# ---- serial_slice_driver_flat ----
serial_slice_driver_flat, routing congestion map:
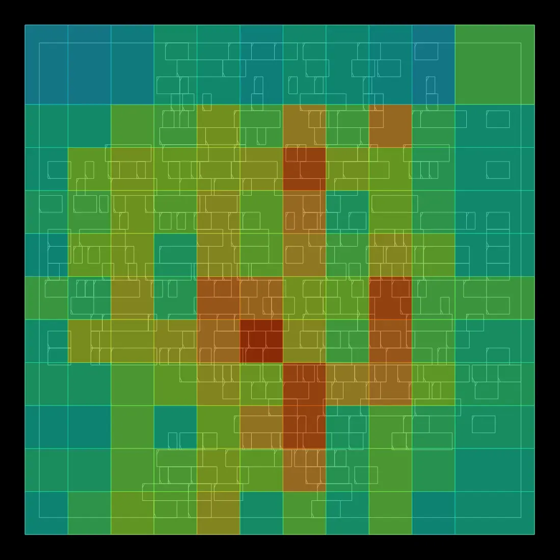

## config.mk

```make
export PLATFORM = sky130hd
export DESIGN_NAME = serial_slice_driver_flat
export DESIGN_NICKNAME = d
export VERILOG_FILES = /design/src/rtl/serial_slice_driver_if.sv /design/src/rtl/serial_slice_driver.sv /design/src/flat_wrapper.sv
export SDC_FILE = /design/constraint.sdc
export NUM_CORES = 1
export LEC_CHECK = 0
export CELL_PAD_IN_SITES_DETAIL_PLACEMENT = 0
export CELL_PAD_IN_SITES_GLOBAL_PLACEMENT = 2
export CORE_MARGIN = 2
export CORE_UTILIZATION = 28
export CTS_CLUSTER_SIZE = 12
export DETAILED_ROUTE_END_ITERATION = 12
export PLACE_DENSITY = 0.81
export SYNTH_ARGS = -nofsm -noshare
export SYNTH_HDL_FRONTEND = slang
export SYNTH_SLANG_ARGS = --single-unit
```

## constraint.sdc

```tcl
create_clock -name clk -period 1.85 [get_ports clk]
set_input_delay 0.2775 -clock clk [delete_from_list [all_inputs] [get_ports clk]]
set_output_delay 0.2775 -clock clk [all_outputs]
set_load 0.005 [all_outputs]
```

## src/rtl/serial_slice_driver_if.sv

```systemverilog
// Connection between the bit-serial sequencer and one combinational 1-bit ALU slice.
// The sequencer is the master: it presents one bit pair plus a carry and reads back result and cout.
interface serial_slice_driver_if;
    logic [1:0] mode;
    logic       opcode;
    logic       ain;
    logic       bin;
    logic       cin;
    logic       result;
    logic       cout;

    modport master (
        output mode, opcode, ain, bin, cin,
        input  result, cout
    );

    modport slave (
        input  mode, opcode, ain, bin, cin,
        output result, cout
    );
endinterface

```

## src/rtl/serial_slice_driver.sv

```systemverilog
// Runs a WIDTH-bit operation through a 1-bit slice, LSB first, one bit per clock.
// Each bit's cout is fed back as the next bit's cin; done pulses once y/carry_out are final.
module serial_slice_driver #(
    parameter int WIDTH = 8,
    parameter int CNTW  = 3
) (
    input  logic                 clk,
    input  logic                 reset,
    input  logic                 start,
    input  logic [1:0]           mode_in,
    input  logic                 opcode_in,
    input  logic [WIDTH-1:0]     a_in,
    input  logic [WIDTH-1:0]     b_in,
    input  logic                 cin_in,
    output logic                 busy,
    output logic                 done,
    output logic [WIDTH-1:0]     y,
    output logic                 carry_out,
    serial_slice_driver_if.master slice
);

    typedef enum logic [1:0] {
        S_IDLE = 2'd0,
        S_RUN  = 2'd1,
        S_DONE = 2'd2
    } state_t;

    localparam logic [CNTW-1:0] LAST_BIT = CNTW'(WIDTH - 1);

    state_t            r_state;
    state_t            w_next_state;
    logic [WIDTH-1:0]  r_a;
    logic [WIDTH-1:0]  r_b;
    logic [1:0]        r_mode;
    logic              r_opcode;
    logic              r_carry;
    logic [CNTW-1:0]   r_k;
    logic [WIDTH-1:0]  r_y;
    logic              r_carry_out;

    logic              w_busy;
    logic              w_done;
    logic              w_ain;
    logic              w_bin;
    logic              w_cin;

    // NOTE: sequential state uses <= so every register samples pre-edge values.
    always_ff @(posedge clk) begin
        if (reset) begin
            r_state <= S_IDLE;
        end else begin
            r_state <= w_next_state;
        end
    end

    // NOTE: every output gets a default first, so no path leaves a latch behind.
    always_comb begin
        w_next_state = r_state;
        w_busy       = 1'b0;
        w_done       = 1'b0;
        w_ain        = 1'b0;
        w_bin        = 1'b0;
        w_cin        = 1'b0;
        case (r_state)
            S_IDLE: begin
                if (start) begin
                    w_next_state = S_RUN;
                end
            end
            S_RUN: begin
                w_busy = 1'b1;
                w_ain  = r_a[r_k];
                w_bin  = r_b[r_k];
                w_cin  = r_carry;
                if (r_k == LAST_BIT) begin
                    w_next_state = S_DONE;
                end
            end
            S_DONE: begin
                w_busy       = 1'b1;
                w_done       = 1'b1;
                w_next_state = S_IDLE;
            end
            default: begin
                w_next_state = S_IDLE;
            end
        endcase
    end

    // Operand/data registers; the slice result for bit k lands in y[k] at the end of its cycle.
    always_ff @(posedge clk) begin
        if (reset) begin
            r_a         <= '0;
            r_b         <= '0;
            r_mode      <= '0;
            r_opcode    <= 1'b0;
            r_carry     <= 1'b0;
            r_k         <= '0;
            r_y         <= '0;
            r_carry_out <= 1'b0;
        end else begin
            case (r_state)
                S_IDLE: begin
                    if (start) begin
                        r_a      <= a_in;
                        r_b      <= b_in;
                        r_mode   <= mode_in;
                        r_opcode <= opcode_in;
                        r_carry  <= cin_in;
                        r_k      <= '0;
                        r_y      <= '0;
                    end
                end
                S_RUN: begin
                    r_y[r_k] <= slice.result;
                    r_carry  <= slice.cout;
                    if (r_k == LAST_BIT) begin
                        r_carry_out <= slice.cout;
                    end else begin
                        r_k <= r_k + CNTW'(1);
                    end
                end
                default: begin
                end
            endcase
        end
    end

    assign busy         = w_busy;
    assign done         = w_done;
    assign y            = r_y;
    assign carry_out    = r_carry_out;
    assign slice.mode   = r_mode;
    assign slice.opcode = r_opcode;
    assign slice.ain    = w_ain;
    assign slice.bin    = w_bin;
    assign slice.cin    = w_cin;

endmodule

```

## src/flat_wrapper.sv

```systemverilog
// flat-port wrapper written by rule: the top's interface ports become plain ports
module serial_slice_driver_flat 
#(
    parameter int WIDTH = 8,
    parameter int CNTW  = 3
)
  (clk, reset, start, mode_in, opcode_in, a_in, b_in, cin_in, busy, done, y, carry_out, slice_mode, slice_opcode, slice_ain, slice_bin, slice_cin, slice_result, slice_cout);
  serial_slice_driver_if slice_i ();
  input  logic clk;
  input  logic reset;
  input  logic start;
  input  logic [1:0] mode_in;
  input  logic opcode_in;
  input  logic [WIDTH-1:0] a_in;
  input  logic [WIDTH-1:0] b_in;
  input  logic cin_in;
  output logic busy;
  output logic done;
  output logic [WIDTH-1:0] y;
  output logic carry_out;
  output wire logic [$bits(slice_i.mode)-1:0] slice_mode;
  output wire logic [$bits(slice_i.opcode)-1:0] slice_opcode;
  output wire logic [$bits(slice_i.ain)-1:0] slice_ain;
  output wire logic [$bits(slice_i.bin)-1:0] slice_bin;
  output wire logic [$bits(slice_i.cin)-1:0] slice_cin;
  input wire logic [$bits(slice_i.result)-1:0] slice_result;
  input wire logic [$bits(slice_i.cout)-1:0] slice_cout;
  assign slice_mode = slice_i.mode;
  assign slice_opcode = slice_i.opcode;
  assign slice_ain = slice_i.ain;
  assign slice_bin = slice_i.bin;
  assign slice_cin = slice_i.cin;
  assign slice_i.result = slice_result;
  assign slice_i.cout = slice_cout;
  serial_slice_driver #(.WIDTH(WIDTH), .CNTW(CNTW)) u_core (.clk(clk), .reset(reset), .start(start), .mode_in(mode_in), .opcode_in(opcode_in), .a_in(a_in), .b_in(b_in), .cin_in(cin_in), .busy(busy), .done(done), .y(y), .carry_out(carry_out), .slice(slice_i));
endmodule
```

# ---- sccb_cfg_sequencer ----
==> src/rtl/sccb_cfg_sequencer.sv <==
`default_nettype none
//============================================================================
// Module   : sccb_cfg_sequencer
// Purpose  : Walks a camera register-initialisation table held in an external
//            synchronous ROM/BRAM and feeds each entry to the SCCB write core.
//            Single register writes from the APB host share the same core.
//            Arbitration happens only between transactions, and the host has
//            fixed priority at each arbitration point.
// Revision : 1.0 - initial release
//----------------------------------------------------------------------------
// Ports
//   PCLK, PRESET           clock, synchronous active-high reset
//   cfg_start              pulse: run the table from entry 0
//   cfg_busy/done/err      sequence running / normal end pulse / sticky abort
//   cfg_count              table writes ACKed in the current run
//   host_req/reg/wdata     host single-write request (level, held to ack)
//   host_ack/nack          host write completion pulse and final NACK status
//   tbl_addr/tbl_data      table read port (1-cycle read latency)
//   sccb_start/id/reg/wdata  launch of one 3-phase SCCB write
//   sccb_busy/done/nack    SCCB core status
//============================================================================
module sccb_cfg_sequencer #(
    parameter int          ADDR_W     = 8,
    parameter logic [7:0]  DEV_ID     = 8'h42,
    parameter int          DELAY_UNIT = 50000,
    parameter int          MAX_RETRY  = 2
) (
    input  logic              PCLK,
    input  logic              PRESET,
    input  logic              cfg_start,
    output logic              cfg_busy,
    output logic              cfg_done,
    output logic              cfg_err,
    output logic [ADDR_W-1:0] cfg_count,
    input  logic              host_req,
    input  logic [7:0]        host_reg,
    input  logic [7:0]        host_wdata,
    output logic              host_ack,
    output logic              host_nack,
    output logic [ADDR_W-1:0] tbl_addr,
    input  logic [15:0]       tbl_data,
    output logic              sccb_start,
    output logic [7:0]        sccb_id,
    output logic [7:0]        sccb_reg,
    output logic [7:0]        sccb_wdata,
    input  logic              sccb_busy,
    input  logic              sccb_done,
    input  logic              sccb_nack
);

    localparam logic [31:0]       c_delay_unit = 32'(DELAY_UNIT);
    localparam logic [7:0]        c_max_retry  = 8'(MAX_RETRY);
    localparam logic [ADDR_W-1:0] c_addr_one   = ADDR_W'(1);
    localparam logic [ADDR_W-1:0] c_last_addr  = '1;

    typedef enum logic [3:0] {
        S_IDLE       = 4'd0,
        S_FETCH      = 4'd1,
        S_DECODE     = 4'd2,
        S_ARB        = 4'd3,
        S_ISSUE      = 4'd4,
        S_WAIT       = 4'd5,
        S_DELAY      = 4'd6,
        S_HOST_ISSUE = 4'd7,
        S_HOST_WAIT  = 4'd8
    } state_t;

    state_t      r_state;
    logic [7:0]  r_ent_reg;
    logic [7:0]  r_ent_data;
    logic [7:0]  r_retry;
    logic [7:0]  r_host_retry;
    logic [31:0] r_delay;

    logic        w_host_pend;
    logic        w_tbl_end;
    logic        w_is_delay;
    logic        w_at_last;
    logic [31:0] w_delay_load;

    // The request is still high during the cycle host_ack is shown; masking
    // it there keeps one request from being served twice.
    assign w_host_pend  = host_req & ~host_ack;
    assign w_tbl_end    = (tbl_data == 16'hFFFF);
    assign w_is_delay   = (tbl_data[15:8] == 8'hFE);
    assign w_at_last    = (tbl_addr == c_last_addr);
    assign w_delay_load = 32'(tbl_data[7:0]) * c_delay_unit;

    assign sccb_id = DEV_ID;

    always_ff @(posedge PCLK) begin
        if (PRESET) begin
            r_state      <= S_IDLE;
            r_ent_reg    <= 8'd0;
            r_ent_data   <= 8'd0;
            r_retry      <= 8'd0;
            r_host_retry <= 8'd0;
            r_delay      <= 32'd0;
            cfg_busy     <= 1'b0;
            cfg_done     <= 1'b0;
            cfg_err      <= 1'b0;
            cfg_count    <= '0;
            host_ack     <= 1'b0;
            host_nack    <= 1'b0;
            tbl_addr     <= '0;
            sccb_start   <= 1'b0;
            sccb_reg     <= 8'd0;
            sccb_wdata   <= 8'd0;
        end else begin
            cfg_done   <= 1'b0;
            host_ack   <= 1'b0;
            host_nack  <= 1'b0;
            sccb_start <= 1'b0;

            case (r_state)
                S_IDLE: begin
                    // A start wins over a coincident host request; the host
                    // is picked up at the first arbitration point.
                    if (cfg_start) begin
                        cfg_err   <= 1'b0;
                        cfg_count <= '0;
                        tbl_addr  <= '0;
                        cfg_busy  <= 1'b1;
                        r_state   <= S_FETCH;
                    end else if (w_host_pend) begin
                        r_host_retry <= 8'd0;
                        r_state      <= S_HOST_ISSUE;
                    end
                end

                S_FETCH: r_state <= S_DECODE;

                S_DECODE: begin
                    if (w_tbl_end) begin
                        cfg_done <= 1'b1;
                        cfg_busy <= 1'b0;
                        r_state  <= S_IDLE;
                    end else if (w_is_delay) begin
                        r_delay <= w_delay_load;
                        if (tbl_data[7:0] == 8'd0) begin
                            // Running off the last address ends the table
                            // rather than wrapping back to entry 0.
                            if (w_at_last) begin
                                cfg_done <= 1'b1;
                                cfg_busy <= 1'b0;
                                r_state  <= S_IDLE;
                            end else begin
                                tbl_addr <= tbl_addr + c_addr_one;
                                r_state  <= S_FETCH;
                            end
                        end else begin
                            r_state <= S_DELAY;
                        end
                    end else begin
                        r_ent_reg  <= tbl_data[15:8];
                        r_ent_data <= tbl_data[7:0];
                        r_retry    <= 8'd0;
                        r_state    <= S_ARB;
                    end
                end

                S_ARB: begin
                    if (w_host_pend) begin
                        r_host_retry <= 8'd0;
                        r_state      <= S_HOST_ISSUE;
                    end else if (!sccb_busy) begin
                        r_state <= S_ISSUE;
                    end
                end

                S_ISSUE: begin
                    sccb_start <= 1'b1;
                    sccb_reg   <= r_ent_reg;
                    sccb_wdata <= r_ent_data;
                    r_state    <= S_WAIT;
                end

                S_WAIT: begin
                    if (sccb_done) begin
                        if (!sccb_nack) begin
                            cfg_count <= cfg_count + c_addr_one;
                            if (w_at_last) begin
                                cfg_done <= 1'b1;
                                cfg_busy <= 1'b0;
                                r_state  <= S_IDLE;
                            end else begin
                                tbl_addr <= tbl_addr + c_addr_one;
                                r_state  <= S_FETCH;
                            end
                        end else if (r_retry < c_max_retry) begin
                            r_retry <= r_retry + 8'd1;
                            r_state <= S_ARB;
                        end else begin
                            cfg_err  <= 1'b1;
                            cfg_busy <= 1'b0;
                            r_state  <= S_IDLE;
                        end
                    end
                end

                S_DELAY: begin
                    if (r_delay <= 32'd1) begin
                        if (w_at_last) begin
                            cfg_done <= 1'b1;
                            cfg_busy <= 1'b0;
                            r_state  <= S_IDLE;
                        end else begin
                            tbl_addr <= tbl_addr + c_addr_one;
                            r_state  <= S_FETCH;
                        end
                    end else begin
                        r_delay <= r_delay - 32'd1;
                    end
                end

                S_HOST_ISSUE: begin
                    // Entered from IDLE without a busy check, so hold off
                    // here until the core is free.
                    if (!sccb_busy) begin
                        sccb_start <= 1'b1;
                        sccb_reg   <= host_reg;
                        sccb_wdata <= host_wdata;
                        r_state    <= S_HOST_WAIT;
                    end
                end

                S_HOST_WAIT: begin
                    if (sccb_done) begin
                        if (sccb_nack && (r_host_retry < c_max_retry)) begin
                            r_host_retry <= r_host_retry + 8'd1;
                            r_state      <= S_HOST_ISSUE;
                        end else begin
                            host_ack  <= 1'b1;
                            host_nack <= sccb_nack;
                            // Resume the table (the held entry re-arbitrates)
                            // or drop back to idle if no run is active.
                            r_state   <= cfg_busy ? S_ARB : S_IDLE;
                        end
                    end
                end

                default: r_state <= S_IDLE;
            endcase
        end
    end

endmodule
`default_nettype wire
==> config.mk <==
export PLATFORM = sky130hd
export DESIGN_NAME = sccb_cfg_sequencer
export DESIGN_NICKNAME = d
export VERILOG_FILES = /design/src/rtl/sccb_cfg_sequencer.sv
export SDC_FILE = /design/constraint.sdc
export NUM_CORES = 1
export LEC_CHECK = 0
export CELL_PAD_IN_SITES_DETAIL_PLACEMENT = 1
export CELL_PAD_IN_SITES_GLOBAL_PLACEMENT = 1
export CORE_MARGIN = 4
export CORE_UTILIZATION = 46
export DETAILED_ROUTE_END_ITERATION = 6
export PLACE_DENSITY = 0.85
export RECOVER_POWER = 100
export REMOVE_ABC_BUFFERS = 1
export SLEW_MARGIN = 30
export SYNTH_ARGS = -nofsm -noshare
export SYNTH_HDL_FRONTEND = slang
export SYNTH_SLANG_ARGS = --single-unit
==> constraint.sdc <==
create_clock -name PCLK -period 7.4 [get_ports PCLK]
set_clock_uncertainty 0.05 [all_clocks]
set_input_delay 1.11 -clock PCLK [delete_from_list [all_inputs] [get_ports PCLK]]
set_output_delay 1.11 -clock PCLK [all_outputs]
set_load 0.01 [all_outputs]
# ---- tone_sequencer ----
## src/rtl/tone_pkg.sv

```systemverilog
// tone_pkg: note codes, note frequencies and the half-period helper shared by tone_sequencer.
package tone_pkg;
    localparam logic [3:0] NOTE_C6 = 4'd1;
    localparam logic [3:0] NOTE_D6 = 4'd2;
    localparam logic [3:0] NOTE_E6 = 4'd3;
    localparam logic [3:0] NOTE_F6 = 4'd4;
    localparam logic [3:0] NOTE_G6 = 4'd5;
    localparam logic [3:0] NOTE_B6 = 4'd6;
    localparam logic [3:0] NOTE_C7 = 4'd7;
    localparam logic [3:0] NOTE_G5 = 4'd8;
    localparam logic [3:0] NOTE_F4 = 4'd9;
    localparam logic [3:0] NOTE_B3 = 4'd10;
    localparam int F_C6 = 1047;
    localparam int F_D6 = 1175;
    localparam int F_E6 = 1319;
    localparam int F_F6 = 1397;
    localparam int F_G6 = 1568;
    localparam int F_B6 = 1976;
    localparam int F_C7 = 2093;
    localparam int F_G5 = 784;
    localparam int F_F4 = 349;
    localparam int F_B3 = 247;
    typedef enum logic [1:0] {S_IDLE, S_PLAY, S_GAP} state_t;
    function automatic int half_period(input int clk_freq, input int f);
        return clk_freq / (2 * f) - 1;
    endfunction
endpackage

```

## src/rtl/note_fifo.sv

```systemverilog
// note_fifo: synchronous FIFO with full/empty flags; an entry becomes poppable
// (avail) one cycle after the edge that wrote it.
module note_fifo #(
    parameter int DEPTH = 4,
    parameter int W     = 12
) (
    input  logic         clk,
    input  logic         rst,
    input  logic         push,
    input  logic [W-1:0] din,
    input  logic         pop,
    output logic [W-1:0] dout,
    output logic         full,
    output logic         empty,
    output logic         avail
);
    localparam int AW = $clog2(DEPTH);
    logic [W-1:0] mem_q [DEPTH];
    logic [W-1:0] mem_d [DEPTH];
    logic [AW-1:0] wp_q, wp_d, rp_q, rp_d;
    logic [AW:0] cnt_q, cnt_d;
    logic wr_q, wr_d;
    always_comb begin
        mem_d = mem_q;
        if (push) mem_d[wp_q] = din;
        wp_d = wp_q + AW'(push);
        rp_d = rp_q + AW'(pop);
        cnt_d = cnt_q + (AW+1)'(push) - (AW+1)'(pop);
        wr_d = push;
    end
    always_ff @(posedge clk) begin
        mem_q <= mem_d;
        if (rst) begin
            wp_q <= '0;
            rp_q <= '0;
            cnt_q <= '0;
            wr_q <= 1'b0;
        end else begin
            wp_q <= wp_d;
            rp_q <= rp_d;
            cnt_q <= cnt_d;
            wr_q <= wr_d;
        end
    end
    assign dout = mem_q[rp_q];
    assign full = cnt_q == (AW+1)'(DEPTH);
    assign empty = cnt_q == '0;
    // the entry written on the previous edge is still in flight
    assign avail = cnt_q > (AW+1)'(wr_q);
endmodule

```

## src/rtl/tone_sequencer.sv

```systemverilog
// tone_sequencer: queues (note, duration) entries and plays each as a square
// wave for dur ticks, followed by an optional silent gap.
module tone_sequencer import tone_pkg::*; #(
    parameter int CLK_FREQ  = 25_000_000,
    parameter int TICK_HZ   = 1000,
    parameter int DUR_BITS  = 8,
    parameter int GAP_TICKS = 10,
    parameter int DEPTH     = 4
) (
    input  logic                clk,
    input  logic                rst,
    input  logic                in_valid,
    output logic                in_ready,
    input  logic [3:0]          in_note,
    input  logic [DUR_BITS-1:0] in_dur,
    input  logic                enable,
    output logic                tone_out,
    output logic                busy,
    output logic                done
);
    localparam int TICK_CLKS = CLK_FREQ / TICK_HZ;
    localparam int DIV_W = $clog2(half_period(CLK_FREQ, F_B3) + 1);
    localparam int PW = $clog2(TICK_CLKS + 1);
    localparam int GW = $clog2(GAP_TICKS + 1);
    localparam int RW = DUR_BITS > GW ? DUR_BITS : GW;
    localparam int EW = 4 + DUR_BITS;
    localparam logic [DIV_W-1:0] T_C6 = DIV_W'(half_period(CLK_FREQ, F_C6));
    localparam logic [DIV_W-1:0] T_D6 = DIV_W'(half_period(CLK_FREQ, F_D6));
    localparam logic [DIV_W-1:0] T_E6 = DIV_W'(half_period(CLK_FREQ, F_E6));
    localparam logic [DIV_W-1:0] T_F6 = DIV_W'(half_period(CLK_FREQ, F_F6));
    localparam logic [DIV_W-1:0] T_G6 = DIV_W'(half_period(CLK_FREQ, F_G6));
    localparam logic [DIV_W-1:0] T_B6 = DIV_W'(half_period(CLK_FREQ, F_B6));
    localparam logic [DIV_W-1:0] T_C7 = DIV_W'(half_period(CLK_FREQ, F_C7));
    localparam logic [DIV_W-1:0] T_G5 = DIV_W'(half_period(CLK_FREQ, F_G5));
    localparam logic [DIV_W-1:0] T_F4 = DIV_W'(half_period(CLK_FREQ, F_F4));
    localparam logic [DIV_W-1:0] T_B3 = DIV_W'(half_period(CLK_FREQ, F_B3));

    state_t state_q, state_d;
    logic [3:0] note_q, note_d;
    logic [DIV_W-1:0] div_q, div_d, thr;
    logic [PW-1:0] presc_q, presc_d;
    logic [RW-1:0] rem_q, rem_d;
    logic tone_q, tone_d, done_q, done_d;
    logic [EW-1:0] head;
    logic full, empty, avail, push, pop, rest, tick, last, play_end, fin;

    assign push = in_valid && !full;
    note_fifo #(.DEPTH(DEPTH), .W(EW)) u_fifo (
        .clk   (clk),
        .rst   (rst),
        .push  (push),
        .din   ({in_note, in_dur}),
        .pop   (pop),
        .dout  (head),
        .full  (full),
        .empty (empty),
        .avail (avail)
    );

    always_comb begin
        thr = '0;
        rest = 1'b0;
        case (note_q)
            NOTE_C6: thr = T_C6;
            NOTE_D6: thr = T_D6;
            NOTE_E6: thr = T_E6;
            NOTE_F6: thr = T_F6;
            NOTE_G6: thr = T_G6;
            NOTE_B6: thr = T_B6;
            NOTE_C7: thr = T_C7;
            NOTE_G5: thr = T_G5;
            NOTE_F4: thr = T_F4;
            NOTE_B3: thr = T_B3;
            default: rest = 1'b1;
        endcase
    end

    // rem_q == 0 in PLAY only happens for a zero-duration entry
    assign tick = presc_q == PW'(TICK_CLKS - 1);
    assign last = tick && rem_q == RW'(1);
    assign play_end = state_q == S_PLAY && (rem_q == '0 || last);
    assign fin = (play_end && GAP_TICKS == 0) || (state_q == S_GAP && last);
    assign pop = enable && (state_q == S_IDLE || fin) && avail;
    assign done_d = enable && fin && !avail && empty && !push;

    always_ff @(posedge clk) begin
        if (rst) begin
            state_q <= S_IDLE;
            note_q <= '0;
            div_q <= '0;
            presc_q <= '0;
            rem_q <= '0;
            tone_q <= 1'b0;
            done_q <= 1'b0;
        end else begin
            state_q <= state_d;
            note_q <= note_d;
            div_q <= div_d;
            presc_q <= presc_d;
            rem_q <= rem_d;
            tone_q <= tone_d;
            done_q <= done_d;
        end
    end

    always_comb begin
        state_d = state_q;
        note_d = note_q;
        div_d = div_q;
        presc_d = presc_q;
        rem_d = rem_q;
        tone_d = tone_q;
        if (enable && state_q != S_IDLE) begin
            presc_d = tick ? '0 : presc_q + PW'(1);
            rem_d = tick ? rem_q - RW'(1) : rem_q;
        end
        if (enable && state_q == S_PLAY) begin
            div_d = (rest || div_q >= thr) ? '0 : div_q + DIV_W'(1);
            tone_d = !rest && (div_q >= thr ? !tone_q : tone_q);
        end
        if (enable && play_end && !fin) begin
            state_d = S_GAP;
            rem_d = RW'(GAP_TICKS);
            presc_d = '0;
            div_d = '0;
            tone_d = 1'b0;
        end
        if (enable && fin) begin
            state_d = S_IDLE;
            rem_d = '0;
            presc_d = '0;
            div_d = '0;
            tone_d = 1'b0;
        end
        if (pop) begin
            state_d = S_PLAY;
            note_d = head[EW-1 -: 4];
            rem_d = RW'(head[DUR_BITS-1:0]);
            presc_d = '0;
            div_d = '0;
            tone_d = 1'b0;
        end
    end

    always_comb begin
        tone_out = tone_q && enable;
        busy = state_q != S_IDLE || !empty;
        done = done_q;
        in_ready = !full;
    end
endmodule
```

## config.mk

```make
export PLATFORM = sky130hd
export DESIGN_NAME = tone_sequencer
export DESIGN_NICKNAME = d
export VERILOG_FILES = /design/src/rtl/tone_pkg.sv /design/src/rtl/note_fifo.sv /design/src/rtl/tone_sequencer.sv
export SDC_FILE = /design/constraint.sdc
export NUM_CORES = 1
export LEC_CHECK = 0
export CELL_PAD_IN_SITES_DETAIL_PLACEMENT = 1
export CELL_PAD_IN_SITES_GLOBAL_PLACEMENT = 1
export CORE_MARGIN = 4
export CORE_UTILIZATION = 40
export DETAILED_ROUTE_END_ITERATION = 10
export MAX_ROUTING_LAYER = met4
export PLACE_DENSITY = 0.78
export SYNTH_ARGS = -nofsm -noshare
export SYNTH_HDL_FRONTEND = slang
export SYNTH_SLANG_ARGS = --single-unit
```

## constraint.sdc

```tcl
create_clock -name clk -period 2.8 [get_ports clk]
set_clock_uncertainty 0.05 [all_clocks]
set_input_delay 0.56 -clock clk [delete_from_list [all_inputs] [get_ports clk]]
set_output_delay 0.56 -clock clk [all_outputs]
set_load 0.02 [all_outputs]
```

# ---- baud_ctrl_flat ----
==> src/rtl/baud_ctrl_if.sv <==
// Baud controller bus: configuration request, busy/start status in,
// active selection, period count and tick pulses.
interface baud_ctrl_if #(
  parameter int unsigned KW = 19
);
  logic [3:0]    baud_val_in;
  logic          cfg_we;
  logic          tx_busy;
  logic          rx_busy;
  logic          rx_start;
  logic [KW-1:0] k;
  logic [3:0]    baud_val;
  logic          cfg_pending;
  logic          cfg_err;
  logic          tx_tick;
  logic          rx_tick;

  // Requesting side: software/UART datapath plus the baud_dec lookup
  modport master (
    output baud_val_in, cfg_we, tx_busy, rx_busy, rx_start, k,
    input  baud_val, cfg_pending, cfg_err, tx_tick, rx_tick
  );

  // Controller side
  modport slave (
    input  baud_val_in, cfg_we, tx_busy, rx_busy, rx_start, k,
    output baud_val, cfg_pending, cfg_err, tx_tick, rx_tick
  );
endinterface

==> src/rtl/baud_ctrl.sv <==
// Baud timing controller: holds the active baud selection, defers changes
// until TX and RX are idle, and generates TX bit ticks and RX mid-bit ticks.
module baud_ctrl #(
  parameter int unsigned KW = 19
) (
  input  logic        clk,
  input  logic        reset_n,
  baud_ctrl_if.slave  ctrl
);

  localparam logic [3:0] BAUD_RST = 4'b0100;
  localparam logic [3:0] CODE_MAX = 4'b1011;

  logic [3:0]    r_baud;
  logic [3:0]    r_pend;
  logic          r_pending;
  logic          r_cfg_err;
  logic          r_tx_tick;
  logic          r_rx_tick;
  logic [KW-1:0] r_tx_cnt;
  logic [KW-1:0] r_rx_cnt;
  logic          r_rx_half;

  logic [KW-1:0] w_keff;
  logic [KW-1:0] w_khalf;
  logic          w_code_ok;
  logic          w_apply;

  logic [3:0]    w_baud_nxt;
  logic [3:0]    w_pend_nxt;
  logic          w_pending_nxt;
  logic          w_cfg_err_nxt;
  logic          w_tx_tick_nxt;
  logic          w_rx_tick_nxt;
  logic [KW-1:0] w_tx_cnt_nxt;
  logic [KW-1:0] w_rx_cnt_nxt;
  logic          w_rx_half_nxt;

  // Effective period (minimum 2) and half period, plus the apply condition
  always_comb begin
    w_keff    = (ctrl.k < KW'(2)) ? KW'(2) : ctrl.k;
    w_khalf   = w_keff >> 1;
    w_code_ok = (ctrl.baud_val_in <= CODE_MAX);
    w_apply   = r_pending & ~ctrl.tx_busy & ~ctrl.rx_busy & ~r_rx_half & ~ctrl.cfg_we;
  end

  // Next-state: config capture, TX/RX counters, then apply overrides all
  always_comb begin
    w_baud_nxt    = r_baud;
    w_pend_nxt    = r_pend;
    w_pending_nxt = r_pending;
    w_cfg_err_nxt = 1'b0;
    w_tx_tick_nxt = 1'b0;
    w_rx_tick_nxt = 1'b0;
    w_tx_cnt_nxt  = '0;
    w_rx_cnt_nxt  = '0;
    w_rx_half_nxt = r_rx_half;

    if (ctrl.cfg_we) begin
      if (w_code_ok) begin
        w_pend_nxt    = ctrl.baud_val_in;
        w_pending_nxt = 1'b1;
      end else begin
        w_cfg_err_nxt = 1'b1;
      end
    end

    // >= rather than == so a stray count above the period still wraps
    if (ctrl.tx_busy) begin
      if (r_tx_cnt >= w_keff - KW'(1)) begin
        w_tx_tick_nxt = 1'b1;
      end else begin
        w_tx_cnt_nxt = r_tx_cnt + KW'(1);
      end
    end

    // Start edge resyncs to a half period, then full periods while busy
    if (ctrl.rx_start) begin
      w_rx_half_nxt = 1'b1;
    end else if (r_rx_half) begin
      if (r_rx_cnt >= w_khalf - KW'(1)) begin
        w_rx_tick_nxt = 1'b1;
        w_rx_half_nxt = 1'b0;
      end else begin
        w_rx_cnt_nxt = r_rx_cnt + KW'(1);
      end
    end else if (ctrl.rx_busy) begin
      if (r_rx_cnt >= w_keff - KW'(1)) begin
        w_rx_tick_nxt = 1'b1;
      end else begin
        w_rx_cnt_nxt = r_rx_cnt + KW'(1);
      end
    end

    if (w_apply) begin
      w_baud_nxt    = r_pend;
      w_pending_nxt = 1'b0;
      w_tx_cnt_nxt  = '0;
      w_rx_cnt_nxt  = '0;
      w_rx_half_nxt = 1'b0;
      w_tx_tick_nxt = 1'b0;
      w_rx_tick_nxt = 1'b0;
    end
  end

  // State registers
  always_ff @(posedge clk or negedge reset_n) begin
    if (!reset_n) begin
      r_baud    <= BAUD_RST;
      r_pend    <= '0;
      r_pending <= 1'b0;
      r_cfg_err <= 1'b0;
      r_tx_tick <= 1'b0;
      r_rx_tick <= 1'b0;
      r_tx_cnt  <= '0;
      r_rx_cnt  <= '0;
      r_rx_half <= 1'b0;
    end else begin
      r_baud    <= w_baud_nxt;
      r_pend    <= w_pend_nxt;
      r_pending <= w_pending_nxt;
      r_cfg_err <= w_cfg_err_nxt;
      r_tx_tick <= w_tx_tick_nxt;
      r_rx_tick <= w_rx_tick_nxt;
      r_tx_cnt  <= w_tx_cnt_nxt;
      r_rx_cnt  <= w_rx_cnt_nxt;
      r_rx_half <= w_rx_half_nxt;
    end
  end

  assign ctrl.baud_val    = r_baud;
  assign ctrl.cfg_pending = r_pending;
  assign ctrl.cfg_err     = r_cfg_err;
  assign ctrl.tx_tick     = r_tx_tick;
  assign ctrl.rx_tick     = r_rx_tick;

endmodule

==> src/flat_wrapper.sv <==
// flat-port wrapper written by rule: the top's interface ports become plain ports
module baud_ctrl_flat 
#(
  parameter int unsigned KW = 19
)
  (clk, reset_n, ctrl_baud_val_in, ctrl_cfg_we, ctrl_tx_busy, ctrl_rx_busy, ctrl_rx_start, ctrl_k, ctrl_baud_val, ctrl_cfg_pending, ctrl_cfg_err, ctrl_tx_tick, ctrl_rx_tick);
  baud_ctrl_if #(.KW(KW)) ctrl_i ();
  input  logic clk;
  input  logic reset_n;
  input wire logic [$bits(ctrl_i.baud_val_in)-1:0] ctrl_baud_val_in;
  input wire logic [$bits(ctrl_i.cfg_we)-1:0] ctrl_cfg_we;
  input wire logic [$bits(ctrl_i.tx_busy)-1:0] ctrl_tx_busy;
  input wire logic [$bits(ctrl_i.rx_busy)-1:0] ctrl_rx_busy;
  input wire logic [$bits(ctrl_i.rx_start)-1:0] ctrl_rx_start;
  input wire logic [$bits(ctrl_i.k)-1:0] ctrl_k;
  output wire logic [$bits(ctrl_i.baud_val)-1:0] ctrl_baud_val;
  output wire logic [$bits(ctrl_i.cfg_pending)-1:0] ctrl_cfg_pending;
  output wire logic [$bits(ctrl_i.cfg_err)-1:0] ctrl_cfg_err;
  output wire logic [$bits(ctrl_i.tx_tick)-1:0] ctrl_tx_tick;
  output wire logic [$bits(ctrl_i.rx_tick)-1:0] ctrl_rx_tick;
  assign ctrl_i.baud_val_in = ctrl_baud_val_in;
  assign ctrl_i.cfg_we = ctrl_cfg_we;
  assign ctrl_i.tx_busy = ctrl_tx_busy;
  assign ctrl_i.rx_busy = ctrl_rx_busy;
  assign ctrl_i.rx_start = ctrl_rx_start;
  assign ctrl_i.k = ctrl_k;
  assign ctrl_baud_val = ctrl_i.baud_val;
  assign ctrl_cfg_pending = ctrl_i.cfg_pending;
  assign ctrl_cfg_err = ctrl_i.cfg_err;
  assign ctrl_tx_tick = ctrl_i.tx_tick;
  assign ctrl_rx_tick = ctrl_i.rx_tick;
  baud_ctrl #(.KW(KW)) u_core (.clk(clk), .reset_n(reset_n), .ctrl(ctrl_i));
endmodule
==> config.mk <==
export PLATFORM = sky130hd
export DESIGN_NAME = baud_ctrl_flat
export DESIGN_NICKNAME = d
export VERILOG_FILES = /design/src/rtl/baud_ctrl_if.sv /design/src/rtl/baud_ctrl.sv /design/src/flat_wrapper.sv
export SDC_FILE = /design/constraint.sdc
export NUM_CORES = 1
export LEC_CHECK = 0
export CELL_PAD_IN_SITES_DETAIL_PLACEMENT = 1
export CELL_PAD_IN_SITES_GLOBAL_PLACEMENT = 2
export CORE_MARGIN = 2
export CORE_UTILIZATION = 37
export DETAILED_ROUTE_END_ITERATION = 16
export PLACE_DENSITY_LB_ADDON = 0.1
export SKIP_CTS_REPAIR_TIMING = 1
export SLEW_MARGIN = 25
export SYNTH_ARGS = -nofsm -noshare
export SYNTH_HDL_FRONTEND = slang
export SYNTH_SLANG_ARGS = --single-unit
==> constraint.sdc <==
create_clock -name clk -period 2.7 [get_ports clk]
set_input_delay 0.81 -clock clk [delete_from_list [all_inputs] [get_ports clk]]
set_output_delay 0.81 -clock clk [all_outputs]
set_load 0.05 [all_outputs]
baud_ctrl_flat, metal 4:
Cells faint in the background.
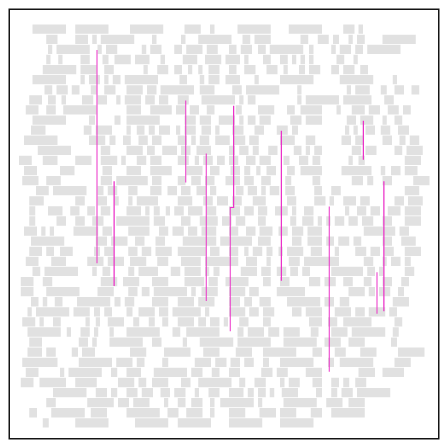
wire length on this layer: 348 um
main direction: vertical
share of all routed wire: 2.1%
routed vias: 4595
final wirelength: 16800 um

==> ci_impl_report.md, baud_ctrl_flat <==
### Metrics collected by this job

| Metric | Value |
|---|---|
| CP Launch Type | input port |
| Post-synth top cells | nor2_1 (53), dfrtp_1 (50), ha_1 (47) |
| Boundary Pins | 37 |
| Part of the power in the clock network | 0.335 |
| Failing checks | setup timing |
| Final worst path period share | 1.82 |
| Worst Path Required | 2950 ps |
| Count of tool warnings | 28 |
| Seq group | 0.796 mW |
| Internal Power | 1.35 mW |
| Sw power | 0.558 mW |
| Yosys top cell by area | dfrtp_1 |
| Via/cell ratio | 5.56 |
| Clk_buf instances | 6 |
| Fin Hold WS | 340 ps |
| DR top layer | met4 |
| M2 GR Usage | 0.391 |
| Non-filler cells, final | 826 |
| Count leader, synth | nor2_1 |
| Comb. pwr | 0.471 mW |
| Die area | 13300 um^2 |
| Setup Viol. Count Final | 41 |
| Met3 usage | 0.0316 |
| CP bufs+invs | 2 |
| Max Fclk | 203 MHz |
| Worst path max stage delay | 570 ps |
| Buffers on Ports | 36 |
| Crit path DAT | 5160 ps |
| Global Route Usage Sum | 0.234 |
| Largest net degree at the start of global routing | 30 |
| Placed cells | 796 |
| Register share after synthesis | 0.279 |
| Largest logic family | simple AND/OR/NAND/NOR gates |
| Nonclk inv count | 12 |
| Xor/xnor share of the synthesized area | 0.128 |
| Synth Net Count | 589 |
| Setup WS pre-CTS | -2750 ps |
| First-pass GRT wire length | 24000 um |
| Fraction of layout cells with a size suffix above 1 | 0.366 |
| Outcome | complete, but fails checks |
| Total Nets Final | 733 |
| Crit-path leading delay family | simple AND/OR/NAND/NOR gates |
| Num CTS Buffers | 5 |
| Setup ws final | -2220 ps |
| Diodes inserted | 0 |
| Hold Path Class | input port to asynchronous set/reset pin |
| Drt drc | 0 |
| Worst R2R Start | u_core.r_tx_cnt[4] |
| Sequential share of cell area | 0.190 |
| Number of enable flip-flop cells | 0 |
| Grt peak-use layer | met2 |
| Sw Ratio | 0.293 |
| Pwr top | registers |
| GP Congestion | 0.920 |
| Core region area | 12100 um^2 |
| Post-route ant nets | 0 |
| Met3 wire length | 672 um |
| Seq pwr share | 0.418 |
| Iteration-0 DRC Markers | 158 |
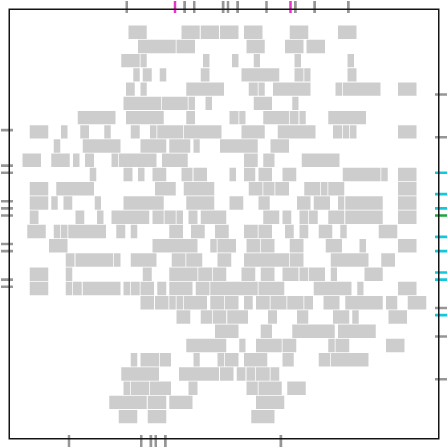
serial_slice_driver_flat: ports around the boundary
Pins as bars across the die edge, other pins in grey.
legend:
  mode_in:
    colour: magenta
    pins: 2
    direction: input
    edge: top
  reset:
    colour: green
    pins: 1
    direction: input
    edge: right
  y:
    colour: cyan
    pins: 8
    direction: output
    edge: right
Buffers on Ports: 41
Die Ht: 81.8 um
Die X: 81.8 um

About 'routing congestion map' of serial_slice_driver_flat:
final core occ: 0.428
Global Route Usage Sum: 0.139

==> ci_impl_report.md, serial_slice_driver_flat <==
### Metrics collected by this job

| Metric | Value |
|---|---|
| Outcome | finished, final reports clean |
| Yosys reg bits | 34 |
| Final worst path period share | 0.956 |
| Final Hold Vio Count | 0 |
| Sw Ratio | 0.282 |
| Max Fclk | 565 MHz |
| Overall power | 1.82 mW |
| Seq_cells | 34 |
| Final Instance Area | 2520 um^2 |
| Count of tool warnings | 31 |
| CTS resizes | 19 |
| Hold Path End | u_core.r_a[5] |
| Clk_buf instances | 6 |
| Worst Path Required | 2060 ps |
| Comb. pwr | 0.439 mW |
| Dominant Register Cell | dfxtp_1 |
| Worst path max stage delay | 470 ps |
| Avg Cell Area, Syn | 8.26 um^2 |
| WL per Instance | 12.3 um |
| Yosys top cell by area | dfxtp_1 |
| Placed cells | 326 |
| Setup crit start | u_core.r_k[0] |
| Seq pwr share | 0.440 |
| Hold Path Class | flop to flop |
| Setup WS pre-CTS | -137 ps |
| Vias in the first global route | 1479 |
| CP bufs+invs | 1 |
| Nonclk inv count | 11 |
| Unique cell types | 39 |
| Area after DPL | 2290 um^2 |
| Root buffer cell | clkbuf_8 |
| DR top layer | met4 |
| Clock Skews | 4.04 ps |
| Pre-Repair DR Iteration Count | 4 |
| Hold path cells | 2 |
| Met3 wire length | 185 um |
| Clock network area share | 0.0377 |
| Grt peak-use layer | met2 |
| Worst R2R Start | u_core.r_k[0] |
| Non-filler cells, final | 342 |
| Slowest cell on the critical path | or4_1 |
| Largest logic family | simple AND/OR/NAND/NOR gates |
| Post-route ant nets | 0 |
| Final wirelength | 4210 um |
| Critical Path Sink | u_core.r_k[1] |
| Setup TNS | 0 ps |
| Total Nets Final | 298 |
| # H-tree levels | 2 |
| Area delta synth->final | 48.9% |
| Synth Area in Simple Gates | 0.231 |
| CTS Sinks | 34 |
| Ys cells | 205 |
| Mux area share | 0.0554 |
| N_taps | 75 |
| Placed wire-length estimate | 3040 um |
| Critical path depth | 6 |
| Tmin final | 1770 ps |
| Multi-Input Combinational | 145 |
| Crit path DAT | 1980 ps |
sccb_cfg_sequencer, routing congestion map:
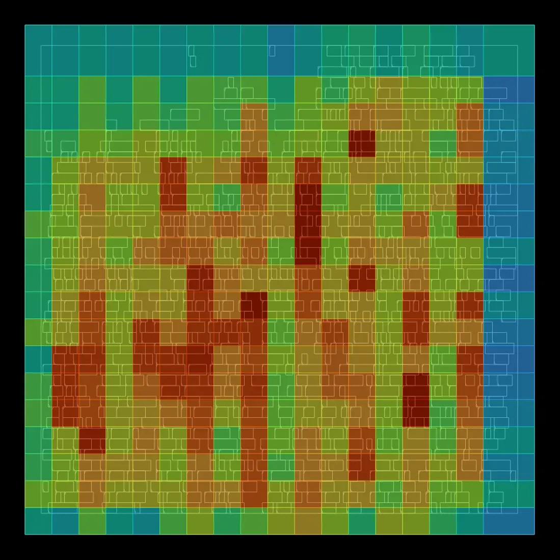
grt met1 use: 0.299
Global Route Usage Sum: 0.248
grt peak-use layer: met2
WL per Instance: 19.5 um

==> ci_impl_report.md, sccb_cfg_sequencer <==
### Metrics collected by this job

| Metric | Value |
|---|---|
| Setup TNS | 0 ps |
| Compound-gate portion of the synthesized area | 0.169 |
| Area delta synth->final | 16.5% |
| MaxCap Viol Count | 4 |
| N_taps | 184 |
| Final wirelength | 20500 um |
| Final worst path period share | 0.728 |
| Worst path max stage delay | 2210 ps |
| Via/cell ratio | 6.02 |
| Logic share of the area | 0.561 |
| Commonest Layout Cell | nor2_1 |
| DR top layer | met4 |
| CP Launch Type | input port |
| Row count | 44 |
| Count leader, synth | nor2_1 |
| Clock network area share | 0.0368 |
| Final Instance Area | 8020 um^2 |
| Failing checks | capacitance limit, slew limit |
| Worst R2R Start | r_state[2] |
| Worst Path Required | 7560 ps |
| Xor/xnor share of the synthesized area | 0.0420 |
| M2 GR Usage | 0.445 |
| Post-synth top cells | nor2_1 (118), dfxtp_1 (106), ha_1 (64) |
| Vias in the first global route | 6692 |
| Count of tool warnings | 32 |
| Slew Limit Fails | 159 |
| Synth top area share | 0.308 |
| Largest logic family | simple AND/OR/NAND/NOR gates |
| Outcome | complete, but fails checks |
| Placed cells | 1035 |
| Fraction of layout cells with a size suffix above 1 | 0.0438 |
| Clk slew on worst S/H paths | 80 ps |
| Comb. pwr | 1.04 mW |
| Pre-Repair DR Iteration Count | 4 |
| Met3 usage | 0.0401 |
| Cells along the critical path | buf_2 > clkbuf_1 > clkinv_1 > nand2_1 > a211oi_1 |
| Non-filler cells, final | 1051 |
| Hold path start | r_retry[6] |
tone_sequencer, where the registers sit:
Other sequential cells in the stronger grey, the rest of the logic in the fainter grey.
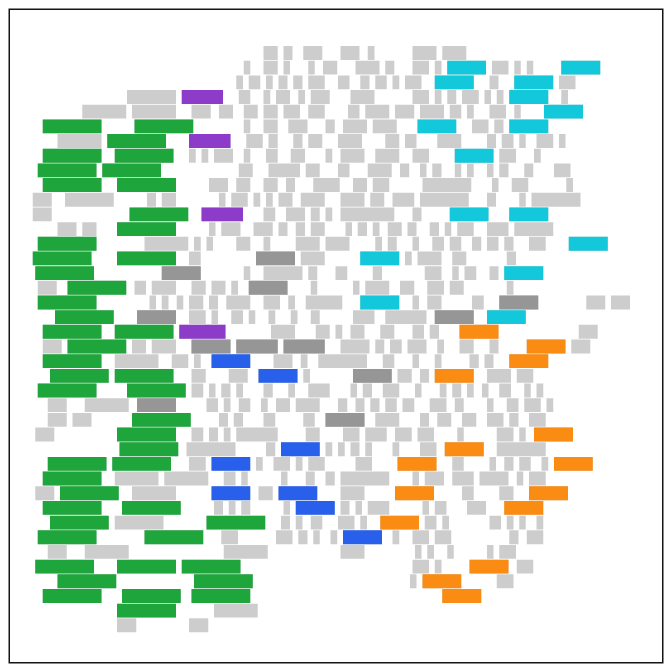
legend:
  presc_q:
    colour: orange
    placed_flops: 15
  note_q:
    colour: purple
    placed_flops: 4
  div_q:
    colour: cyan
    placed_flops: 16
    where: top right
  rem_q:
    colour: blue
    placed_flops: 8
    where: bottom middle
  u_fifo.mem_q:
    colour: green
    placed_flops: 48
    where: a column on the left
final core occ: 0.493
Seq group: 1.97 mW

==> ci_impl_report.md, tone_sequencer <==
### Metrics collected by this job

| Metric | Value |
|---|---|
| CTS Sinks | 103 |
| CTS tree | done |
| Crit path DAT | 2940 ps |
| VDD IR max | 519 uV |
| Overall power | 5.37 mW |
| CP endpoint kind | flop |
| Clk slew on worst S/H paths | 70 ps |
| Multi-Input Combinational | 336 |
| Hold Path End | presc_q[1] |
| CP Launch Type | flop |
| P_leak | 2.20 nW |
| Pwr top | combinational logic |
| Antenna violations before repair | 0 |
| Worst R2R Start | note_q[0] |
| MaxCap Viol Count | 0 |
| CTS resizes | 1 |
| Global Route Usage Sum | 0.172 |
| Yosys Chip Area | 5090 um^2 |
| Dominant Register Cell | dfxtp_1 |
| Hold path start | presc_q[1] |
| Slowest cell on the critical path | dfxtp_4 |
| Largest area class, layout | flip-flops and latches |
| Worst path max stage delay | 380 ps |
| Compound-gate portion of the synthesized area | 0.0855 |
| Slew HR | 0.551 |
| Diodes inserted | 0 |
| Met2 routed WL | 5840 um |
| Hold_buf cts | 0 |
| Flop area | 2550 um^2 |
| Most Frequent Cell on Critical Path | buf_4 |
| Yosys top cell by area | edfxtp_1 |
| Outcome | finished, final reports clean |
| Number of enable flip-flop cells | 48 |
| Hold path cells | 2 |
| Critical Path Sink | tone_q |
| Core region area | 12300 um^2 |
| Post-synth top cells | nor2_1 (70), dfxtp_1 (55), edfxtp_1 (48) |
| Fin Hold WS | 457 ps |
| Fraction of layout cells with a size suffix above 1 | 0.178 |
| Clk buf depth | 2 |
| Tmin final | 2700 ps |
| Part of the power in the clock network | 0.226 |
| Cells along the critical path | buf_4 > xnor2_2 > nor2_1 > a21oi_2 > ha_1 > a211oi_2 > o211a_1 > o311ai_1 > buf_4 > a211oi_2 > buf_4 > buf_4 > o21ai_0 > a21oi_1 |
| Comb area | 2500 um^2 |
| Final worst path period share | 0.966 |
| Slew Limit Fails | 0 |
| Root buffer cell | clkbuf_16 |
| Logic gate share of total power | 0.407 |
| Area after DPL | 5640 um^2 |
| Logic share of the area | 0.414 |
| Setup crit start | note_q[0] |
| Worst Reg-to-Reg Cells | 14 |
| Synth Area in Adders | 0.0678 |
| Clk latency of the worst-skew pair | 360 ps |
| Crit Reg-Reg Endpoint | tone_q |
| Setup Viol. Count Final | 0 |

# ---- reg_dump_reader ----
--- config.mk ---
export PLATFORM = sky130hd
export DESIGN_NAME = reg_dump_reader
export DESIGN_NICKNAME = d
export VERILOG_FILES = /design/src/rtl/reg_dump_pkg.sv /design/src/rtl/reg_dump_reader.sv
export SDC_FILE = /design/constraint.sdc
export NUM_CORES = 1
export LEC_CHECK = 0
export CELL_PAD_IN_SITES_DETAIL_PLACEMENT = 1
export CELL_PAD_IN_SITES_GLOBAL_PLACEMENT = 1
export CORE_UTILIZATION = 30
export CTS_CLUSTER_SIZE = 28
export DETAILED_ROUTE_END_ITERATION = 16
export GPL_TIMING_DRIVEN = 0
export MAX_ROUTING_LAYER = met4
export PLACE_DENSITY = 0.77
export SYNTH_ARGS = -nofsm -noshare
export SYNTH_HDL_FRONTEND = slang
export SYNTH_SLANG_ARGS = --single-unit
--- constraint.sdc ---
create_clock -name clk -period 1.9 [get_ports clk]
set_input_delay 0.38 -clock clk [delete_from_list [all_inputs] [get_ports clk]]
set_output_delay 0.38 -clock clk [all_outputs]
set_load 0.02 [all_outputs]
--- src/rtl/reg_dump_pkg.sv ---
// reg_dump_pkg: shared types for the register dump reader.
//   state_e        - dump FSM states
//   READ_LAT_*     - the two supported reg_file read latencies
package reg_dump_pkg;

    typedef enum logic [2:0] {
        ST_IDLE = 3'd0,
        ST_READ = 3'd1,
        ST_WAIT = 3'd2,
        ST_SEND = 3'd3,
        ST_DONE = 3'd4
    } state_e;

    localparam int READ_LAT_COMB = 0;  // combinational reg_file read
    localparam int READ_LAT_REG  = 1;  // registered reg_file read

endpackage

--- src/rtl/reg_dump_reader.sv ---
// reg_dump_reader: walks an inclusive, wrapping register range on one
// reg_file read port and emits each register as an {address, data} beat
// on a valid/ready stream.
// Ports:
//   clk, rst             clock, async active-low reset
//   start                begin a dump (sampled in IDLE only)
//   first_add, last_add  inclusive range, captured on accepted start
//   abort                cancel a dump in progress (no done pulse)
//   readRegAdd           reg_file read address
//   readRegData          reg_file read data
//   out_valid/out_ready  stream handshake
//   out_add, out_data    beat payload
//   busy                 dump in progress
//   done                 one-cycle pulse after the last beat is accepted
module reg_dump_reader
    import reg_dump_pkg::*;
#(
    parameter int WIDTH    = 32,
    parameter int ADDR_W   = 5,
    parameter int READ_LAT = 0
) (
    input  logic              clk,
    input  logic              rst,
    input  logic              start,
    input  logic [ADDR_W-1:0] first_add,
    input  logic [ADDR_W-1:0] last_add,
    input  logic              abort,
    output logic [ADDR_W-1:0] readRegAdd,
    input  logic [WIDTH-1:0]  readRegData,
    output logic              out_valid,
    input  logic              out_ready,
    output logic [ADDR_W-1:0] out_add,
    output logic [WIDTH-1:0]  out_data,
    output logic              busy,
    output logic              done
);

    // Anything other than the combinational setting is treated as registered.
    localparam bit REG_READ = (READ_LAT != READ_LAT_COMB);

    state_e            state_q, state_d;
    logic [ADDR_W-1:0] raddr_q, raddr_d;
    logic [ADDR_W-1:0] last_q, last_d;
    logic              ovalid_q, ovalid_d;
    logic [ADDR_W-1:0] oadd_q, oadd_d;
    logic [WIDTH-1:0]  odata_q, odata_d;
    logic              busy_q, busy_d;
    logic              done_q, done_d;

    always_comb begin
        state_d  = state_q;
        raddr_d  = raddr_q;
        last_d   = last_q;
        ovalid_d = ovalid_q;
        oadd_d   = oadd_q;
        odata_d  = odata_q;
        busy_d   = busy_q;
        done_d   = 1'b0;

        // Abort outranks every other transition while a dump is active. A
        // handshake on the same edge has already been seen by the consumer.
        if (abort && (state_q inside {ST_READ, ST_WAIT, ST_SEND})) begin
            state_d  = ST_IDLE;
            ovalid_d = 1'b0;
            busy_d   = 1'b0;
        end else begin
            case (state_q)
                ST_IDLE: begin
                    if (start) begin
                        last_d  = last_add;
                        raddr_d = first_add;
                        busy_d  = 1'b1;
                        state_d = ST_READ;
                    end
                end
                ST_READ: begin
                    if (REG_READ) begin
                        state_d = ST_WAIT;
                    end else begin
                        odata_d  = readRegData;
                        oadd_d   = raddr_q;
                        ovalid_d = 1'b1;
                        state_d  = ST_SEND;
                    end
                end
                ST_WAIT: begin
                    odata_d  = readRegData;
                    oadd_d   = raddr_q;
                    ovalid_d = 1'b1;
                    state_d  = ST_SEND;
                end
                ST_SEND: begin
                    if (ovalid_q && out_ready) begin
                        ovalid_d = 1'b0;
                        if (oadd_q == last_q) begin
                            busy_d  = 1'b0;
                            done_d  = 1'b1;
                            state_d = ST_DONE;
                        end else begin
                            // Natural wrap of the ADDR_W-bit counter gives
                            // the modulo range walk.
                            raddr_d = raddr_q + 1'b1;
                            state_d = ST_READ;
                        end
                    end
                end
                ST_DONE: state_d = ST_IDLE;
                default: begin
                    state_d  = ST_IDLE;
                    ovalid_d = 1'b0;
                    busy_d   = 1'b0;
                end
            endcase
        end
    end

    always_ff @(posedge clk or negedge rst) begin
        if (!rst) begin
            state_q  <= ST_IDLE;
            raddr_q  <= '0;
            last_q   <= '0;
            ovalid_q <= 1'b0;
            oadd_q   <= '0;
            odata_q  <= '0;
            busy_q   <= 1'b0;
            done_q   <= 1'b0;
        end else begin
            state_q  <= state_d;
            raddr_q  <= raddr_d;
            last_q   <= last_d;
            ovalid_q <= ovalid_d;
            oadd_q   <= oadd_d;
            odata_q  <= odata_d;
            busy_q   <= busy_d;
            done_q   <= done_d;
        end
    end

    assign readRegAdd = raddr_q;
    assign out_valid  = ovalid_q;
    assign out_add    = oadd_q;
    assign out_data   = odata_q;
    assign busy       = busy_q;
    assign done       = done_q;

endmodule

# ---- robo_sequenciador ----
**config.mk**
```make
export PLATFORM = sky130hd
export DESIGN_NAME = robo_sequenciador
export DESIGN_NICKNAME = d
export VERILOG_FILES = /design/src/rtl/robo_pkg.sv /design/src/rtl/robo_debounce.sv /design/src/rtl/robo_sequenciador.sv
export SDC_FILE = /design/constraint.sdc
export NUM_CORES = 1
export LEC_CHECK = 0
export ABC_AREA = 0
export CORE_MARGIN = 2
export CORE_UTILIZATION = 55
export DETAILED_ROUTE_END_ITERATION = 7
export GPL_ROUTABILITY_DRIVEN = 0
export GPL_TIMING_DRIVEN = 0
export PLACE_DENSITY_LB_ADDON = 0.2
export SLEW_MARGIN = 10
export SYNTH_ARGS = -nofsm -noshare
export SYNTH_HDL_FRONTEND = slang
export SYNTH_SLANG_ARGS = --single-unit
```
**constraint.sdc**
```tcl
create_clock -name clock -period 3 [get_ports clock]
set_input_delay 0.6 -clock clock [delete_from_list [all_inputs] [get_ports clock]]
set_output_delay 0.6 -clock clock [all_outputs]
set_load 0.02 [all_outputs]
```
**src/rtl/robo_pkg.sv**
```systemverilog
// Shared encodings for the robot sequencer: controller states, motor command codes and fault codes.
package robo_pkg;

    typedef enum logic [2:0] {
        ST_IDLE,
        ST_SETTLE,
        ST_STEP,
        ST_CAPTURE,
        ST_ISSUE,
        ST_WAIT,
        ST_DONE,
        ST_FAULT
    } state_t;

    localparam logic [1:0] MOT_NONE    = 2'b00;
    localparam logic [1:0] MOT_AVANCAR = 2'b01;
    localparam logic [1:0] MOT_GIRAR   = 2'b10;

    localparam logic [1:0] FLT_NONE    = 2'b00;
    localparam logic [1:0] FLT_TIMEOUT = 2'b01;
    localparam logic [1:0] FLT_STUCK   = 2'b10;
    localparam logic [1:0] FLT_ILLEGAL = 2'b11;

    function automatic logic is_busy(input state_t s);
        return !(s == ST_IDLE || s == ST_DONE || s == ST_FAULT);
    endfunction

endpackage

```
**src/rtl/robo_debounce.sv**
```systemverilog
// Two-flop synchronizer per sensor bit followed by a shared stability counter.
// stable rises in the DEB_CYC-th cycle that the synchronized pair has held its value.
module robo_debounce
    import robo_pkg::*;
#(
    parameter int DEB_CYC = 8
) (
    input  logic       clock,
    input  logic       reset,
    input  logic       restart,
    input  logic [1:0] raw,
    output logic       stable,
    output logic [1:0] pair
);

    localparam int CNT_W = $clog2(DEB_CYC) + 1;

    logic [1:0]       sync_bits;
    logic [1:0]       diff_bits;
    logic [CNT_W-1:0] cnt_reg;

    genvar gi;
    generate
        for (gi = 0; gi < 2; gi++) begin : g_sync
            logic meta_reg;
            logic sync_reg;
            always_ff @(posedge clock) begin
                if (reset) begin
                    meta_reg <= 1'b0;
                    sync_reg <= 1'b0;
                end else begin
                    meta_reg <= raw[gi];
                    sync_reg <= meta_reg;
                end
            end
            assign sync_bits[gi] = sync_reg;
            // A difference between the stages means a new value lands in sync_reg next cycle.
            assign diff_bits[gi] = meta_reg ^ sync_reg;
        end
    endgenerate

    assign stable = (cnt_reg == CNT_W'(DEB_CYC - 1));
    assign pair   = sync_bits;

    always_ff @(posedge clock) begin
        if (reset || restart || (|diff_bits)) begin
            cnt_reg <= '0;
        end else if (!stable) begin
            cnt_reg <= cnt_reg + CNT_W'(1);
        end
    end

endmodule

```
**src/rtl/robo_sequenciador.sv**
```systemverilog
// Mission sequencer: debounces sensors, steps the decision FSM once per move, hands the command
// to the motor driver over valid/ready and supervises completion, counting moves and raising faults.
module robo_sequenciador
    import robo_pkg::*;
#(
    parameter int DEB_CYC    = 8,
    parameter int TIMEOUT    = 1024,
    parameter int MAX_GIROS  = 4,
    parameter int STEP_W     = 16,
    parameter int MAX_PASSOS = 1000
) (
    input  logic              clock,
    input  logic              reset,
    input  logic              start,
    input  logic              stop,
    input  logic              head_raw,
    input  logic              left_raw,
    output logic              fsm_head,
    output logic              fsm_left,
    output logic              fsm_step,
    input  logic              fsm_avancar,
    input  logic              fsm_girar,
    output logic [1:0]        mot_cmd,
    output logic              mot_valid,
    input  logic              mot_ready,
    input  logic              mot_done,
    output logic              busy,
    output logic              concluido,
    output logic              fault,
    output logic [1:0]        fault_code,
    output logic [STEP_W-1:0] passos
);

    localparam int TW = $clog2(TIMEOUT + 1);
    localparam int GW = $clog2(MAX_GIROS + 1);

    state_t            state_reg, state_next;
    logic [1:0]        cmd_reg, cmd_next;
    logic [1:0]        code_reg, code_next;
    logic              head_reg, head_next;
    logic              left_reg, left_next;
    logic              stop_reg, stop_next;
    logic [STEP_W-1:0] passos_reg, passos_next, passos_inc;
    logic [GW-1:0]     giros_reg, giros_next, giros_inc;
    logic [TW-1:0]     timer_reg, timer_next;
    logic              restart;
    logic              stable;
    logic [1:0]        pair;

    robo_debounce #(.DEB_CYC(DEB_CYC)) u_debounce (
        .clock   (clock),
        .reset   (reset),
        .restart (restart),
        .raw     ({head_raw, left_raw}),
        .stable  (stable),
        .pair    (pair)
    );

    // Saturating increments so the counters can never wrap past their limits.
    assign passos_inc = (passos_reg >= STEP_W'(MAX_PASSOS)) ? passos_reg : passos_reg + STEP_W'(1);
    assign giros_inc  = (giros_reg >= GW'(MAX_GIROS)) ? giros_reg : giros_reg + GW'(1);

    always_comb begin
        state_next  = state_reg;
        cmd_next    = cmd_reg;
        code_next   = code_reg;
        head_next   = head_reg;
        left_next   = left_reg;
        stop_next   = stop_reg;
        passos_next = passos_reg;
        giros_next  = giros_reg;
        timer_next  = timer_reg;
        restart     = 1'b0;
        case (state_reg)
            ST_IDLE, ST_DONE, ST_FAULT: begin
                // From IDLE a simultaneous stop cancels the start; from DONE/FAULT start still clears.
                if (start && (!stop || state_reg != ST_IDLE)) begin
                    passos_next = '0;
                    giros_next  = '0;
                    code_next   = FLT_NONE;
                    cmd_next    = MOT_NONE;
                    stop_next   = 1'b0;
                    state_next  = stop ? ST_IDLE : ST_SETTLE;
                end
            end
            ST_SETTLE: begin
                if (stop) begin
                    state_next = ST_IDLE;
                end else if (stable) begin
                    head_next  = pair[1];
                    left_next  = pair[0];
                    state_next = ST_STEP;
                end
            end
            ST_STEP: begin
                state_next = stop ? ST_IDLE : ST_CAPTURE;
            end
            ST_CAPTURE: begin
                if (stop) begin
                    state_next = ST_IDLE;
                end else if (fsm_avancar != fsm_girar) begin
                    cmd_next   = fsm_avancar ? MOT_AVANCAR : MOT_GIRAR;
                    state_next = ST_ISSUE;
                end else begin
                    code_next  = FLT_ILLEGAL;
                    state_next = ST_FAULT;
                end
            end
            ST_ISSUE: begin
                if (stop) stop_next = 1'b1;
                if (mot_ready) begin
                    timer_next = '0;
                    state_next = ST_WAIT;
                end
            end
            ST_WAIT: begin
                if (stop) stop_next = 1'b1;
                timer_next = timer_reg + TW'(1);
                if (mot_done) begin
                    if (cmd_reg == MOT_AVANCAR) begin
                        passos_next = passos_inc;
                        giros_next  = '0;
                    end else begin
                        giros_next = giros_inc;
                    end
                    if (cmd_reg == MOT_AVANCAR && passos_inc == STEP_W'(MAX_PASSOS)) begin
                        state_next = ST_DONE;
                    end else if (cmd_reg == MOT_GIRAR && giros_inc == GW'(MAX_GIROS)) begin
                        code_next  = FLT_STUCK;
                        state_next = ST_FAULT;
                    end else if (stop_reg || stop) begin
                        stop_next  = 1'b0;
                        state_next = ST_IDLE;
                    end else begin
                        restart    = 1'b1;
                        state_next = ST_SETTLE;
                    end
                end else if (timer_reg == TW'(TIMEOUT - 1)) begin
                    code_next  = FLT_TIMEOUT;
                    state_next = ST_FAULT;
                end
            end
            default: state_next = ST_IDLE;
        endcase
    end

    always_ff @(posedge clock) begin
        if (reset) begin
            state_reg  <= ST_IDLE;
            cmd_reg    <= MOT_NONE;
            code_reg   <= FLT_NONE;
            head_reg   <= 1'b0;
            left_reg   <= 1'b0;
            stop_reg   <= 1'b0;
            passos_reg <= '0;
            giros_reg  <= '0;
            timer_reg  <= '0;
        end else begin
            state_reg  <= state_next;
            cmd_reg    <= cmd_next;
            code_reg   <= code_next;
            head_reg   <= head_next;
            left_reg   <= left_next;
            stop_reg   <= stop_next;
            passos_reg <= passos_next;
            giros_reg  <= giros_next;
            timer_reg  <= timer_next;
        end
    end

    assign fsm_head   = head_reg;
    assign fsm_left   = left_reg;
    assign fsm_step   = (state_reg == ST_STEP);
    assign mot_valid  = (state_reg == ST_ISSUE);
    assign mot_cmd    = (state_reg == ST_ISSUE || state_reg == ST_WAIT) ? cmd_reg : MOT_NONE;
    assign busy       = is_busy(state_reg);
    assign concluido  = (state_reg == ST_DONE);
    assign fault      = (state_reg == ST_FAULT);
    assign fault_code = code_reg;
    assign passos     = passos_reg;

endmodule

```
# ---- axi_master ----
[src/rtl/axi_master.sv]
// Single-outstanding AXI3-style burst master: accepts one read or write command,
// runs the address/data/response phases and reports completion with a one-cycle done pulse.
module axi_master #(
    parameter int WIDTH = 32
) (
    input  logic             aclk,
    input  logic             arst,

    // Command interface
    input  logic             cmd_valid,
    output logic             cmd_ready,
    input  logic             cmd_write,
    input  logic [3:0]       cmd_id,
    input  logic [31:0]      cmd_addr,
    input  logic [3:0]       cmd_len,
    input  logic [2:0]       cmd_size,

    // Write-beat source
    input  logic             wr_valid,
    output logic             wr_ready,
    input  logic [WIDTH-1:0] wr_data,
    input  logic [3:0]       wr_strb,

    // Read-beat sink
    output logic             rd_valid,
    input  logic             rd_ready,
    output logic [WIDTH-1:0] rd_data,
    output logic             rd_last,

    // Completion
    output logic             done,
    output logic [3:0]       done_id,
    output logic [1:0]       done_resp,
    output logic             done_err,

    // AW channel
    output logic [3:0]       awid,
    output logic [31:0]      awaddr,
    output logic [3:0]       awlen,
    output logic [2:0]       awsize,
    output logic [1:0]       awburst,
    output logic             awvalid,
    input  logic             awready,
    output logic [1:0]       awlock,
    output logic [3:0]       awcache,
    output logic [2:0]       awprot,
    output logic             awqos,
    output logic             awregion,

    // W channel
    output logic [3:0]       wid,
    output logic [WIDTH-1:0] wdata,
    output logic [3:0]       wstrb,
    output logic             wlast,
    output logic             wvalid,
    input  logic             wready,

    // B channel
    input  logic [3:0]       bid,
    input  logic [1:0]       bresp,
    input  logic             bvalid,
    output logic             bready,

    // AR channel
    output logic [3:0]       arid,
    output logic [31:0]      araddr,
    output logic [3:0]       arlen,
    output logic [2:0]       arsize,
    output logic [1:0]       arburst,
    output logic             arvalid,
    input  logic             arready,
    output logic [1:0]       arlock,
    output logic [3:0]       arcache,
    output logic [2:0]       arprot,
    output logic             arqos,
    output logic             arregion,

    // R channel
    input  logic [3:0]       rid,
    input  logic [WIDTH-1:0] rdata,
    input  logic [1:0]       rresp,
    input  logic             rlast,
    input  logic             rvalid,
    output logic             rready
);

    typedef enum logic [2:0] {
        IDLE,
        WADDR,
        WDATA,
        WRESP,
        RADDR,
        RDATA,
        DONE
    } state_t;

    state_t      state, state_nxt;

    logic [3:0]  id_q;
    logic [31:0] addr_q;
    logic [3:0]  len_q;
    logic [2:0]  size_q;
    logic [3:0]  cnt_q;
    logic [1:0]  resp_q;
    logic        err_q;

    logic        cmd_fire;
    logic        w_fire;
    logic        r_fire;
    logic        cmd_bad;
    logic [13:0] end_off;

    // Byte offset just past the burst within its 4KB page; must not exceed the page.
    assign end_off  = {2'b00, cmd_addr[11:0]} + (14'({1'b0, cmd_len} + 5'd1) << cmd_size);
    assign cmd_bad  = (cmd_size > 3'd2) || (end_off > 14'd4096);

    // cmd_ready is held low while reset is asserted and rises as soon as it is released.
    assign cmd_ready = (state == IDLE) && arst;
    assign cmd_fire  = cmd_valid && cmd_ready;
    assign w_fire    = (state == WDATA) && wr_valid && wready;
    assign r_fire    = (state == RDATA) && rvalid && rd_ready;

    // NOTE: state and datapath registers use non-blocking assignments so every flop samples pre-edge values.
    always_ff @(posedge aclk or negedge arst) begin
        if (!arst) begin
            state <= IDLE;
        end else begin
            state <= state_nxt;
        end
    end

    // NOTE: next state defaults to the current state first so no path through this block infers a latch.
    always_comb begin
        state_nxt = state;
        case (state)
            IDLE: begin
                if (cmd_fire) begin
                    if (cmd_bad)        state_nxt = DONE;
                    else if (cmd_write) state_nxt = WADDR;
                    else                state_nxt = RADDR;
                end
            end
            WADDR:   if (awready) state_nxt = WDATA;
            WDATA:   if (w_fire && (cnt_q == len_q)) state_nxt = WRESP;
            WRESP:   if (bvalid) state_nxt = DONE;
            RADDR:   if (arready) state_nxt = RDATA;
            RDATA:   if (r_fire && rlast) state_nxt = DONE;
            DONE:    state_nxt = IDLE;
            default: state_nxt = IDLE;
        endcase
    end

    always_ff @(posedge aclk or negedge arst) begin
        if (!arst) begin
            id_q   <= '0;
            addr_q <= '0;
            len_q  <= '0;
            size_q <= '0;
            cnt_q  <= '0;
            resp_q <= '0;
            err_q  <= 1'b0;
        end else begin
            case (state)
                IDLE: begin
                    if (cmd_fire) begin
                        id_q   <= cmd_id;
                        addr_q <= cmd_addr;
                        len_q  <= cmd_len;
                        size_q <= cmd_size;
                        cnt_q  <= '0;
                        resp_q <= cmd_bad ? 2'b10 : 2'b00;
                        err_q  <= 1'b0;
                    end
                end
                WDATA: begin
                    if (w_fire) cnt_q <= cnt_q + 4'd1;
                end
                WRESP: begin
                    if (bvalid) begin
                        resp_q <= bresp;
                        err_q  <= (bid != id_q);
                    end
                end
                RDATA: begin
                    if (r_fire) begin
                        cnt_q <= cnt_q + 4'd1;
                        if (rresp > resp_q) resp_q <= rresp;
                        // Flag a wrong ID, an early rlast, or a beat past the expected last one.
                        if ((rid != id_q) || (rlast ? (cnt_q != len_q) : (cnt_q == len_q)))
                            err_q <= 1'b1;
                    end
                end
                default: ;
            endcase
        end
    end

    assign awid     = id_q;
    assign awaddr   = addr_q;
    assign awlen    = len_q;
    assign awsize   = size_q;
    assign awburst  = 2'b01;
    assign awvalid  = (state == WADDR);
    assign awlock   = '0;
    assign awcache  = '0;
    assign awprot   = '0;
    assign awqos    = 1'b0;
    assign awregion = 1'b0;

    assign wid      = id_q;
    assign wdata    = wr_data;
    assign wstrb    = wr_strb;
    assign wvalid   = (state == WDATA) && wr_valid;
    assign wlast    = (state == WDATA) && (cnt_q == len_q);
    assign wr_ready = (state == WDATA) && wready;

    assign bready   = (state == WRESP);

    assign arid     = id_q;
    assign araddr   = addr_q;
    assign arlen    = len_q;
    assign arsize   = size_q;
    assign arburst  = 2'b01;
    assign arvalid  = (state == RADDR);
    assign arlock   = '0;
    assign arcache  = '0;
    assign arprot   = '0;
    assign arqos    = 1'b0;
    assign arregion = 1'b0;

    assign rready   = (state == RDATA) && rd_ready;
    assign rd_valid = (state == RDATA) && rvalid;
    assign rd_data  = rdata;
    assign rd_last  = (state == RDATA) && rlast;

    assign done      = (state == DONE);
    assign done_id   = id_q;
    assign done_resp = resp_q;
    assign done_err  = err_q;

endmodule

[config.mk]
export PLATFORM = sky130hd
export DESIGN_NAME = axi_master
export DESIGN_NICKNAME = d
export VERILOG_FILES = /design/src/rtl/axi_master.sv
export SDC_FILE = /design/constraint.sdc
export NUM_CORES = 1
export LEC_CHECK = 0
export CAP_MARGIN = 40
export CORE_AREA = 4 4 130 132
export CTS_BUF_LIST = sky130_fd_sc_hd__clkbuf_8
export CTS_CLUSTER_DIAMETER = 200
export DETAILED_ROUTE_END_ITERATION = 16
export DIE_AREA = 0 0 134 136
export PLACE_DENSITY = 0.72
export SYNTH_ARGS = -nofsm -noshare
export SYNTH_HDL_FRONTEND = slang
export SYNTH_SLANG_ARGS = --single-unit
[constraint.sdc]
create_clock -name aclk -period 2.1 [get_ports aclk]
set_clock_uncertainty 0.05 [all_clocks]
set_input_delay 0.42 -clock aclk [delete_from_list [all_inputs] [get_ports aclk]]
set_output_delay 0.42 -clock aclk [all_outputs]
set_load 0.01 [all_outputs]

## Gallery

Clock wires, drivers and flops.
picture 1
The bar under the picture is 20 um long.
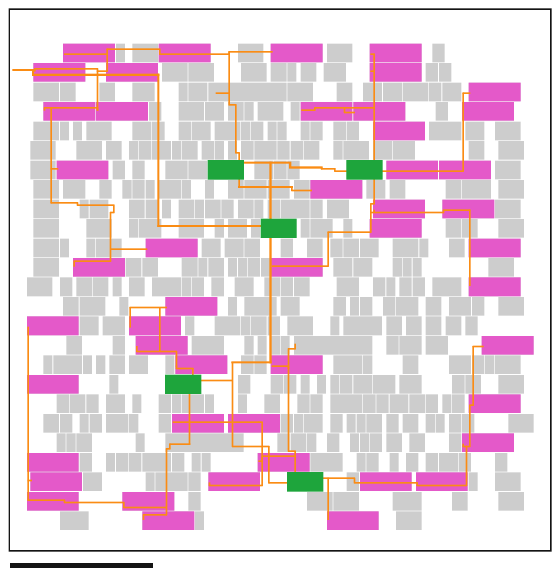
picture 2
The bar under the picture is 50 um long.
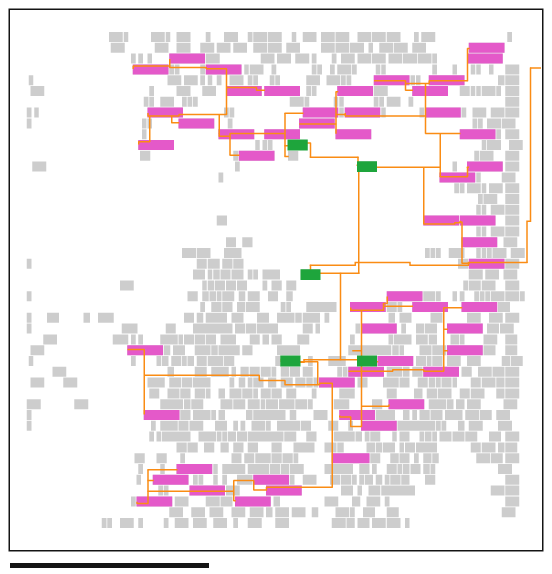
picture 3
The bar under the picture is 20 um long.
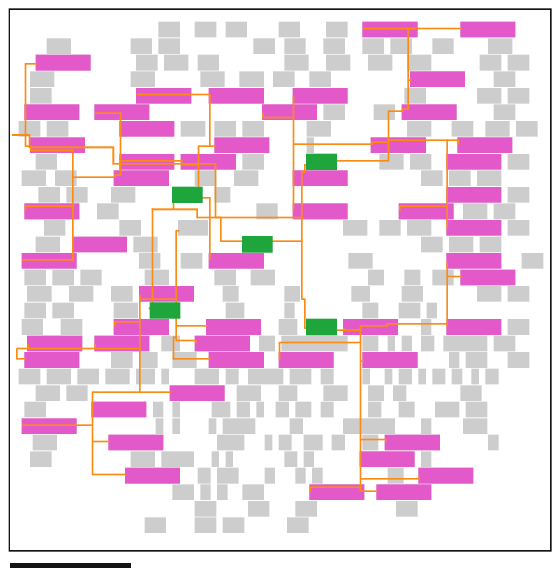
The one with the smallest die is picture 1.
The one with the largest die is picture 2.
picture 2 -> axi_master
picture 1 -> robo_sequenciador
picture 3 -> reg_dump_reader

Key to picture 3:
legend:
  flip-flops:
    colour: magenta
    count: 53
  cells driving clock nets:
    colour: green
    count: 5
  clock wires:
    colour: orange
    length: 637 um
routed clock nets: 6
flops lie: spread over the die

axi_master, where the registers sit:
Other sequential cells in the stronger grey, the rest of the logic in the fainter grey.
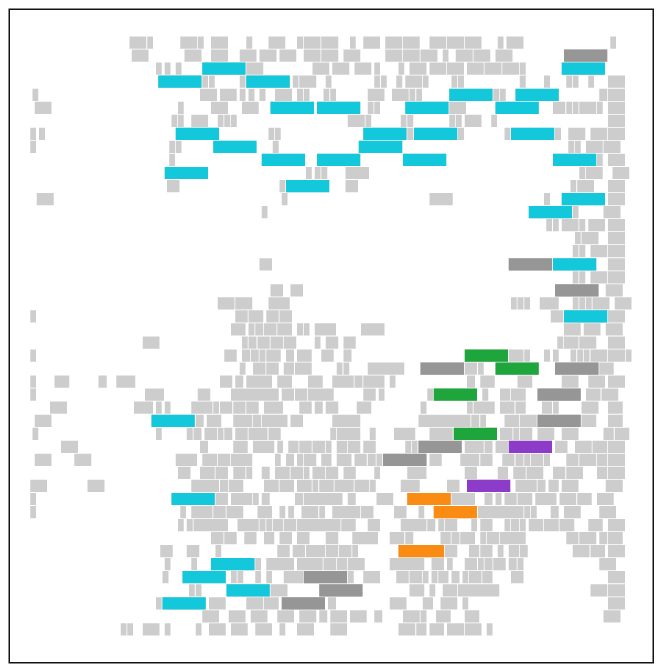
legend:
  state:
    colour: orange
    placed_flops: 3
  cnt_q:
    colour: green
    placed_flops: 4
    where: right middle
  araddr:
    colour: cyan
    placed_flops: 32
    where: spread over the die
  done_resp:
    colour: purple
    placed_flops: 2
not coloured: 12
final core occ: 0.401
Seq group: 1.97 mW
Flop area: 1330 um^2
sequential share of cell area: 0.211

==> ci_impl_report.md, axi_master <==
### Metrics collected by this job

| Metric | Value |
|---|---|
| Outcome | complete, but fails checks |
| Failing checks | setup timing |
| Setup TNS | -4850 ps |
| Yosys Chip Area | 4400 um^2 |
| Hold_buf cts | 0 |
| Synth Area in Adders | 0.0500 |
| Critical path depth | 17 |
| Number of enable flip-flop cells | 0 |
| Area after DPL | 5890 um^2 |
| Fin Hold WS | 277 ps |
| Setup crit start | cmd_len[0] |
| Compound-gate portion of the synthesized area | 0.106 |
| Root buffer cell | clkbuf_8 |
| Xor/xnor share of the synthesized area | 0.0477 |
| Setup Viol. Count Final | 5 |
| Largest logic family | buffers and inverters |
| Vias in the first global route | 3889 |
| Crit Reg-Reg Endpoint | state[2] |
| Nonclk inv count | 11 |
| Grt met1 use | 0.156 |
| Largest net degree at the start of global routing | 54 |
| N_taps | 216 |
| Slew Limit Fails | 0 |
| MaxCap Viol Count | 0 |
| P_leak | 2.93 nW |
| Mux area share | 0.0122 |
| Grt peak-use layer | met2 |
| Diodes inserted | 0 |
| Die X | 134 um |
| Die Ht | 136 um |
| Crit path DAT | 3500 ps |
| Overall power | 7.30 mW |
| Logic share of the area | 0.341 |
| Non-filler cells, final | 899 |
| Setup ws final | -1240 ps |
| Max reg flops | 32 |
robo_sequenciador, ports around the boundary:
Pins as bars across the die edge, other pins in grey.
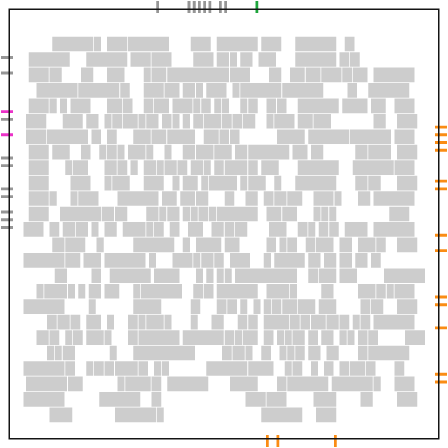
legend:
  fault_code:
    colour: magenta
    pins: 2
    direction: output
    edge: left
  reset:
    colour: green
    pins: 1
    direction: input
    edge: top
  passos:
    colour: orange
    pins: 16
    direction: output
    edge: 13 right, 3 bottom
all pins by edge: 13 right, 12 left, 9 top, 3 bottom
Die X: 75.4 um
Die Ht: 75.4 um
Buffers on Ports: 35

robo_sequenciador, routing congestion map:
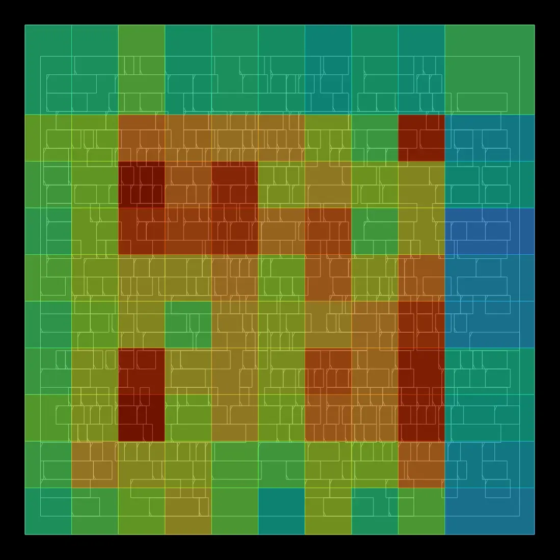
final core occ: 0.705
M2 GR Usage: 0.412
WL per Instance: 14.4 um
Global Route Usage Sum: 0.252

==> ci_impl_report.md, robo_sequenciador <==
### Metrics collected by this job

| Metric | Value |
|---|---|
| Comb area | 1720 um^2 |
| Setup Viol. Count Final | 0 |
| Top cells excl fill/tap | dfxtp_1 (48), nor2_1 (38), clkdlybuf4s50_1 (35) |
| Flop area | 961 um^2 |
| Sw power | 0.308 mW |
| Ys Warns | 0 |
| Commonest Layout Cell | dfxtp_1 |
| CTS tree | done |
| Placed wire-length estimate | 4890 um |
| Dominant Register Cell | dfxtp_1 |
| Synth top area share | 0.343 |
| Yosys Chip Area | 2800 um^2 |
| Multi-Input Combinational | 282 |
| Clk latency of the worst-skew pair | 310 ps |
| Antenna violations before repair | 0 |
| Iteration-0 DRC Markers | 236 |
| Sequential share of cell area | 0.283 |
| Hold Path End | passos[14] |
| Vias in the first global route | 2395 |
| Row count | 25 |
| Met3 usage | 0.0397 |
| Synth Cell Area | 2800 um^2 |
| Via/cell ratio | 6.03 |
| Tmin final | 2800 ps |
| Area delta synth->final | 21.3% |
| Seq_cells | 48 |
| Cells after synthesis | 358 |
| CP Class | flop to output pin |
| Worst-path fanout max | 10 |
| Max reg flops | 16 |
| Hold_buf cts | 0 |
| Mux area share | 0.0371 |
| Non-filler cells, final | 468 |
| CTS resizes | 1 |
| Crit path DAT | 2200 ps |
| Ys cells | 358 |
| Worst path max stage delay | 600 ps |
| Critical path depth | 5 |
| Overall power | 1.42 mW |
| RSZ-0062 raised after global routing | false |
| Pwr top | registers |
| Outcome | finished, final reports clean |
| Met2 routed WL | 3220 um |
| FFs w/ async S/R, synth | 0 |
| Sw Ratio | 0.217 |
| Boundary Pins | 37 |
| Yosys reg bits | 48 |
| Comb. pwr | 0.132 mW |
reg_dump_reader, metal layers overlaid:
The bar under the picture is 20 um long.
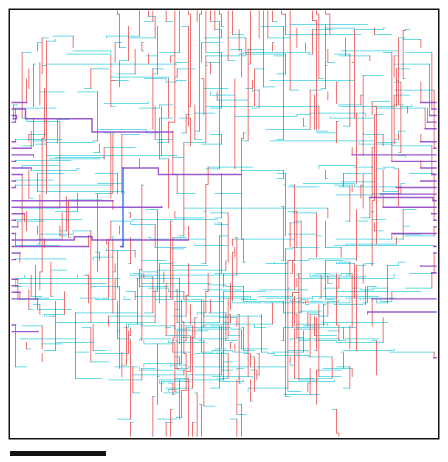
legend:
  met2:
    colour: red
    wire_length: 2700 um
  met4:
    colour: blue
    wire_length: 16.3 um
  met1:
    colour: cyan
    wire_length: 2480 um
  met3:
    colour: purple
    wire_length: 351 um
Global Route Usage Sum: 0.152
routed vias: 1686

==> ci_impl_report.md, reg_dump_reader <==
### Metrics collected by this job

| Metric | Value |
|---|---|
| Outcome | finished, final reports clean |
| Slew Limit Fails | 0 |
| Die X | 88.9 um |
| Synth Net Count | 214 |
| Setup Viol. Count Final | 0 |
| Ys cells | 166 |
| Final wirelength | 5550 um |
| Iteration-0 DRC Markers | 29 |
| Clk latency of the worst-skew pair | 300 ps |
| Setup crit start | readRegAdd[2] |
| CP Launch Type | flop |
| Final worst path period share | 0.959 |
| Comb area | 910 um^2 |
| Die area | 7900 um^2 |
| Comb. pwr | 2.32 mW |
| Sw power | 1.72 mW |
| Slew @ Worst Pin | 680 ps |
| Part of the power in the clock network | 0.157 |
| FFs w/ async S/R, synth | 1.00 |
| Xor/xnor share of the synthesized area | 0.0193 |
| Area delta synth->final | 54.7% |
| Die Ht | 88.9 um |
| Mux area share | 0.215 |
| Non-filler cells, final | 371 |
| Setup TNS | 0 ps |
| Vias in the first global route | 1815 |
| Met2 routed WL | 2700 um |
| Count of tool warnings | 26 |
| Num CTS Buffers | 5 |
| Clk slew on worst S/H paths | 90 ps |
| Via/cell ratio | 4.54 |
| CTS resizes | 4 |
| Yosys Chip Area | 2270 um^2 |
| Top cells by area | dfrtp_1 (59%), mux2_2 (20%), xnor2_1 (1.9%), nor4_1 (1.7%), o21ai_0 (1.5%) |
| Dominant Register Cell | dfrtp_1 |
| Tmin final | 1820 ps |
| Area after DPL | 3320 um^2 |
| Max reg flops | 32 |
| Fraction of layout cells with a size suffix above 1 | 0.265 |

# ---- mod_up_counter ----
<file path="src/rtl/mod_up_counter.sv">
// Programmable-modulus up counter with synchronous load, terminal-count pulse and sticky overflow.
// Define UPCNT_SAT_EN to build the saturating variant; the default build wraps to 0 after limit.
module mod_up_counter #(
    parameter int N       = 4,
    parameter int RST_VAL = 0
) (
    input  logic         clk,
    input  logic         rst,
    input  logic         en,
    input  logic         load,
    input  logic [N-1:0] load_val,
    input  logic [N-1:0] limit,
    input  logic         clr_ovf,
    output logic [N-1:0] q,
    output logic         tc,
    output logic         ovf
);

    localparam logic [N-1:0] LP_RST_Q = RST_VAL[N-1:0];

    logic [N-1:0] r_q;
    logic         r_tc;
    logic         r_ovf;

    logic [N-1:0] w_q_inc;
    logic [N-1:0] w_load_q;
    logic         w_at_limit;

    assign w_q_inc    = r_q + 1'b1;
    assign w_load_q   = (load_val > limit) ? limit : load_val;
    // >= so that lowering limit below the current count is caught on the next enabled edge
    assign w_at_limit = (r_q >= limit);

    always_ff @(posedge clk) begin
        if (rst) begin
            r_q   <= LP_RST_Q;
            r_tc  <= 1'b0;
            r_ovf <= 1'b0;
        end else if (load) begin
            r_q  <= w_load_q;
            r_tc <= 1'b0;
            if (clr_ovf) r_ovf <= 1'b0;
        end else if (en) begin
`ifdef UPCNT_SAT_EN
            if (w_at_limit) begin
                r_q   <= limit;
                r_tc  <= 1'b0;
                r_ovf <= 1'b1;
            end else begin
                r_q  <= w_q_inc;
                r_tc <= (w_q_inc == limit);
                if (clr_ovf) r_ovf <= 1'b0;
            end
`else
            if (w_at_limit) begin
                r_q   <= '0;
                r_tc  <= 1'b1;
                r_ovf <= 1'b1;
            end else begin
                r_q  <= w_q_inc;
                r_tc <= 1'b0;
                if (clr_ovf) r_ovf <= 1'b0;
            end
`endif
        end else begin
            r_tc <= 1'b0;
            if (clr_ovf) r_ovf <= 1'b0;
        end
    end

    assign q   = r_q;
    assign tc  = r_tc;
    assign ovf = r_ovf;

endmodule

</file>
<file path="config.mk">
export PLATFORM = sky130hd
export DESIGN_NAME = mod_up_counter
export DESIGN_NICKNAME = d
export VERILOG_FILES = /design/src/rtl/mod_up_counter.sv
export SDC_FILE = /design/constraint.sdc
export NUM_CORES = 1
export LEC_CHECK = 0
export CORE_AREA = 2 2 39 41
export CTS_BUF_LIST = sky130_fd_sc_hd__clkbuf_4 sky130_fd_sc_hd__clkbuf_8
export DETAILED_ROUTE_END_ITERATION = 10
export DIE_AREA = 0 0 41 43
export PLACE_DENSITY = 0.74
export SYNTH_ARGS = -nofsm -noshare
export SYNTH_HDL_FRONTEND = slang
export SYNTH_SLANG_ARGS = --single-unit
export TNS_END_PERCENT = 100
</file>
<file path="constraint.sdc">
create_clock -name clk -period 1.3 [get_ports clk]
set_input_delay 0.13 -clock clk [delete_from_list [all_inputs] [get_ports clk]]
set_output_delay 0.13 -clock clk [all_outputs]
set_load 0.005 [all_outputs]
</file>
# ---- edge_pulse_meter ----
File: config.mk
export PLATFORM = sky130hd
export DESIGN_NAME = edge_pulse_meter
export DESIGN_NICKNAME = d
export VERILOG_FILES = /design/src/rtl/edge_meter_pkg.sv /design/src/rtl/edge_meter_out_slot.sv /design/src/rtl/edge_pulse_meter.sv
export SDC_FILE = /design/constraint.sdc
export NUM_CORES = 1
export LEC_CHECK = 0
export CAP_MARGIN = 20
export CORE_ASPECT_RATIO = 1.5
export CORE_UTILIZATION = 57
export CTS_CLUSTER_SIZE = 24
export DETAILED_ROUTE_END_ITERATION = 8
export GPL_TIMING_DRIVEN = 0
export PLACE_DENSITY = 0.94
export SYNTH_ARGS = -nofsm -noshare
export SYNTH_HDL_FRONTEND = slang
export SYNTH_HIERARCHICAL = 1
export SYNTH_SLANG_ARGS = --single-unit
File: constraint.sdc
create_clock -name clock -period 6.84 [get_ports clock]
set_input_delay 1.368 -clock clock [delete_from_list [all_inputs] [get_ports clock]]
set_output_delay 1.368 -clock clock [all_outputs]
set_load 0.1 [all_outputs]
File: src/rtl/edge_meter_pkg.sv
`default_nettype none
// ============================================================================
//  Module      : edge_meter_pkg
//  Description : Shared types and default constants for the edge pulse meter.
//                Holds the phase state enum, the measurement record layout
//                and the default counter / total widths.
//  Revision    : 1.0 - initial release
// ============================================================================
package edge_meter_pkg;

    // Default widths of the phase-length counter and of the edge totals.
    localparam int CNT_W_DEF   = 16;
    localparam int TOT_W_DEF   = 16;
    localparam int TIMEOUT_DEF = 1000;

    // Phase tracking state. IDLE means no phase reference has been seen yet.
    typedef enum logic [1:0] {
        ST_IDLE = 2'd0,
        ST_HIGH = 2'd1,
        ST_LOW  = 2'd2
    } state_e;

    // Measurement record at the default counter width. The top level builds
    // the same {level, sat, count} layout at its own CNT_W.
    typedef struct packed {
        logic                 level;
        logic                 sat;
        logic [CNT_W_DEF-1:0] count;
    } meas_t;

endpackage : edge_meter_pkg
`default_nettype wire

File: src/rtl/edge_meter_out_slot.sv
`default_nettype none
// ============================================================================
//  Module      : edge_meter_out_slot
//  Description : One-entry valid/ready holding register. A push is accepted
//                when the slot is empty or is being drained in the same
//                cycle; otherwise it is refused and the parent decides what a
//                refusal means. Held data is frozen while valid and not ready.
//  Ports       : clk, rst        - clock, synchronous active-high reset
//                i_push, i_data  - new entry offered by the parent
//                i_ready         - consumer accepts the held entry
//                o_valid, o_data - held entry
//                o_accept        - push taken this cycle (push & !o_accept
//                                  is a drop)
//  Revision    : 1.0 - initial release
// ============================================================================
module edge_meter_out_slot
    import edge_meter_pkg::*;
#(
    parameter int W = $bits(meas_t)
) (
    input  logic         clk,
    input  logic         rst,
    input  logic         i_push,
    input  logic [W-1:0] i_data,
    input  logic         i_ready,
    output logic         o_valid,
    output logic [W-1:0] o_data,
    output logic         o_accept
);

    logic         r_valid;
    logic [W-1:0] r_data;

    // Drain and reload in the same cycle keeps back-to-back traffic lossless.
    assign o_accept = i_push && (!r_valid || i_ready);

    always_ff @(posedge clk) begin
        if (rst) begin
            r_valid <= 1'b0;
            r_data  <= '0;
        end else if (o_accept) begin
            r_valid <= 1'b1;
            r_data  <= i_data;
        end else if (i_ready) begin
            r_valid <= 1'b0;
        end
    end

    assign o_valid = r_valid;
    assign o_data  = r_data;

endmodule : edge_meter_out_slot
`default_nettype wire

File: src/rtl/edge_pulse_meter.sv
`default_nettype none
// ============================================================================
//  Module      : edge_pulse_meter
//  Description : Measures the length in clock cycles of each high and low
//                phase of a monitored signal, from the single-cycle rising /
//                falling pulses of an upstream edge detector. Each completed
//                phase is offered as one measurement over valid/ready.
//                Running rise/fall totals are kept alongside.
//  Ports       : clock, reset               - clock, sync active-high reset
//                risingEdge, fallingEdge    - edge pulses
//                meas_ready                 - consumer ready
//                meas_valid/level/count/sat - held measurement
//                overrun, edge_err          - sticky error flags
//                timeout_pulse              - one-cycle phase timeout
//                rise_total, fall_total     - wrapping edge totals
//  Config      : define EDGE_METER_TIMEOUT_EN to abandon a phase that lasts
//                TIMEOUT cycles without an edge. Undefined: no timeout logic,
//                timeout_pulse tied to 0.
//  Revision    : 1.0 - initial release
// ============================================================================
module edge_pulse_meter
    import edge_meter_pkg::*;
#(
    parameter int CNT_W   = CNT_W_DEF,
    parameter int TOT_W   = TOT_W_DEF,
    parameter int TIMEOUT = TIMEOUT_DEF
) (
    input  logic             clock,
    input  logic             reset,
    input  logic             risingEdge,
    input  logic             fallingEdge,
    input  logic             meas_ready,
    output logic             meas_valid,
    output logic             meas_level,
    output logic [CNT_W-1:0] meas_count,
    output logic             meas_sat,
    output logic             overrun,
    output logic             edge_err,
    output logic             timeout_pulse,
    output logic [TOT_W-1:0] rise_total,
    output logic [TOT_W-1:0] fall_total
);

    // Measurement record at this instance's counter width.
    typedef struct packed {
        logic             level;
        logic             sat;
        logic [CNT_W-1:0] count;
    } meas_p_t;

    localparam int               c_MEAS_W  = $bits(meas_p_t);
    localparam logic [CNT_W-1:0] c_CNT_MAX = '1;

    // A timeout that the counter can never reach would silently disable it.
    if (TIMEOUT < 1 || TIMEOUT > (2 ** CNT_W) - 1) begin : g_timeout_range
        $error("edge_pulse_meter: TIMEOUT must be in 1 .. 2**CNT_W-1");
    end

    // ------------------------------------------------------------------
    // Edge qualification: simultaneous pulses are contradictory and are
    // treated as no event (only edge_err records them).
    // ------------------------------------------------------------------
    logic w_rise;
    logic w_fall;
    logic w_both;

    assign w_rise = risingEdge  && !fallingEdge;
    assign w_fall = fallingEdge && !risingEdge;
    assign w_both = risingEdge  &&  fallingEdge;

    // ------------------------------------------------------------------
    // Phase counter and state
    // ------------------------------------------------------------------
    state_e           r_state;
    state_e           w_state_nxt;
    logic [CNT_W-1:0] r_cnt;
    logic             r_sat;
    logic             w_in_phase;
    logic             w_timeout;

    assign w_in_phase = (r_state == ST_HIGH) || (r_state == ST_LOW);

`ifdef EDGE_METER_TIMEOUT_EN
    localparam logic [CNT_W-1:0] c_TIMEOUT = CNT_W'(TIMEOUT);

    // A real edge in the timeout cycle wins and is handled normally.
    assign w_timeout = w_in_phase && !w_rise && !w_fall && (r_cnt == c_TIMEOUT);
`else
    assign w_timeout = 1'b0;
`endif

    // State register
    always_ff @(posedge clock) begin
        if (reset) begin
            r_state <= ST_IDLE;
        end else begin
            r_state <= w_state_nxt;
        end
    end

    // Next-state logic. A repeated edge of the current polarity restarts
    // the phase, which is the same target state.
    always_comb begin
        w_state_nxt = r_state;
        case (r_state)
            ST_IDLE: begin
                if (w_rise) begin
                    w_state_nxt = ST_HIGH;
                end else if (w_fall) begin
                    w_state_nxt = ST_LOW;
                end
            end
            ST_HIGH: begin
                if (w_fall) begin
                    w_state_nxt = ST_LOW;
                end else if (w_rise) begin
                    w_state_nxt = ST_HIGH;
                end else if (w_timeout) begin
                    w_state_nxt = ST_IDLE;
                end
            end
            ST_LOW: begin
                if (w_rise) begin
                    w_state_nxt = ST_HIGH;
                end else if (w_fall) begin
                    w_state_nxt = ST_LOW;
                end else if (w_timeout) begin
                    w_state_nxt = ST_IDLE;
                end
            end
            default: begin
                w_state_nxt = ST_IDLE;
            end
        endcase
    end

    // Output / control decode
    logic w_push;
    logic w_push_level;
    logic w_load_one;
    logic w_inc;

    always_comb begin
        w_push       = 1'b0;
        w_push_level = 1'b0;
        // Every qualified edge starts a new phase count, whatever the state.
        w_load_one   = w_rise || w_fall;
        w_inc        = w_in_phase && !w_rise && !w_fall && !w_timeout;
        case (r_state)
            ST_HIGH: begin
                w_push       = w_fall;
                w_push_level = 1'b1;
            end
            ST_LOW: begin
                w_push       = w_rise;
                w_push_level = 1'b0;
            end
            default: begin
                w_push       = 1'b0;
                w_push_level = 1'b0;
            end
        endcase
    end

    // Counter with saturation flag. r_cnt equals the number of cycles since
    // the phase-opening edge, so on the closing edge it is the phase length.
    always_ff @(posedge clock) begin
        if (reset) begin
            r_cnt <= '0;
            r_sat <= 1'b0;
        end else if (w_load_one) begin
            r_cnt <= CNT_W'(1);
            r_sat <= 1'b0;
        end else if (w_timeout) begin
            r_cnt <= '0;
            r_sat <= 1'b0;
        end else if (w_inc) begin
            if (r_cnt == c_CNT_MAX) begin
                r_sat <= 1'b1;
            end else begin
                r_cnt <= r_cnt + CNT_W'(1);
            end
        end
    end

    // ------------------------------------------------------------------
    // Output slot
    // ------------------------------------------------------------------
    meas_p_t w_meas_in;
    meas_p_t w_meas_out;
    logic    w_slot_valid;
    logic    w_accept;

    assign w_meas_in.level = w_push_level;
    assign w_meas_in.sat   = r_sat;
    assign w_meas_in.count = r_cnt;

    edge_meter_out_slot #(
        .W (c_MEAS_W)
    ) u_out_slot (
        .clk      (clock),
        .rst      (reset),
        .i_push   (w_push),
        .i_data   (w_meas_in),
        .i_ready  (meas_ready),
        .o_valid  (w_slot_valid),
        .o_data   (w_meas_out),
        .o_accept (w_accept)
    );

    assign meas_valid = w_slot_valid;
    assign meas_level = w_meas_out.level;
    assign meas_sat   = w_meas_out.sat;
    assign meas_count = w_meas_out.count;

    // ------------------------------------------------------------------
    // Sticky flags, timeout pulse and totals
    // ------------------------------------------------------------------
    logic             r_overrun;
    logic             r_edge_err;
    logic             r_timeout;
    logic [TOT_W-1:0] r_rise_total;
    logic [TOT_W-1:0] r_fall_total;

    always_ff @(posedge clock) begin
        if (reset) begin
            r_overrun    <= 1'b0;
            r_edge_err   <= 1'b0;
            r_timeout    <= 1'b0;
            r_rise_total <= '0;
            r_fall_total <= '0;
        end else begin
            if (w_push && !w_accept) begin
                r_overrun <= 1'b1;
            end
            if (w_both) begin
                r_edge_err <= 1'b1;
            end
            r_timeout <= w_timeout;
            if (w_rise) begin
                r_rise_total <= r_rise_total + TOT_W'(1);
            end
            if (w_fall) begin
                r_fall_total <= r_fall_total + TOT_W'(1);
            end
        end
    end

    assign overrun       = r_overrun;
    assign edge_err      = r_edge_err;
    assign timeout_pulse = r_timeout;
    assign rise_total    = r_rise_total;
    assign fall_total    = r_fall_total;

endmodule : edge_pulse_meter
`default_nettype wire

# ---- ex_stage_alu_flat ----
--- config.mk ---
export PLATFORM = sky130hd
export DESIGN_NAME = ex_stage_alu_flat
export DESIGN_NICKNAME = d
export VERILOG_FILES = /design/src/rtl/ex_stage_alu_if.sv /design/src/rtl/ex_stage_alu.sv /design/src/flat_wrapper.sv
export SDC_FILE = /design/constraint.sdc
export NUM_CORES = 2
export LEC_CHECK = 0
export CORE_ASPECT_RATIO = 0.8
export CORE_MARGIN = 2
export CORE_UTILIZATION = 62
export CTS_CLUSTER_DIAMETER = 50
export DETAILED_ROUTE_END_ITERATION = 16
export DONT_BUFFER_PORTS = 1
export PLACE_DENSITY = 0.87
export SYNTH_ARGS = -nofsm -noshare
export SYNTH_HDL_FRONTEND = slang
export SYNTH_SLANG_ARGS = --single-unit
--- constraint.sdc ---
create_clock -name clk -period 10.2 [get_ports clk]
set_input_delay 1.02 -clock clk [delete_from_list [all_inputs] [get_ports clk]]
set_output_delay 1.02 -clock clk [all_outputs]
set_load 0.02 [all_outputs]
--- src/rtl/ex_stage_alu_if.sv ---
// EX-stage operand/result bundle between the forwarding logic, the ALU and the MEM stage.
interface ex_stage_alu_if #(
    parameter int unsigned WIDTH = 32
);
    logic             valid_in;
    logic [3:0]       aluop;
    logic [WIDTH-1:0] A;
    logic [WIDTH-1:0] B;
    logic [4:0]       rd_in;
    logic             wb_en_in;
    logic [WIDTH-1:0] result_DM;
    logic [4:0]       rd_DM;
    logic             valid_DM;
    logic             flag_E;
    logic             flag_GT;
    logic             stall;

    modport master (
        output valid_in, aluop, A, B, rd_in, wb_en_in,
        input  result_DM, rd_DM, valid_DM, flag_E, flag_GT, stall
    );

    modport slave (
        input  valid_in, aluop, A, B, rd_in, wb_en_in,
        output result_DM, rd_DM, valid_DM, flag_E, flag_GT, stall
    );
endinterface

--- src/rtl/ex_stage_alu.sv ---
// SimpleRISC execute stage: single-cycle ALU, iterative signed divider and EX/MEM register.
module ex_stage_alu #(
    parameter int unsigned WIDTH      = 32,
    parameter int unsigned DIV_CYCLES = 32
) (
    input logic           clk,
    input logic           rst,
    ex_stage_alu_if.slave bus
);
    localparam int unsigned CntW = $clog2(DIV_CYCLES + 1);
    localparam int unsigned ShW  = $clog2(WIDTH);

    typedef enum logic [1:0] {StIdle, StDiv, StDone} state_e;

    state_e           state_q, state_d;
    logic [CntW-1:0]  cnt_q, cnt_d;
    logic [WIDTH-1:0] rem_q, rem_d;
    logic [WIDTH-1:0] quot_q, quot_d;
    logic [WIDTH-1:0] dvsr_q, dvsr_d;
    logic             q_neg_q, q_neg_d;
    logic             r_neg_q, r_neg_d;
    logic             dzero_q, dzero_d;
    logic             mod_q, mod_d;
    logic [4:0]       rd_hold_q, rd_hold_d;
    logic             wb_hold_q, wb_hold_d;
    logic [WIDTH-1:0] result_q, result_d;
    logic [4:0]       rd_q, rd_d;
    logic             valid_q, valid_d;
    logic             flag_e_q, flag_e_d;
    logic             flag_gt_q, flag_gt_d;
    logic             stall_c;

    logic [ShW-1:0]   shamt;
    logic [WIDTH-1:0] alu_res;
    logic [WIDTH-1:0] a_abs, b_abs;
    logic [WIDTH:0]   trial, trial_sub;
    logic [WIDTH-1:0] q_fix, r_fix;
    logic             is_div_op;

    assign shamt     = bus.B[ShW-1:0];
    assign a_abs     = bus.A[WIDTH-1] ? -bus.A : bus.A;
    assign b_abs     = bus.B[WIDTH-1] ? -bus.B : bus.B;
    assign is_div_op = (bus.aluop == 4'd3) || (bus.aluop == 4'd4);

    always_comb begin
        alu_res = '0;
        case (bus.aluop)
            4'd0:    alu_res = bus.A + bus.B;
            4'd1:    alu_res = bus.A - bus.B;
            4'd2:    alu_res = bus.A * bus.B;
            4'd6:    alu_res = bus.A & bus.B;
            4'd7:    alu_res = bus.A | bus.B;
            4'd8:    alu_res = ~bus.B;
            4'd9:    alu_res = bus.B;
            4'd10:   alu_res = bus.A << shamt;
            4'd11:   alu_res = bus.A >> shamt;
            4'd12:   alu_res = $unsigned($signed(bus.A) >>> shamt);
            default: alu_res = '0;
        endcase
    end

    // Restoring step: shift the next dividend bit into the partial remainder.
    assign trial     = {rem_q, quot_q[WIDTH-1]};
    assign trial_sub = trial - {1'b0, dvsr_q};

    // A zero divisor leaves the all-ones quotient untouched; the remainder fix-up yields A.
    assign q_fix = (q_neg_q && !dzero_q) ? -quot_q : quot_q;
    assign r_fix = r_neg_q ? -rem_q : rem_q;

    always_comb begin
        state_d   = state_q;
        cnt_d     = cnt_q;
        rem_d     = rem_q;
        quot_d    = quot_q;
        dvsr_d    = dvsr_q;
        q_neg_d   = q_neg_q;
        r_neg_d   = r_neg_q;
        dzero_d   = dzero_q;
        mod_d     = mod_q;
        rd_hold_d = rd_hold_q;
        wb_hold_d = wb_hold_q;
        result_d  = '0;
        rd_d      = '0;
        valid_d   = 1'b0;
        flag_e_d  = flag_e_q;
        flag_gt_d = flag_gt_q;
        stall_c   = 1'b0;
        case (state_q)
            StIdle: begin
                if (bus.valid_in) begin
                    if (is_div_op) begin
                        stall_c   = 1'b1;
                        rem_d     = '0;
                        quot_d    = a_abs;
                        dvsr_d    = b_abs;
                        q_neg_d   = bus.A[WIDTH-1] ^ bus.B[WIDTH-1];
                        r_neg_d   = bus.A[WIDTH-1];
                        dzero_d   = (bus.B == '0);
                        mod_d     = (bus.aluop == 4'd4);
                        rd_hold_d = bus.rd_in;
                        wb_hold_d = bus.wb_en_in;
                        cnt_d     = '0;
                        state_d   = StDiv;
                    end else begin
                        valid_d  = 1'b1;
                        result_d = alu_res;
                        if (bus.aluop == 4'd5) begin
                            flag_e_d  = (bus.A == bus.B);
                            flag_gt_d = ($signed(bus.A) > $signed(bus.B));
                        end else if (bus.wb_en_in) begin
                            rd_d = bus.rd_in;
                        end
                    end
                end
            end
            StDiv: begin
                stall_c = 1'b1;
                if (!trial_sub[WIDTH]) begin
                    rem_d  = trial_sub[WIDTH-1:0];
                    quot_d = {quot_q[WIDTH-2:0], 1'b1};
                end else begin
                    rem_d  = trial[WIDTH-1:0];
                    quot_d = {quot_q[WIDTH-2:0], 1'b0};
                end
                cnt_d = cnt_q + CntW'(1);
                if (cnt_q == CntW'(DIV_CYCLES - 1)) begin
                    state_d = StDone;
                end
            end
            StDone: begin
                valid_d  = 1'b1;
                result_d = mod_q ? r_fix : q_fix;
                rd_d     = wb_hold_q ? rd_hold_q : 5'd0;
                state_d  = StIdle;
            end
            default: state_d = StIdle;
        endcase
    end

    always_ff @(posedge clk) begin
        if (rst) begin
            state_q   <= StIdle;
            cnt_q     <= '0;
            rem_q     <= '0;
            quot_q    <= '0;
            dvsr_q    <= '0;
            q_neg_q   <= 1'b0;
            r_neg_q   <= 1'b0;
            dzero_q   <= 1'b0;
            mod_q     <= 1'b0;
            rd_hold_q <= '0;
            wb_hold_q <= 1'b0;
            result_q  <= '0;
            rd_q      <= '0;
            valid_q   <= 1'b0;
            flag_e_q  <= 1'b0;
            flag_gt_q <= 1'b0;
        end else begin
            state_q   <= state_d;
            cnt_q     <= cnt_d;
            rem_q     <= rem_d;
            quot_q    <= quot_d;
            dvsr_q    <= dvsr_d;
            q_neg_q   <= q_neg_d;
            r_neg_q   <= r_neg_d;
            dzero_q   <= dzero_d;
            mod_q     <= mod_d;
            rd_hold_q <= rd_hold_d;
            wb_hold_q <= wb_hold_d;
            result_q  <= result_d;
            rd_q      <= rd_d;
            valid_q   <= valid_d;
            flag_e_q  <= flag_e_d;
            flag_gt_q <= flag_gt_d;
        end
    end

    assign bus.result_DM = result_q;
    assign bus.rd_DM     = rd_q;
    assign bus.valid_DM  = valid_q;
    assign bus.flag_E    = flag_e_q;
    assign bus.flag_GT   = flag_gt_q;
    assign bus.stall     = stall_c;
endmodule

--- src/flat_wrapper.sv ---
// flat-port wrapper written by rule: the top's interface ports become plain ports
module ex_stage_alu_flat 
#(
    parameter int unsigned WIDTH      = 32,
    parameter int unsigned DIV_CYCLES = 32
)
  (clk, rst, bus_valid_in, bus_aluop, bus_A, bus_B, bus_rd_in, bus_wb_en_in, bus_result_DM, bus_rd_DM, bus_valid_DM, bus_flag_E, bus_flag_GT, bus_stall);
  ex_stage_alu_if #(.WIDTH(WIDTH)) bus_i ();
  input logic clk;
  input logic rst;
  input wire logic [$bits(bus_i.valid_in)-1:0] bus_valid_in;
  input wire logic [$bits(bus_i.aluop)-1:0] bus_aluop;
  input wire logic [$bits(bus_i.A)-1:0] bus_A;
  input wire logic [$bits(bus_i.B)-1:0] bus_B;
  input wire logic [$bits(bus_i.rd_in)-1:0] bus_rd_in;
  input wire logic [$bits(bus_i.wb_en_in)-1:0] bus_wb_en_in;
  output wire logic [$bits(bus_i.result_DM)-1:0] bus_result_DM;
  output wire logic [$bits(bus_i.rd_DM)-1:0] bus_rd_DM;
  output wire logic [$bits(bus_i.valid_DM)-1:0] bus_valid_DM;
  output wire logic [$bits(bus_i.flag_E)-1:0] bus_flag_E;
  output wire logic [$bits(bus_i.flag_GT)-1:0] bus_flag_GT;
  output wire logic [$bits(bus_i.stall)-1:0] bus_stall;
  assign bus_i.valid_in = bus_valid_in;
  assign bus_i.aluop = bus_aluop;
  assign bus_i.A = bus_A;
  assign bus_i.B = bus_B;
  assign bus_i.rd_in = bus_rd_in;
  assign bus_i.wb_en_in = bus_wb_en_in;
  assign bus_result_DM = bus_i.result_DM;
  assign bus_rd_DM = bus_i.rd_DM;
  assign bus_valid_DM = bus_i.valid_DM;
  assign bus_flag_E = bus_i.flag_E;
  assign bus_flag_GT = bus_i.flag_GT;
  assign bus_stall = bus_i.stall;
  ex_stage_alu #(.WIDTH(WIDTH), .DIV_CYCLES(DIV_CYCLES)) u_core (.clk(clk), .rst(rst), .bus(bus_i));
endmodule

==> gallery <==
Ports around the boundary.
Pins as bars across the die edge, other pins in grey.
shot_01.png
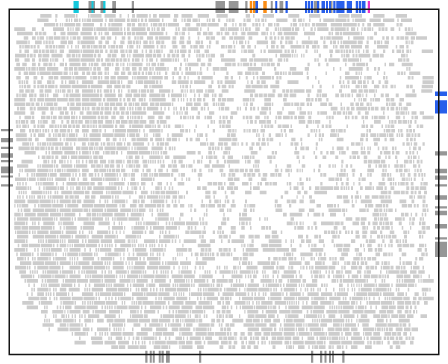
shot_02.png
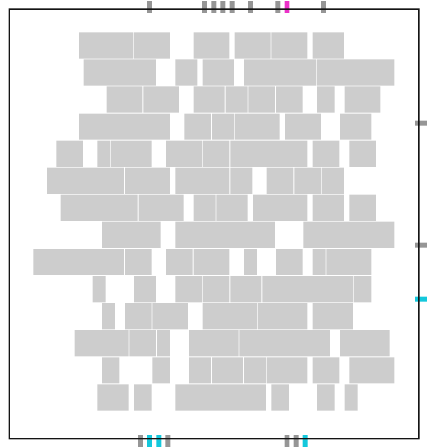
shot_03.png
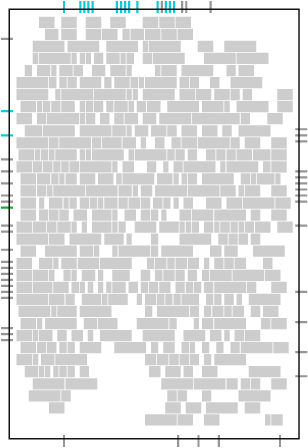
| picture | from |
|---|---|
| shot_01.png | ex_stage_alu_flat |
| shot_02.png | mod_up_counter |
| shot_03.png | edge_pulse_meter |

Key to shot_02.png:
legend:
  clk:
    colour: magenta
    pins: 1
    direction: input
    edge: top
  limit:
    colour: cyan
    pins: 4
    direction: input
    edge: 3 bottom, 1 right

mod_up_counter, clock wires, drivers and flops:
The bar under the picture is 10 um long.
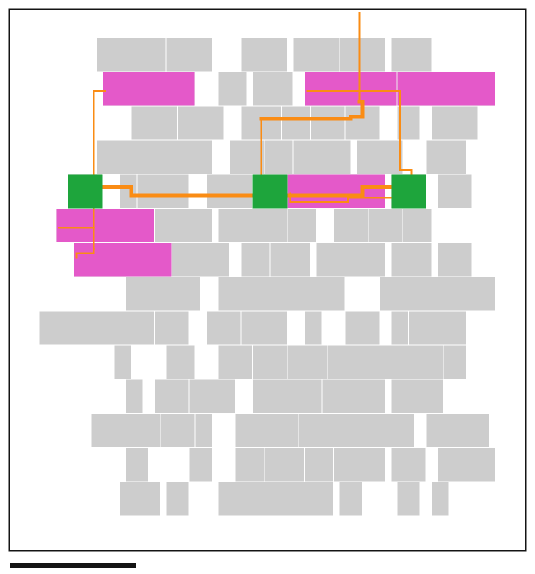
legend:
  clock wires:
    colour: orange
    length: 94.5 um
  flip-flops:
    colour: magenta
    count: 6
  cells driving clock nets:
    colour: green
    count: 3
routed clock nets: 4
clk latency of the worst-skew pair: 240 ps
Clock Skews: 4.82 ps

==> ci_impl_report.md, mod_up_counter <==
### Metrics collected by this job

| Metric | Value |
|---|---|
| Met3 wire length | 51 um |
| Final worst path period share | 1.03 |
| Setup ws final | -35.9 ps |
| M2 GR Usage | 0.281 |
| Yosys Chip Area | 515 um^2 |
| Cells after synthesis | 56 |
| Setup Viol. Count Final | 3 |
| Hold Path End | q[3] |
| Clk buf depth | 2 |
| Register share after synthesis | 0.233 |
| Post-route ant nets | 0 |
| CTS tree | done |
| Largest net degree at the start of global routing | 8 |
| Outcome | complete, but fails checks |
| Failing checks | setup timing |
| Seq_cells | 6 |
| Flop2flop setup slack | -40 ps |
| Clk_buf instances | 3 |
| Drt drc | 0 |
| Xor/xnor share of the synthesized area | 0.0340 |
| Grt total ovfl | 0 |
| # fillers | 109 |
| Routed met1 length | 610 um |
| CP Launch Type | flop |
| Boundary Pins | 19 |
| Total Nets Final | 115 |
| Row count | 14 |
| First-pass GRT wire length | 2130 um |
| Top cells by area | dfxtp_1 (23%), ha_1 (22%), mux2i_1 (7.8%), inv_1 (4.4%), nand2b_1 (3.6%) |
| Comb area | 534 um^2 |
| Die area | 1760 um^2 |
| Worst Path Required | 1410 ps |
| Largest area class, layout | combinational gates |
| Synth top area share | 0.233 |
| Crit path DAT | 1440 ps |
| Worst Reg-to-Reg Cells | 6 |
| Logic share of the area | 0.538 |
| Unique cell types | 26 |
| Sequential share of cell area | 0.126 |
| Critical path depth | 6 |
| Count of tool warnings | 29 |
| Synth Area in Adders | 0.218 |
| Hold_buf cts | 0 |
| Avg Cell Area, Syn | 9.21 um^2 |
| Multi-Input Combinational | 43 |
| Fp util | 0.373 |
| Setup TNS | -55.5 ps |
| Fraction of layout cells with a size suffix above 1 | 0.648 |
| Met2 routed WL | 828 um |
| CP endpoint kind | flop |
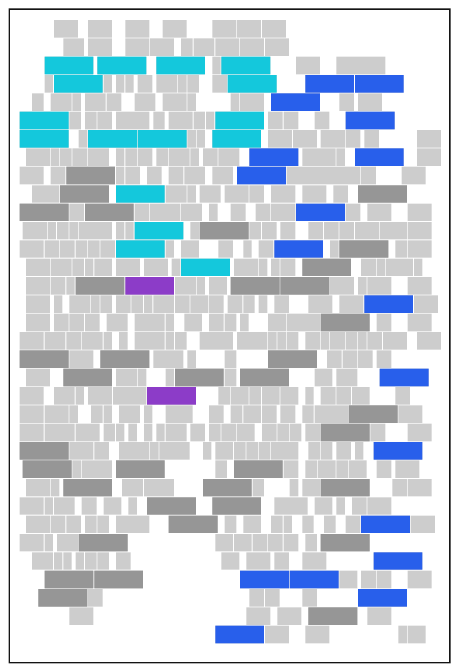
edge_pulse_meter: where the registers sit
Other sequential cells in the stronger grey, the rest of the logic in the fainter grey.
legend:
  u_out_slot/o_data:
    colour: blue
    placed_flops: 18
  rise_total:
    colour: cyan
    placed_flops: 16
  r_state:
    colour: purple
    placed_flops: 2
final core occ: 0.736
sequential share of cell area: 0.339

==> ci_impl_report.md, edge_pulse_meter <==
### Metrics collected by this job

| Metric | Value |
|---|---|
| Outcome | complete, but fails checks |
| Failing checks | DRC |
| # fillers | 436 |
| Grt met1 use | 0.284 |
| Yosys top cell by area | dfxtp_1 |
| Final Instance Area | 4260 um^2 |
| Xor/xnor share of the synthesized area | 0.0592 |
| Setup Viol. Count Final | 0 |
| CP Class | input port to flop |
| Fin Hold WS | 478 ps |
| Crit path DAT | 3860 ps |
| Hold Path Class | flop to flop |
| Hold Path End | u_out_slot/o_data[7] |
| CTS tree | done |
| Worst Path Required | 7120 ps |
| Tmin final | 3580 ps |
| Worst path max stage delay | 570 ps |
| Hold_buf cts | 0 |
| Die area | 6290 um^2 |
| Number of enable flip-flop cells | 0 |
| Synth top area share | 0.424 |
| Iteration-0 DRC Markers | 238 |
| Setup ws final | 3260 ps |
| Unique cell types | 41 |
| WL per Instance | 15.3 um |
| Ys cells | 379 |
| Final Hold Vio Count | 0 |
| Critical Path Sink | r_cnt[15] |
| Nonclk inv count | 9 |
| Boundary Pins | 59 |
| Drt drc | 1 |
| Max reg flops | 18 |
| CTS Sinks | 72 |
| Mux area share | 0.0680 |
| M2 GR Usage | 0.486 |
| Met2 routed WL | 4260 um |
| Largest area class, layout | combinational gates |
| Num CTS Buffers | 9 |
| Worst-path fanout max | 5 |
| Grt total ovfl | 0 |
| Avg Cell Area, Syn | 8.98 um^2 |
| Crit-path leading delay family | simple AND/OR/NAND/NOR gates |
| Crit Reg-Reg Endpoint | r_cnt[15] |
| Top cells excl fill/tap | dfxtp_1 (72), clkdlybuf4s50_1 (57), nand2b_1 (41) |
| First-pass GRT wire length | 13200 um |
| DR top layer | met4 |
| CP Launch Type | input port |
| Fp util | 0.588 |
| Diodes inserted | 0 |
| Yosys reg bits | 72 |
| Clk slew on worst S/H paths | 80 ps |
| Critical path depth | 7 |
ex_stage_alu_flat, metal 4:
Cells faint in the background.
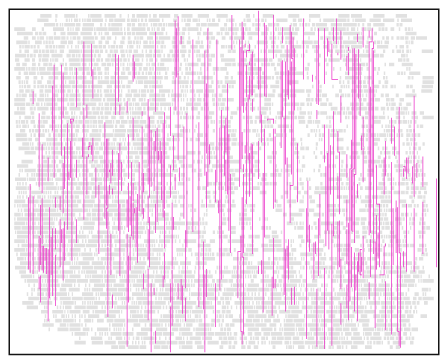
longest straight run: 119 um
wire length on this layer: 10600 um
nets with wire on the layer: 247
share of all routed wire: 7.1%
main direction: vertical
routed vias: 34600
final wirelength: 148000 um

==> ci_impl_report.md, ex_stage_alu_flat <==
### Metrics collected by this job

| Metric | Value |
|---|---|
| # H-tree levels | 4 |
| Setup TNS | 0 ps |
| M2 GR Usage | 0.684 |
| Xor/xnor share of the synthesized area | 0.0626 |
| Clk_buf instances | 18 |
| Clock network area share | 0.0185 |
| Synth Area in Adders | 0.342 |
| Core region area | 53500 um^2 |
| CP endpoint kind | flop |
| Setup WS pre-CTS | 1180 ps |
| Worst path max stage delay | 720 ps |
| Synth Cell Area | 33400 um^2 |
| Register share after synthesis | 0.0922 |
| Avg Cell Area, Syn | 7.69 um^2 |
| Synth top area share | 0.246 |
| Global Route Usage Sum | 0.529 |
| Bufs w/o clock | 58 |
| Flop area | 3080 um^2 |
| Nonclk inv count | 517 |
| # fillers | 4620 |
| Area after DPL | 33700 um^2 |
| CTS tree | done |
| CTS Sinks | 154 |
| Max Fclk | 114 MHz |
| Crit path DAT | 9140 ps |
| Count leader, synth | nor2_1 |
| Drt drc | 0 |
| Outcome | finished, final reports clean |
| Setup ws final | 1440 ps |
| Yosys top cell by area | fa_1 |
| Largest logic family | adder cells |
| Slew HR | 0.0340 |

# ---- npc_sequencer ----
npc_sequencer, clock wires, drivers and flops:
The bar under the picture is 20 um long.
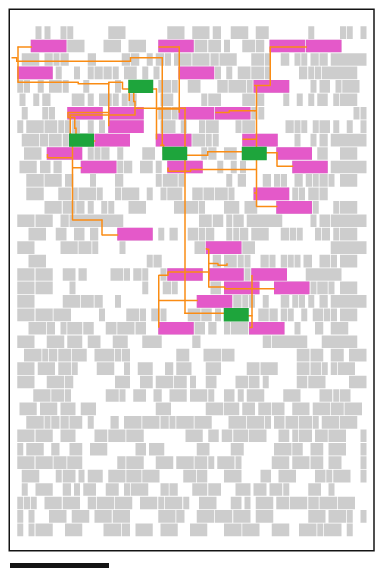
npc_sequencer, metal 4:
Cells faint in the background.
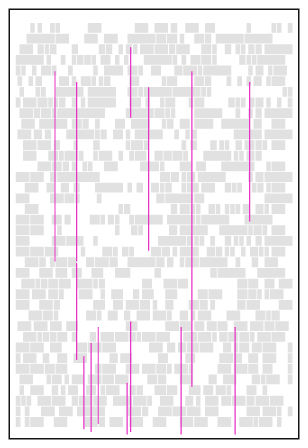
`src/rtl/npc_pkg.sv`:
```
// Shared definitions for the next-PC sequencer: memory window defaults,
// FSM state encoding and redirect-source select encoding.
package npc_pkg;

   localparam logic [31:0] IM_BASE_DEF = 32'h0000_3000;
   localparam logic [31:0] IM_TOP_DEF  = 32'h0000_3FFC;

   typedef enum logic {
      SEQ  = 1'b0,
      HOLD = 1'b1
   } npc_state_e;

   typedef enum logic [1:0] {
      SEL_PC4 = 2'd0,
      SEL_BR  = 2'd1,
      SEL_J   = 2'd2,
      SEL_JR  = 2'd3
   } npc_sel_e;

   // Fixed priority: register jumps win over direct jumps, which win over branches.
   function automatic npc_sel_e npc_select(input logic br, input logic j, input logic jr);
      npc_sel_e s;
      if (jr)      s = SEL_JR;
      else if (j)  s = SEL_J;
      else if (br) s = SEL_BR;
      else         s = SEL_PC4;
      return s;
   endfunction

endpackage

```
`src/rtl/npc_range_chk.sv`:
```
// Flags a redirect target that is not word aligned or lies outside the
// instruction-memory window [IM_BASE, IM_TOP]. Purely combinational.
module npc_range_chk
   import npc_pkg::*;
#(
   parameter logic [31:0] IM_BASE = IM_BASE_DEF,
   parameter logic [31:0] IM_TOP  = IM_TOP_DEF
) (
   input  logic [31:0] addr,
   output logic        bad
);

   assign bad = (addr[1:0] != 2'b00) || (addr < IM_BASE) || (addr > IM_TOP);

endmodule

```
`src/rtl/npc_sequencer.sv`:
```
// Next-PC selection with redirect capture across hazard stalls; npc/pc_en are zero latency.
// Optional stall-cycle counter is built only when NPC_SEQ_PERF_EN is defined.
module npc_sequencer
   import npc_pkg::*;
#(
   parameter logic [31:0] IM_BASE = IM_BASE_DEF,
   parameter logic [31:0] IM_TOP  = IM_TOP_DEF
) (
   input  logic        clk,
   input  logic        reset,
   input  logic [31:0] pc4,
   input  logic        stall,
   input  logic        br_req,
   input  logic [31:0] br_target,
   input  logic        j_req,
   input  logic [31:0] j_target,
   input  logic        jr_req,
   input  logic [31:0] jr_target,
   output logic [31:0] npc,
   output logic        pc_en,
   output logic        redirect_pending,
   output logic        addr_err,
   output logic [31:0] stall_cnt
);

   npc_state_e  state_q, state_d;
   logic [31:0] pend_q, pend_d;
   logic        addr_err_q, addr_err_d;

   npc_sel_e    sel;
   logic [31:0] sel_target;
   logic        any_req;
   logic        target_bad;
   logic [31:0] npc_raw;

   always_comb begin
      sel        = npc_select(br_req, j_req, jr_req);
      sel_target = pc4;
      case (sel)
         SEL_BR:  sel_target = br_target;
         SEL_J:   sel_target = j_target;
         SEL_JR:  sel_target = jr_target;
         default: sel_target = pc4;
      endcase
      any_req = (sel != SEL_PC4);
   end

   npc_range_chk #(
      .IM_BASE (IM_BASE),
      .IM_TOP  (IM_TOP)
   ) u_range_chk (
      .addr (sel_target),
      .bad  (target_bad)
   );

   always_comb begin
      npc_raw = pc4;
      if (reset)
         npc_raw = IM_BASE;
      else if (state_q == HOLD)
         npc_raw = pend_q;
      else if (!stall && any_req)
         npc_raw = sel_target;
   end

   assign npc              = {npc_raw[31:2], 2'b00};
   assign pc_en            = !reset && !stall;
   assign redirect_pending = !reset && (state_q == HOLD);
   assign addr_err         = addr_err_q;

   // Targets are only accepted (and thus checked) in SEQ; HOLD replays an already-checked pend.
   always_comb begin
      state_d    = state_q;
      pend_d     = pend_q;
      addr_err_d = addr_err_q | ((state_q == SEQ) && any_req && target_bad);
      if (state_q == SEQ) begin
         if (stall && any_req) begin
            state_d = HOLD;
            pend_d  = sel_target;
         end
      end else if (!stall) begin
         state_d = SEQ;
      end
   end

   always_ff @(posedge clk) begin
      if (reset) begin
         state_q    <= SEQ;
         pend_q     <= IM_BASE;
         addr_err_q <= 1'b0;
      end else begin
         state_q    <= state_d;
         pend_q     <= pend_d;
         addr_err_q <= addr_err_d;
      end
   end

`ifdef NPC_SEQ_PERF_EN
   logic [31:0] stall_cnt_q, stall_cnt_d;

   always_comb begin
      stall_cnt_d = stall_cnt_q;
      if (stall && (stall_cnt_q != 32'hFFFF_FFFF))
         stall_cnt_d = stall_cnt_q + 32'd1;
   end

   always_ff @(posedge clk) begin
      if (reset) stall_cnt_q <= 32'd0;
      else       stall_cnt_q <= stall_cnt_d;
   end

   assign stall_cnt = stall_cnt_q;
`else
   assign stall_cnt = 32'd0;
`endif

endmodule
```
`config.mk`:
```
export PLATFORM = sky130hd
export DESIGN_NAME = npc_sequencer
export DESIGN_NICKNAME = d
export VERILOG_FILES = /design/src/rtl/npc_pkg.sv /design/src/rtl/npc_range_chk.sv /design/src/rtl/npc_sequencer.sv
export SDC_FILE = /design/constraint.sdc
export NUM_CORES = 1
export LEC_CHECK = 0
export CORE_ASPECT_RATIO = 1.5
export CORE_UTILIZATION = 41
export CTS_BUF_LIST = sky130_fd_sc_hd__clkbuf_4 sky130_fd_sc_hd__clkbuf_8
export CTS_CLUSTER_DIAMETER = 200
export DETAILED_ROUTE_END_ITERATION = 6
export PLACE_DENSITY_LB_ADDON = 0.05
export SYNTH_ARGS = -nofsm -noshare
export SYNTH_HDL_FRONTEND = slang
export SYNTH_SLANG_ARGS = --single-unit
```
`constraint.sdc`:
```
create_clock -name clk -period 7.2 [get_ports clk]
set_input_delay 1.8 -clock clk [delete_from_list [all_inputs] [get_ports clk]]
set_output_delay 1.8 -clock clk [all_outputs]
set_load 0.05 [all_outputs]
```
==> ci_impl_report.md <==
### Metrics collected by this job

| Metric | Value |
|---|---|
| Outcome | finished, final reports clean |
| Overall power | 0.729 mW |
| Count of tool warnings | 26 |
| Hold path cells | 1 |
| Pwr Density | 151 nW/um^2 |
| Comb area | 2070 um^2 |
| Hold path start | pend_q[12] |
| Worst Reg-to-Reg Cells | 4 |
| Sequential share of cell area | 0.133 |
| Comb. pwr | 0.355 mW |
| Multi-Input Combinational | 391 |
| Number of enable flip-flop cells | 0 |
| Pwr top | combinational logic |
| Largest area class, layout | combinational gates |
| Core region area | 7320 um^2 |
| Routed met1 length | 4120 um |
| Vias in the first global route | 3484 |
| Setup Viol. Count Final | 0 |
| Placed cells | 717 |
| Critical path depth | 7 |
| Cells after synthesis | 488 |
| DR top layer | met4 |
| N_taps | 100 |
| Post-route ant nets | 0 |
| Met2 routed WL | 6180 um |
| Seq pwr share | 0.272 |
| Slew HR | 0.386 |
| Boundary Pins | 201 |
| Worst path max stage delay | 850 ps |
| Worst Path Required | 5400 ps |
| Crit Reg-Reg Endpoint | pend_q[13] |
| Row count | 38 |
| Top cells excl fill/tap | clkdlybuf4s50_1 (147), nor2_1 (108), a21oi_1 (43) |
| Setup crit start | j_req |
| Dominant Register Cell | dfxtp_1 |
| Synth Cell Area | 3150 um^2 |
| # fillers | 680 |
| Register share after synthesis | 0.204 |
| Final worst path period share | 0.860 |
| Largest net degree at the start of global routing | 65 |
| Worst-path fanout max | 64 |
| CP Class | input port to output pin |
| Buffers on Ports | 166 |
| Yosys reg bits | 32 |
| Sw power | 0.282 mW |
| CP bufs+invs | 2 |
| Iteration-0 DRC Markers | 206 |
| Met3 wire length | 572 um |
| Tmin final | 6190 ps |
| Placed wire-length estimate | 8700 um |
| Reg with most FFs | pend_q |
| Nonclk inv count | 22 |
| CTS resizes | 0 |
| Final Hold Vio Count | 0 |
| Clk_buf instances | 6 |
| Top cells by area | dfxtp_1 (20%), nor2_1 (13%), buf_4 (8.8%), a21oi_1 (6.8%), a211oi_1 (4.5%) |
| Logic gate share of total power | 0.486 |
| Die X | 73.5 um |
| Met3 usage | 0.0467 |
| Clk slew on worst S/H paths | 70 ps |
| Slew Limit Fails | 0 |
| Grt peak-use layer | met2 |
| P_leak | 1.95 nW |
| Global Route Usage Sum | 0.285 |
| Antenna violations before repair | 0 |
| First-pass GRT wire length | 17200 um |
| Area delta synth->final | 53.2% |
| Slew @ Worst Pin | 921 ps |
About 'clock wires, drivers and flops' of npc_sequencer:
legend:
  flip-flops:
    colour: magenta
    count: 32
  clock wires:
    colour: orange
    length: 455 um
  cells driving clock nets:
    colour: green
    count: 5
routed clock nets: 6
Clock net power: 0.177 mW
clk latency of the worst-skew pair: 290 ps
part of the power in the clock network: 0.242
Clock Skews: 3.91 ps

About 'metal 4' of npc_sequencer:
nets with wire on the layer: 13
main direction: vertical
share of all routed wire: 4.0%
longest straight run: 80.2 um
routed vias: 3702
final wirelength: 11300 um



==> notes/layouts.md <==
Pictures saved along the way, in no particular order.

Where the registers sit.
Other sequential cells in the stronger grey, the rest of the logic in the fainter grey.
panel A
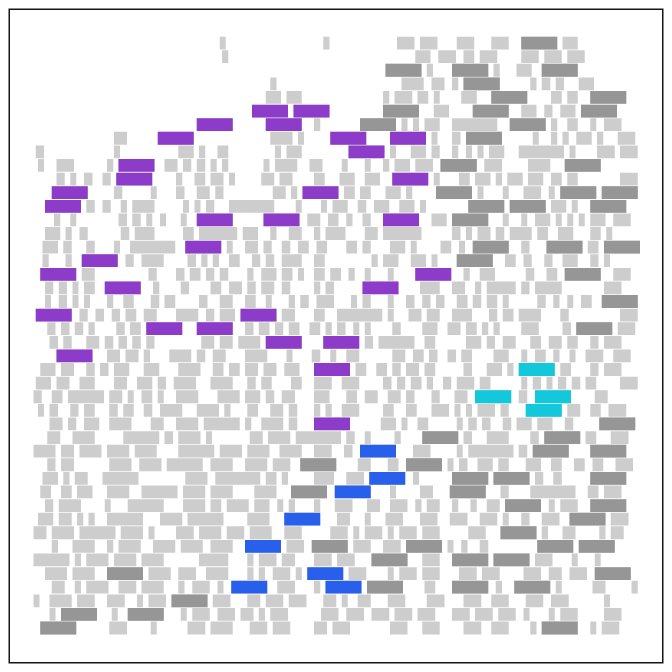
panel B
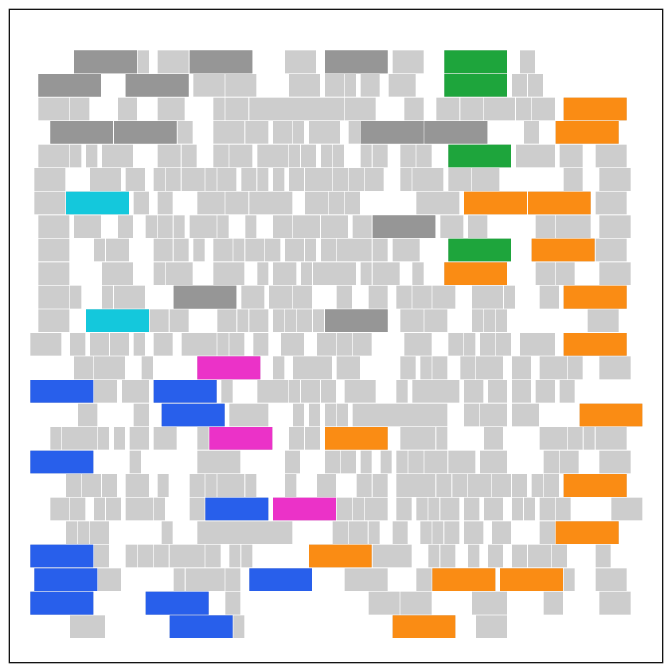
panel C
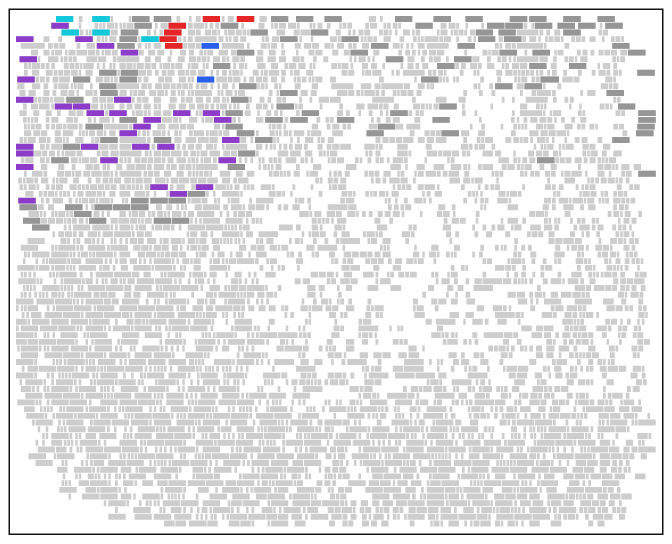
panel D
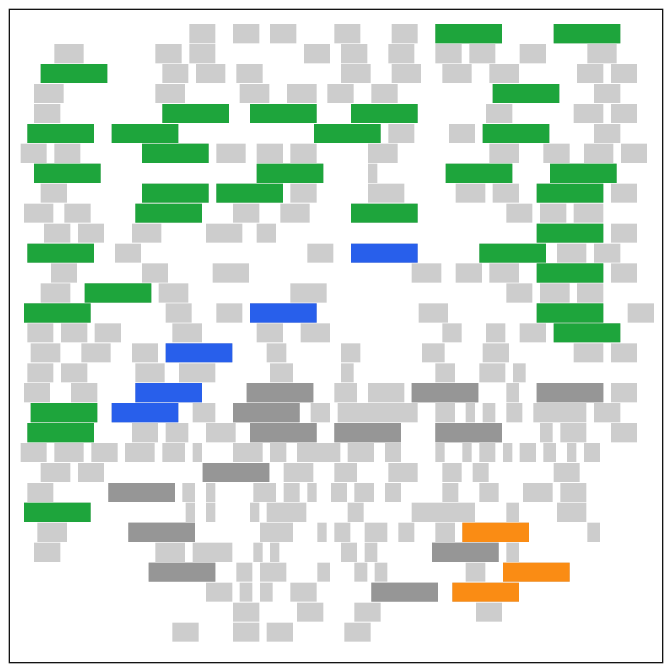
panel E
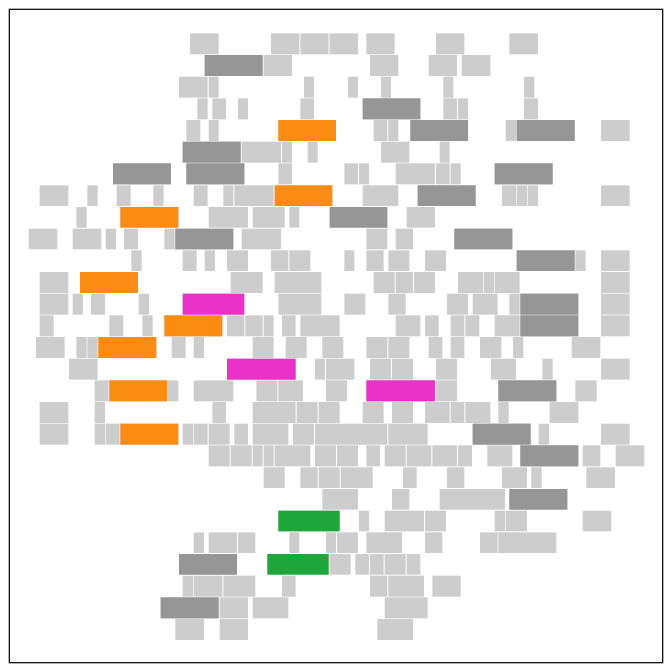
panel F
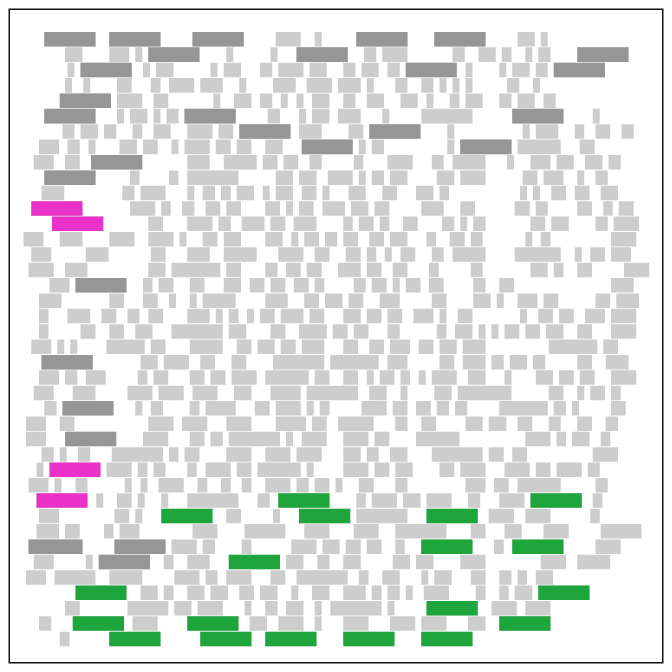
Of these, most cells: panel C
| picture | from |
|---|---|
| panel D | reg_dump_reader |
| panel C | ex_stage_alu_flat |
| panel A | sccb_cfg_sequencer |
| panel F | baud_ctrl_flat |
| panel B | robo_sequenciador |
| panel E | serial_slice_driver_flat |


==> screenshots <==
Metal 4.
Cells faint in the background.
(a)
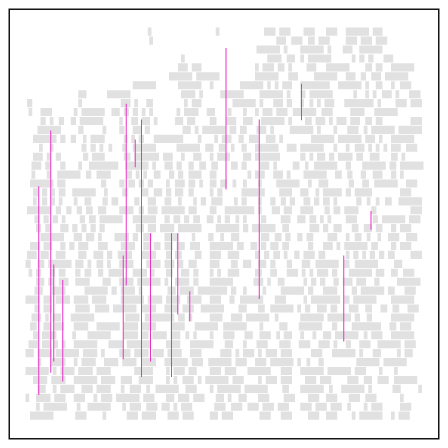
(b)
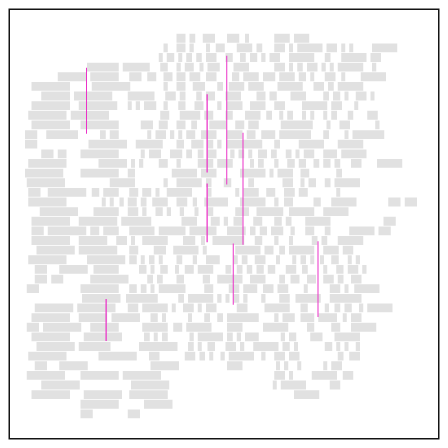
(c)
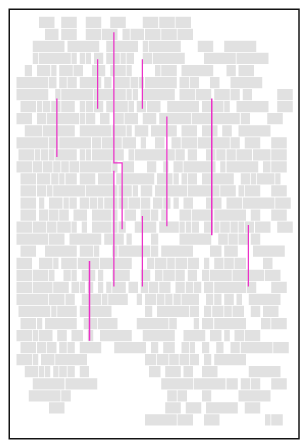
(a) is sccb_cfg_sequencer.
(b) is tone_sequencer.
(c) is edge_pulse_meter.

Key to (c):
share of all routed wire: 2.6%
longest straight run: 30.6 um

Power figures rest on the tool's default switching activity, not on a simulated workload.
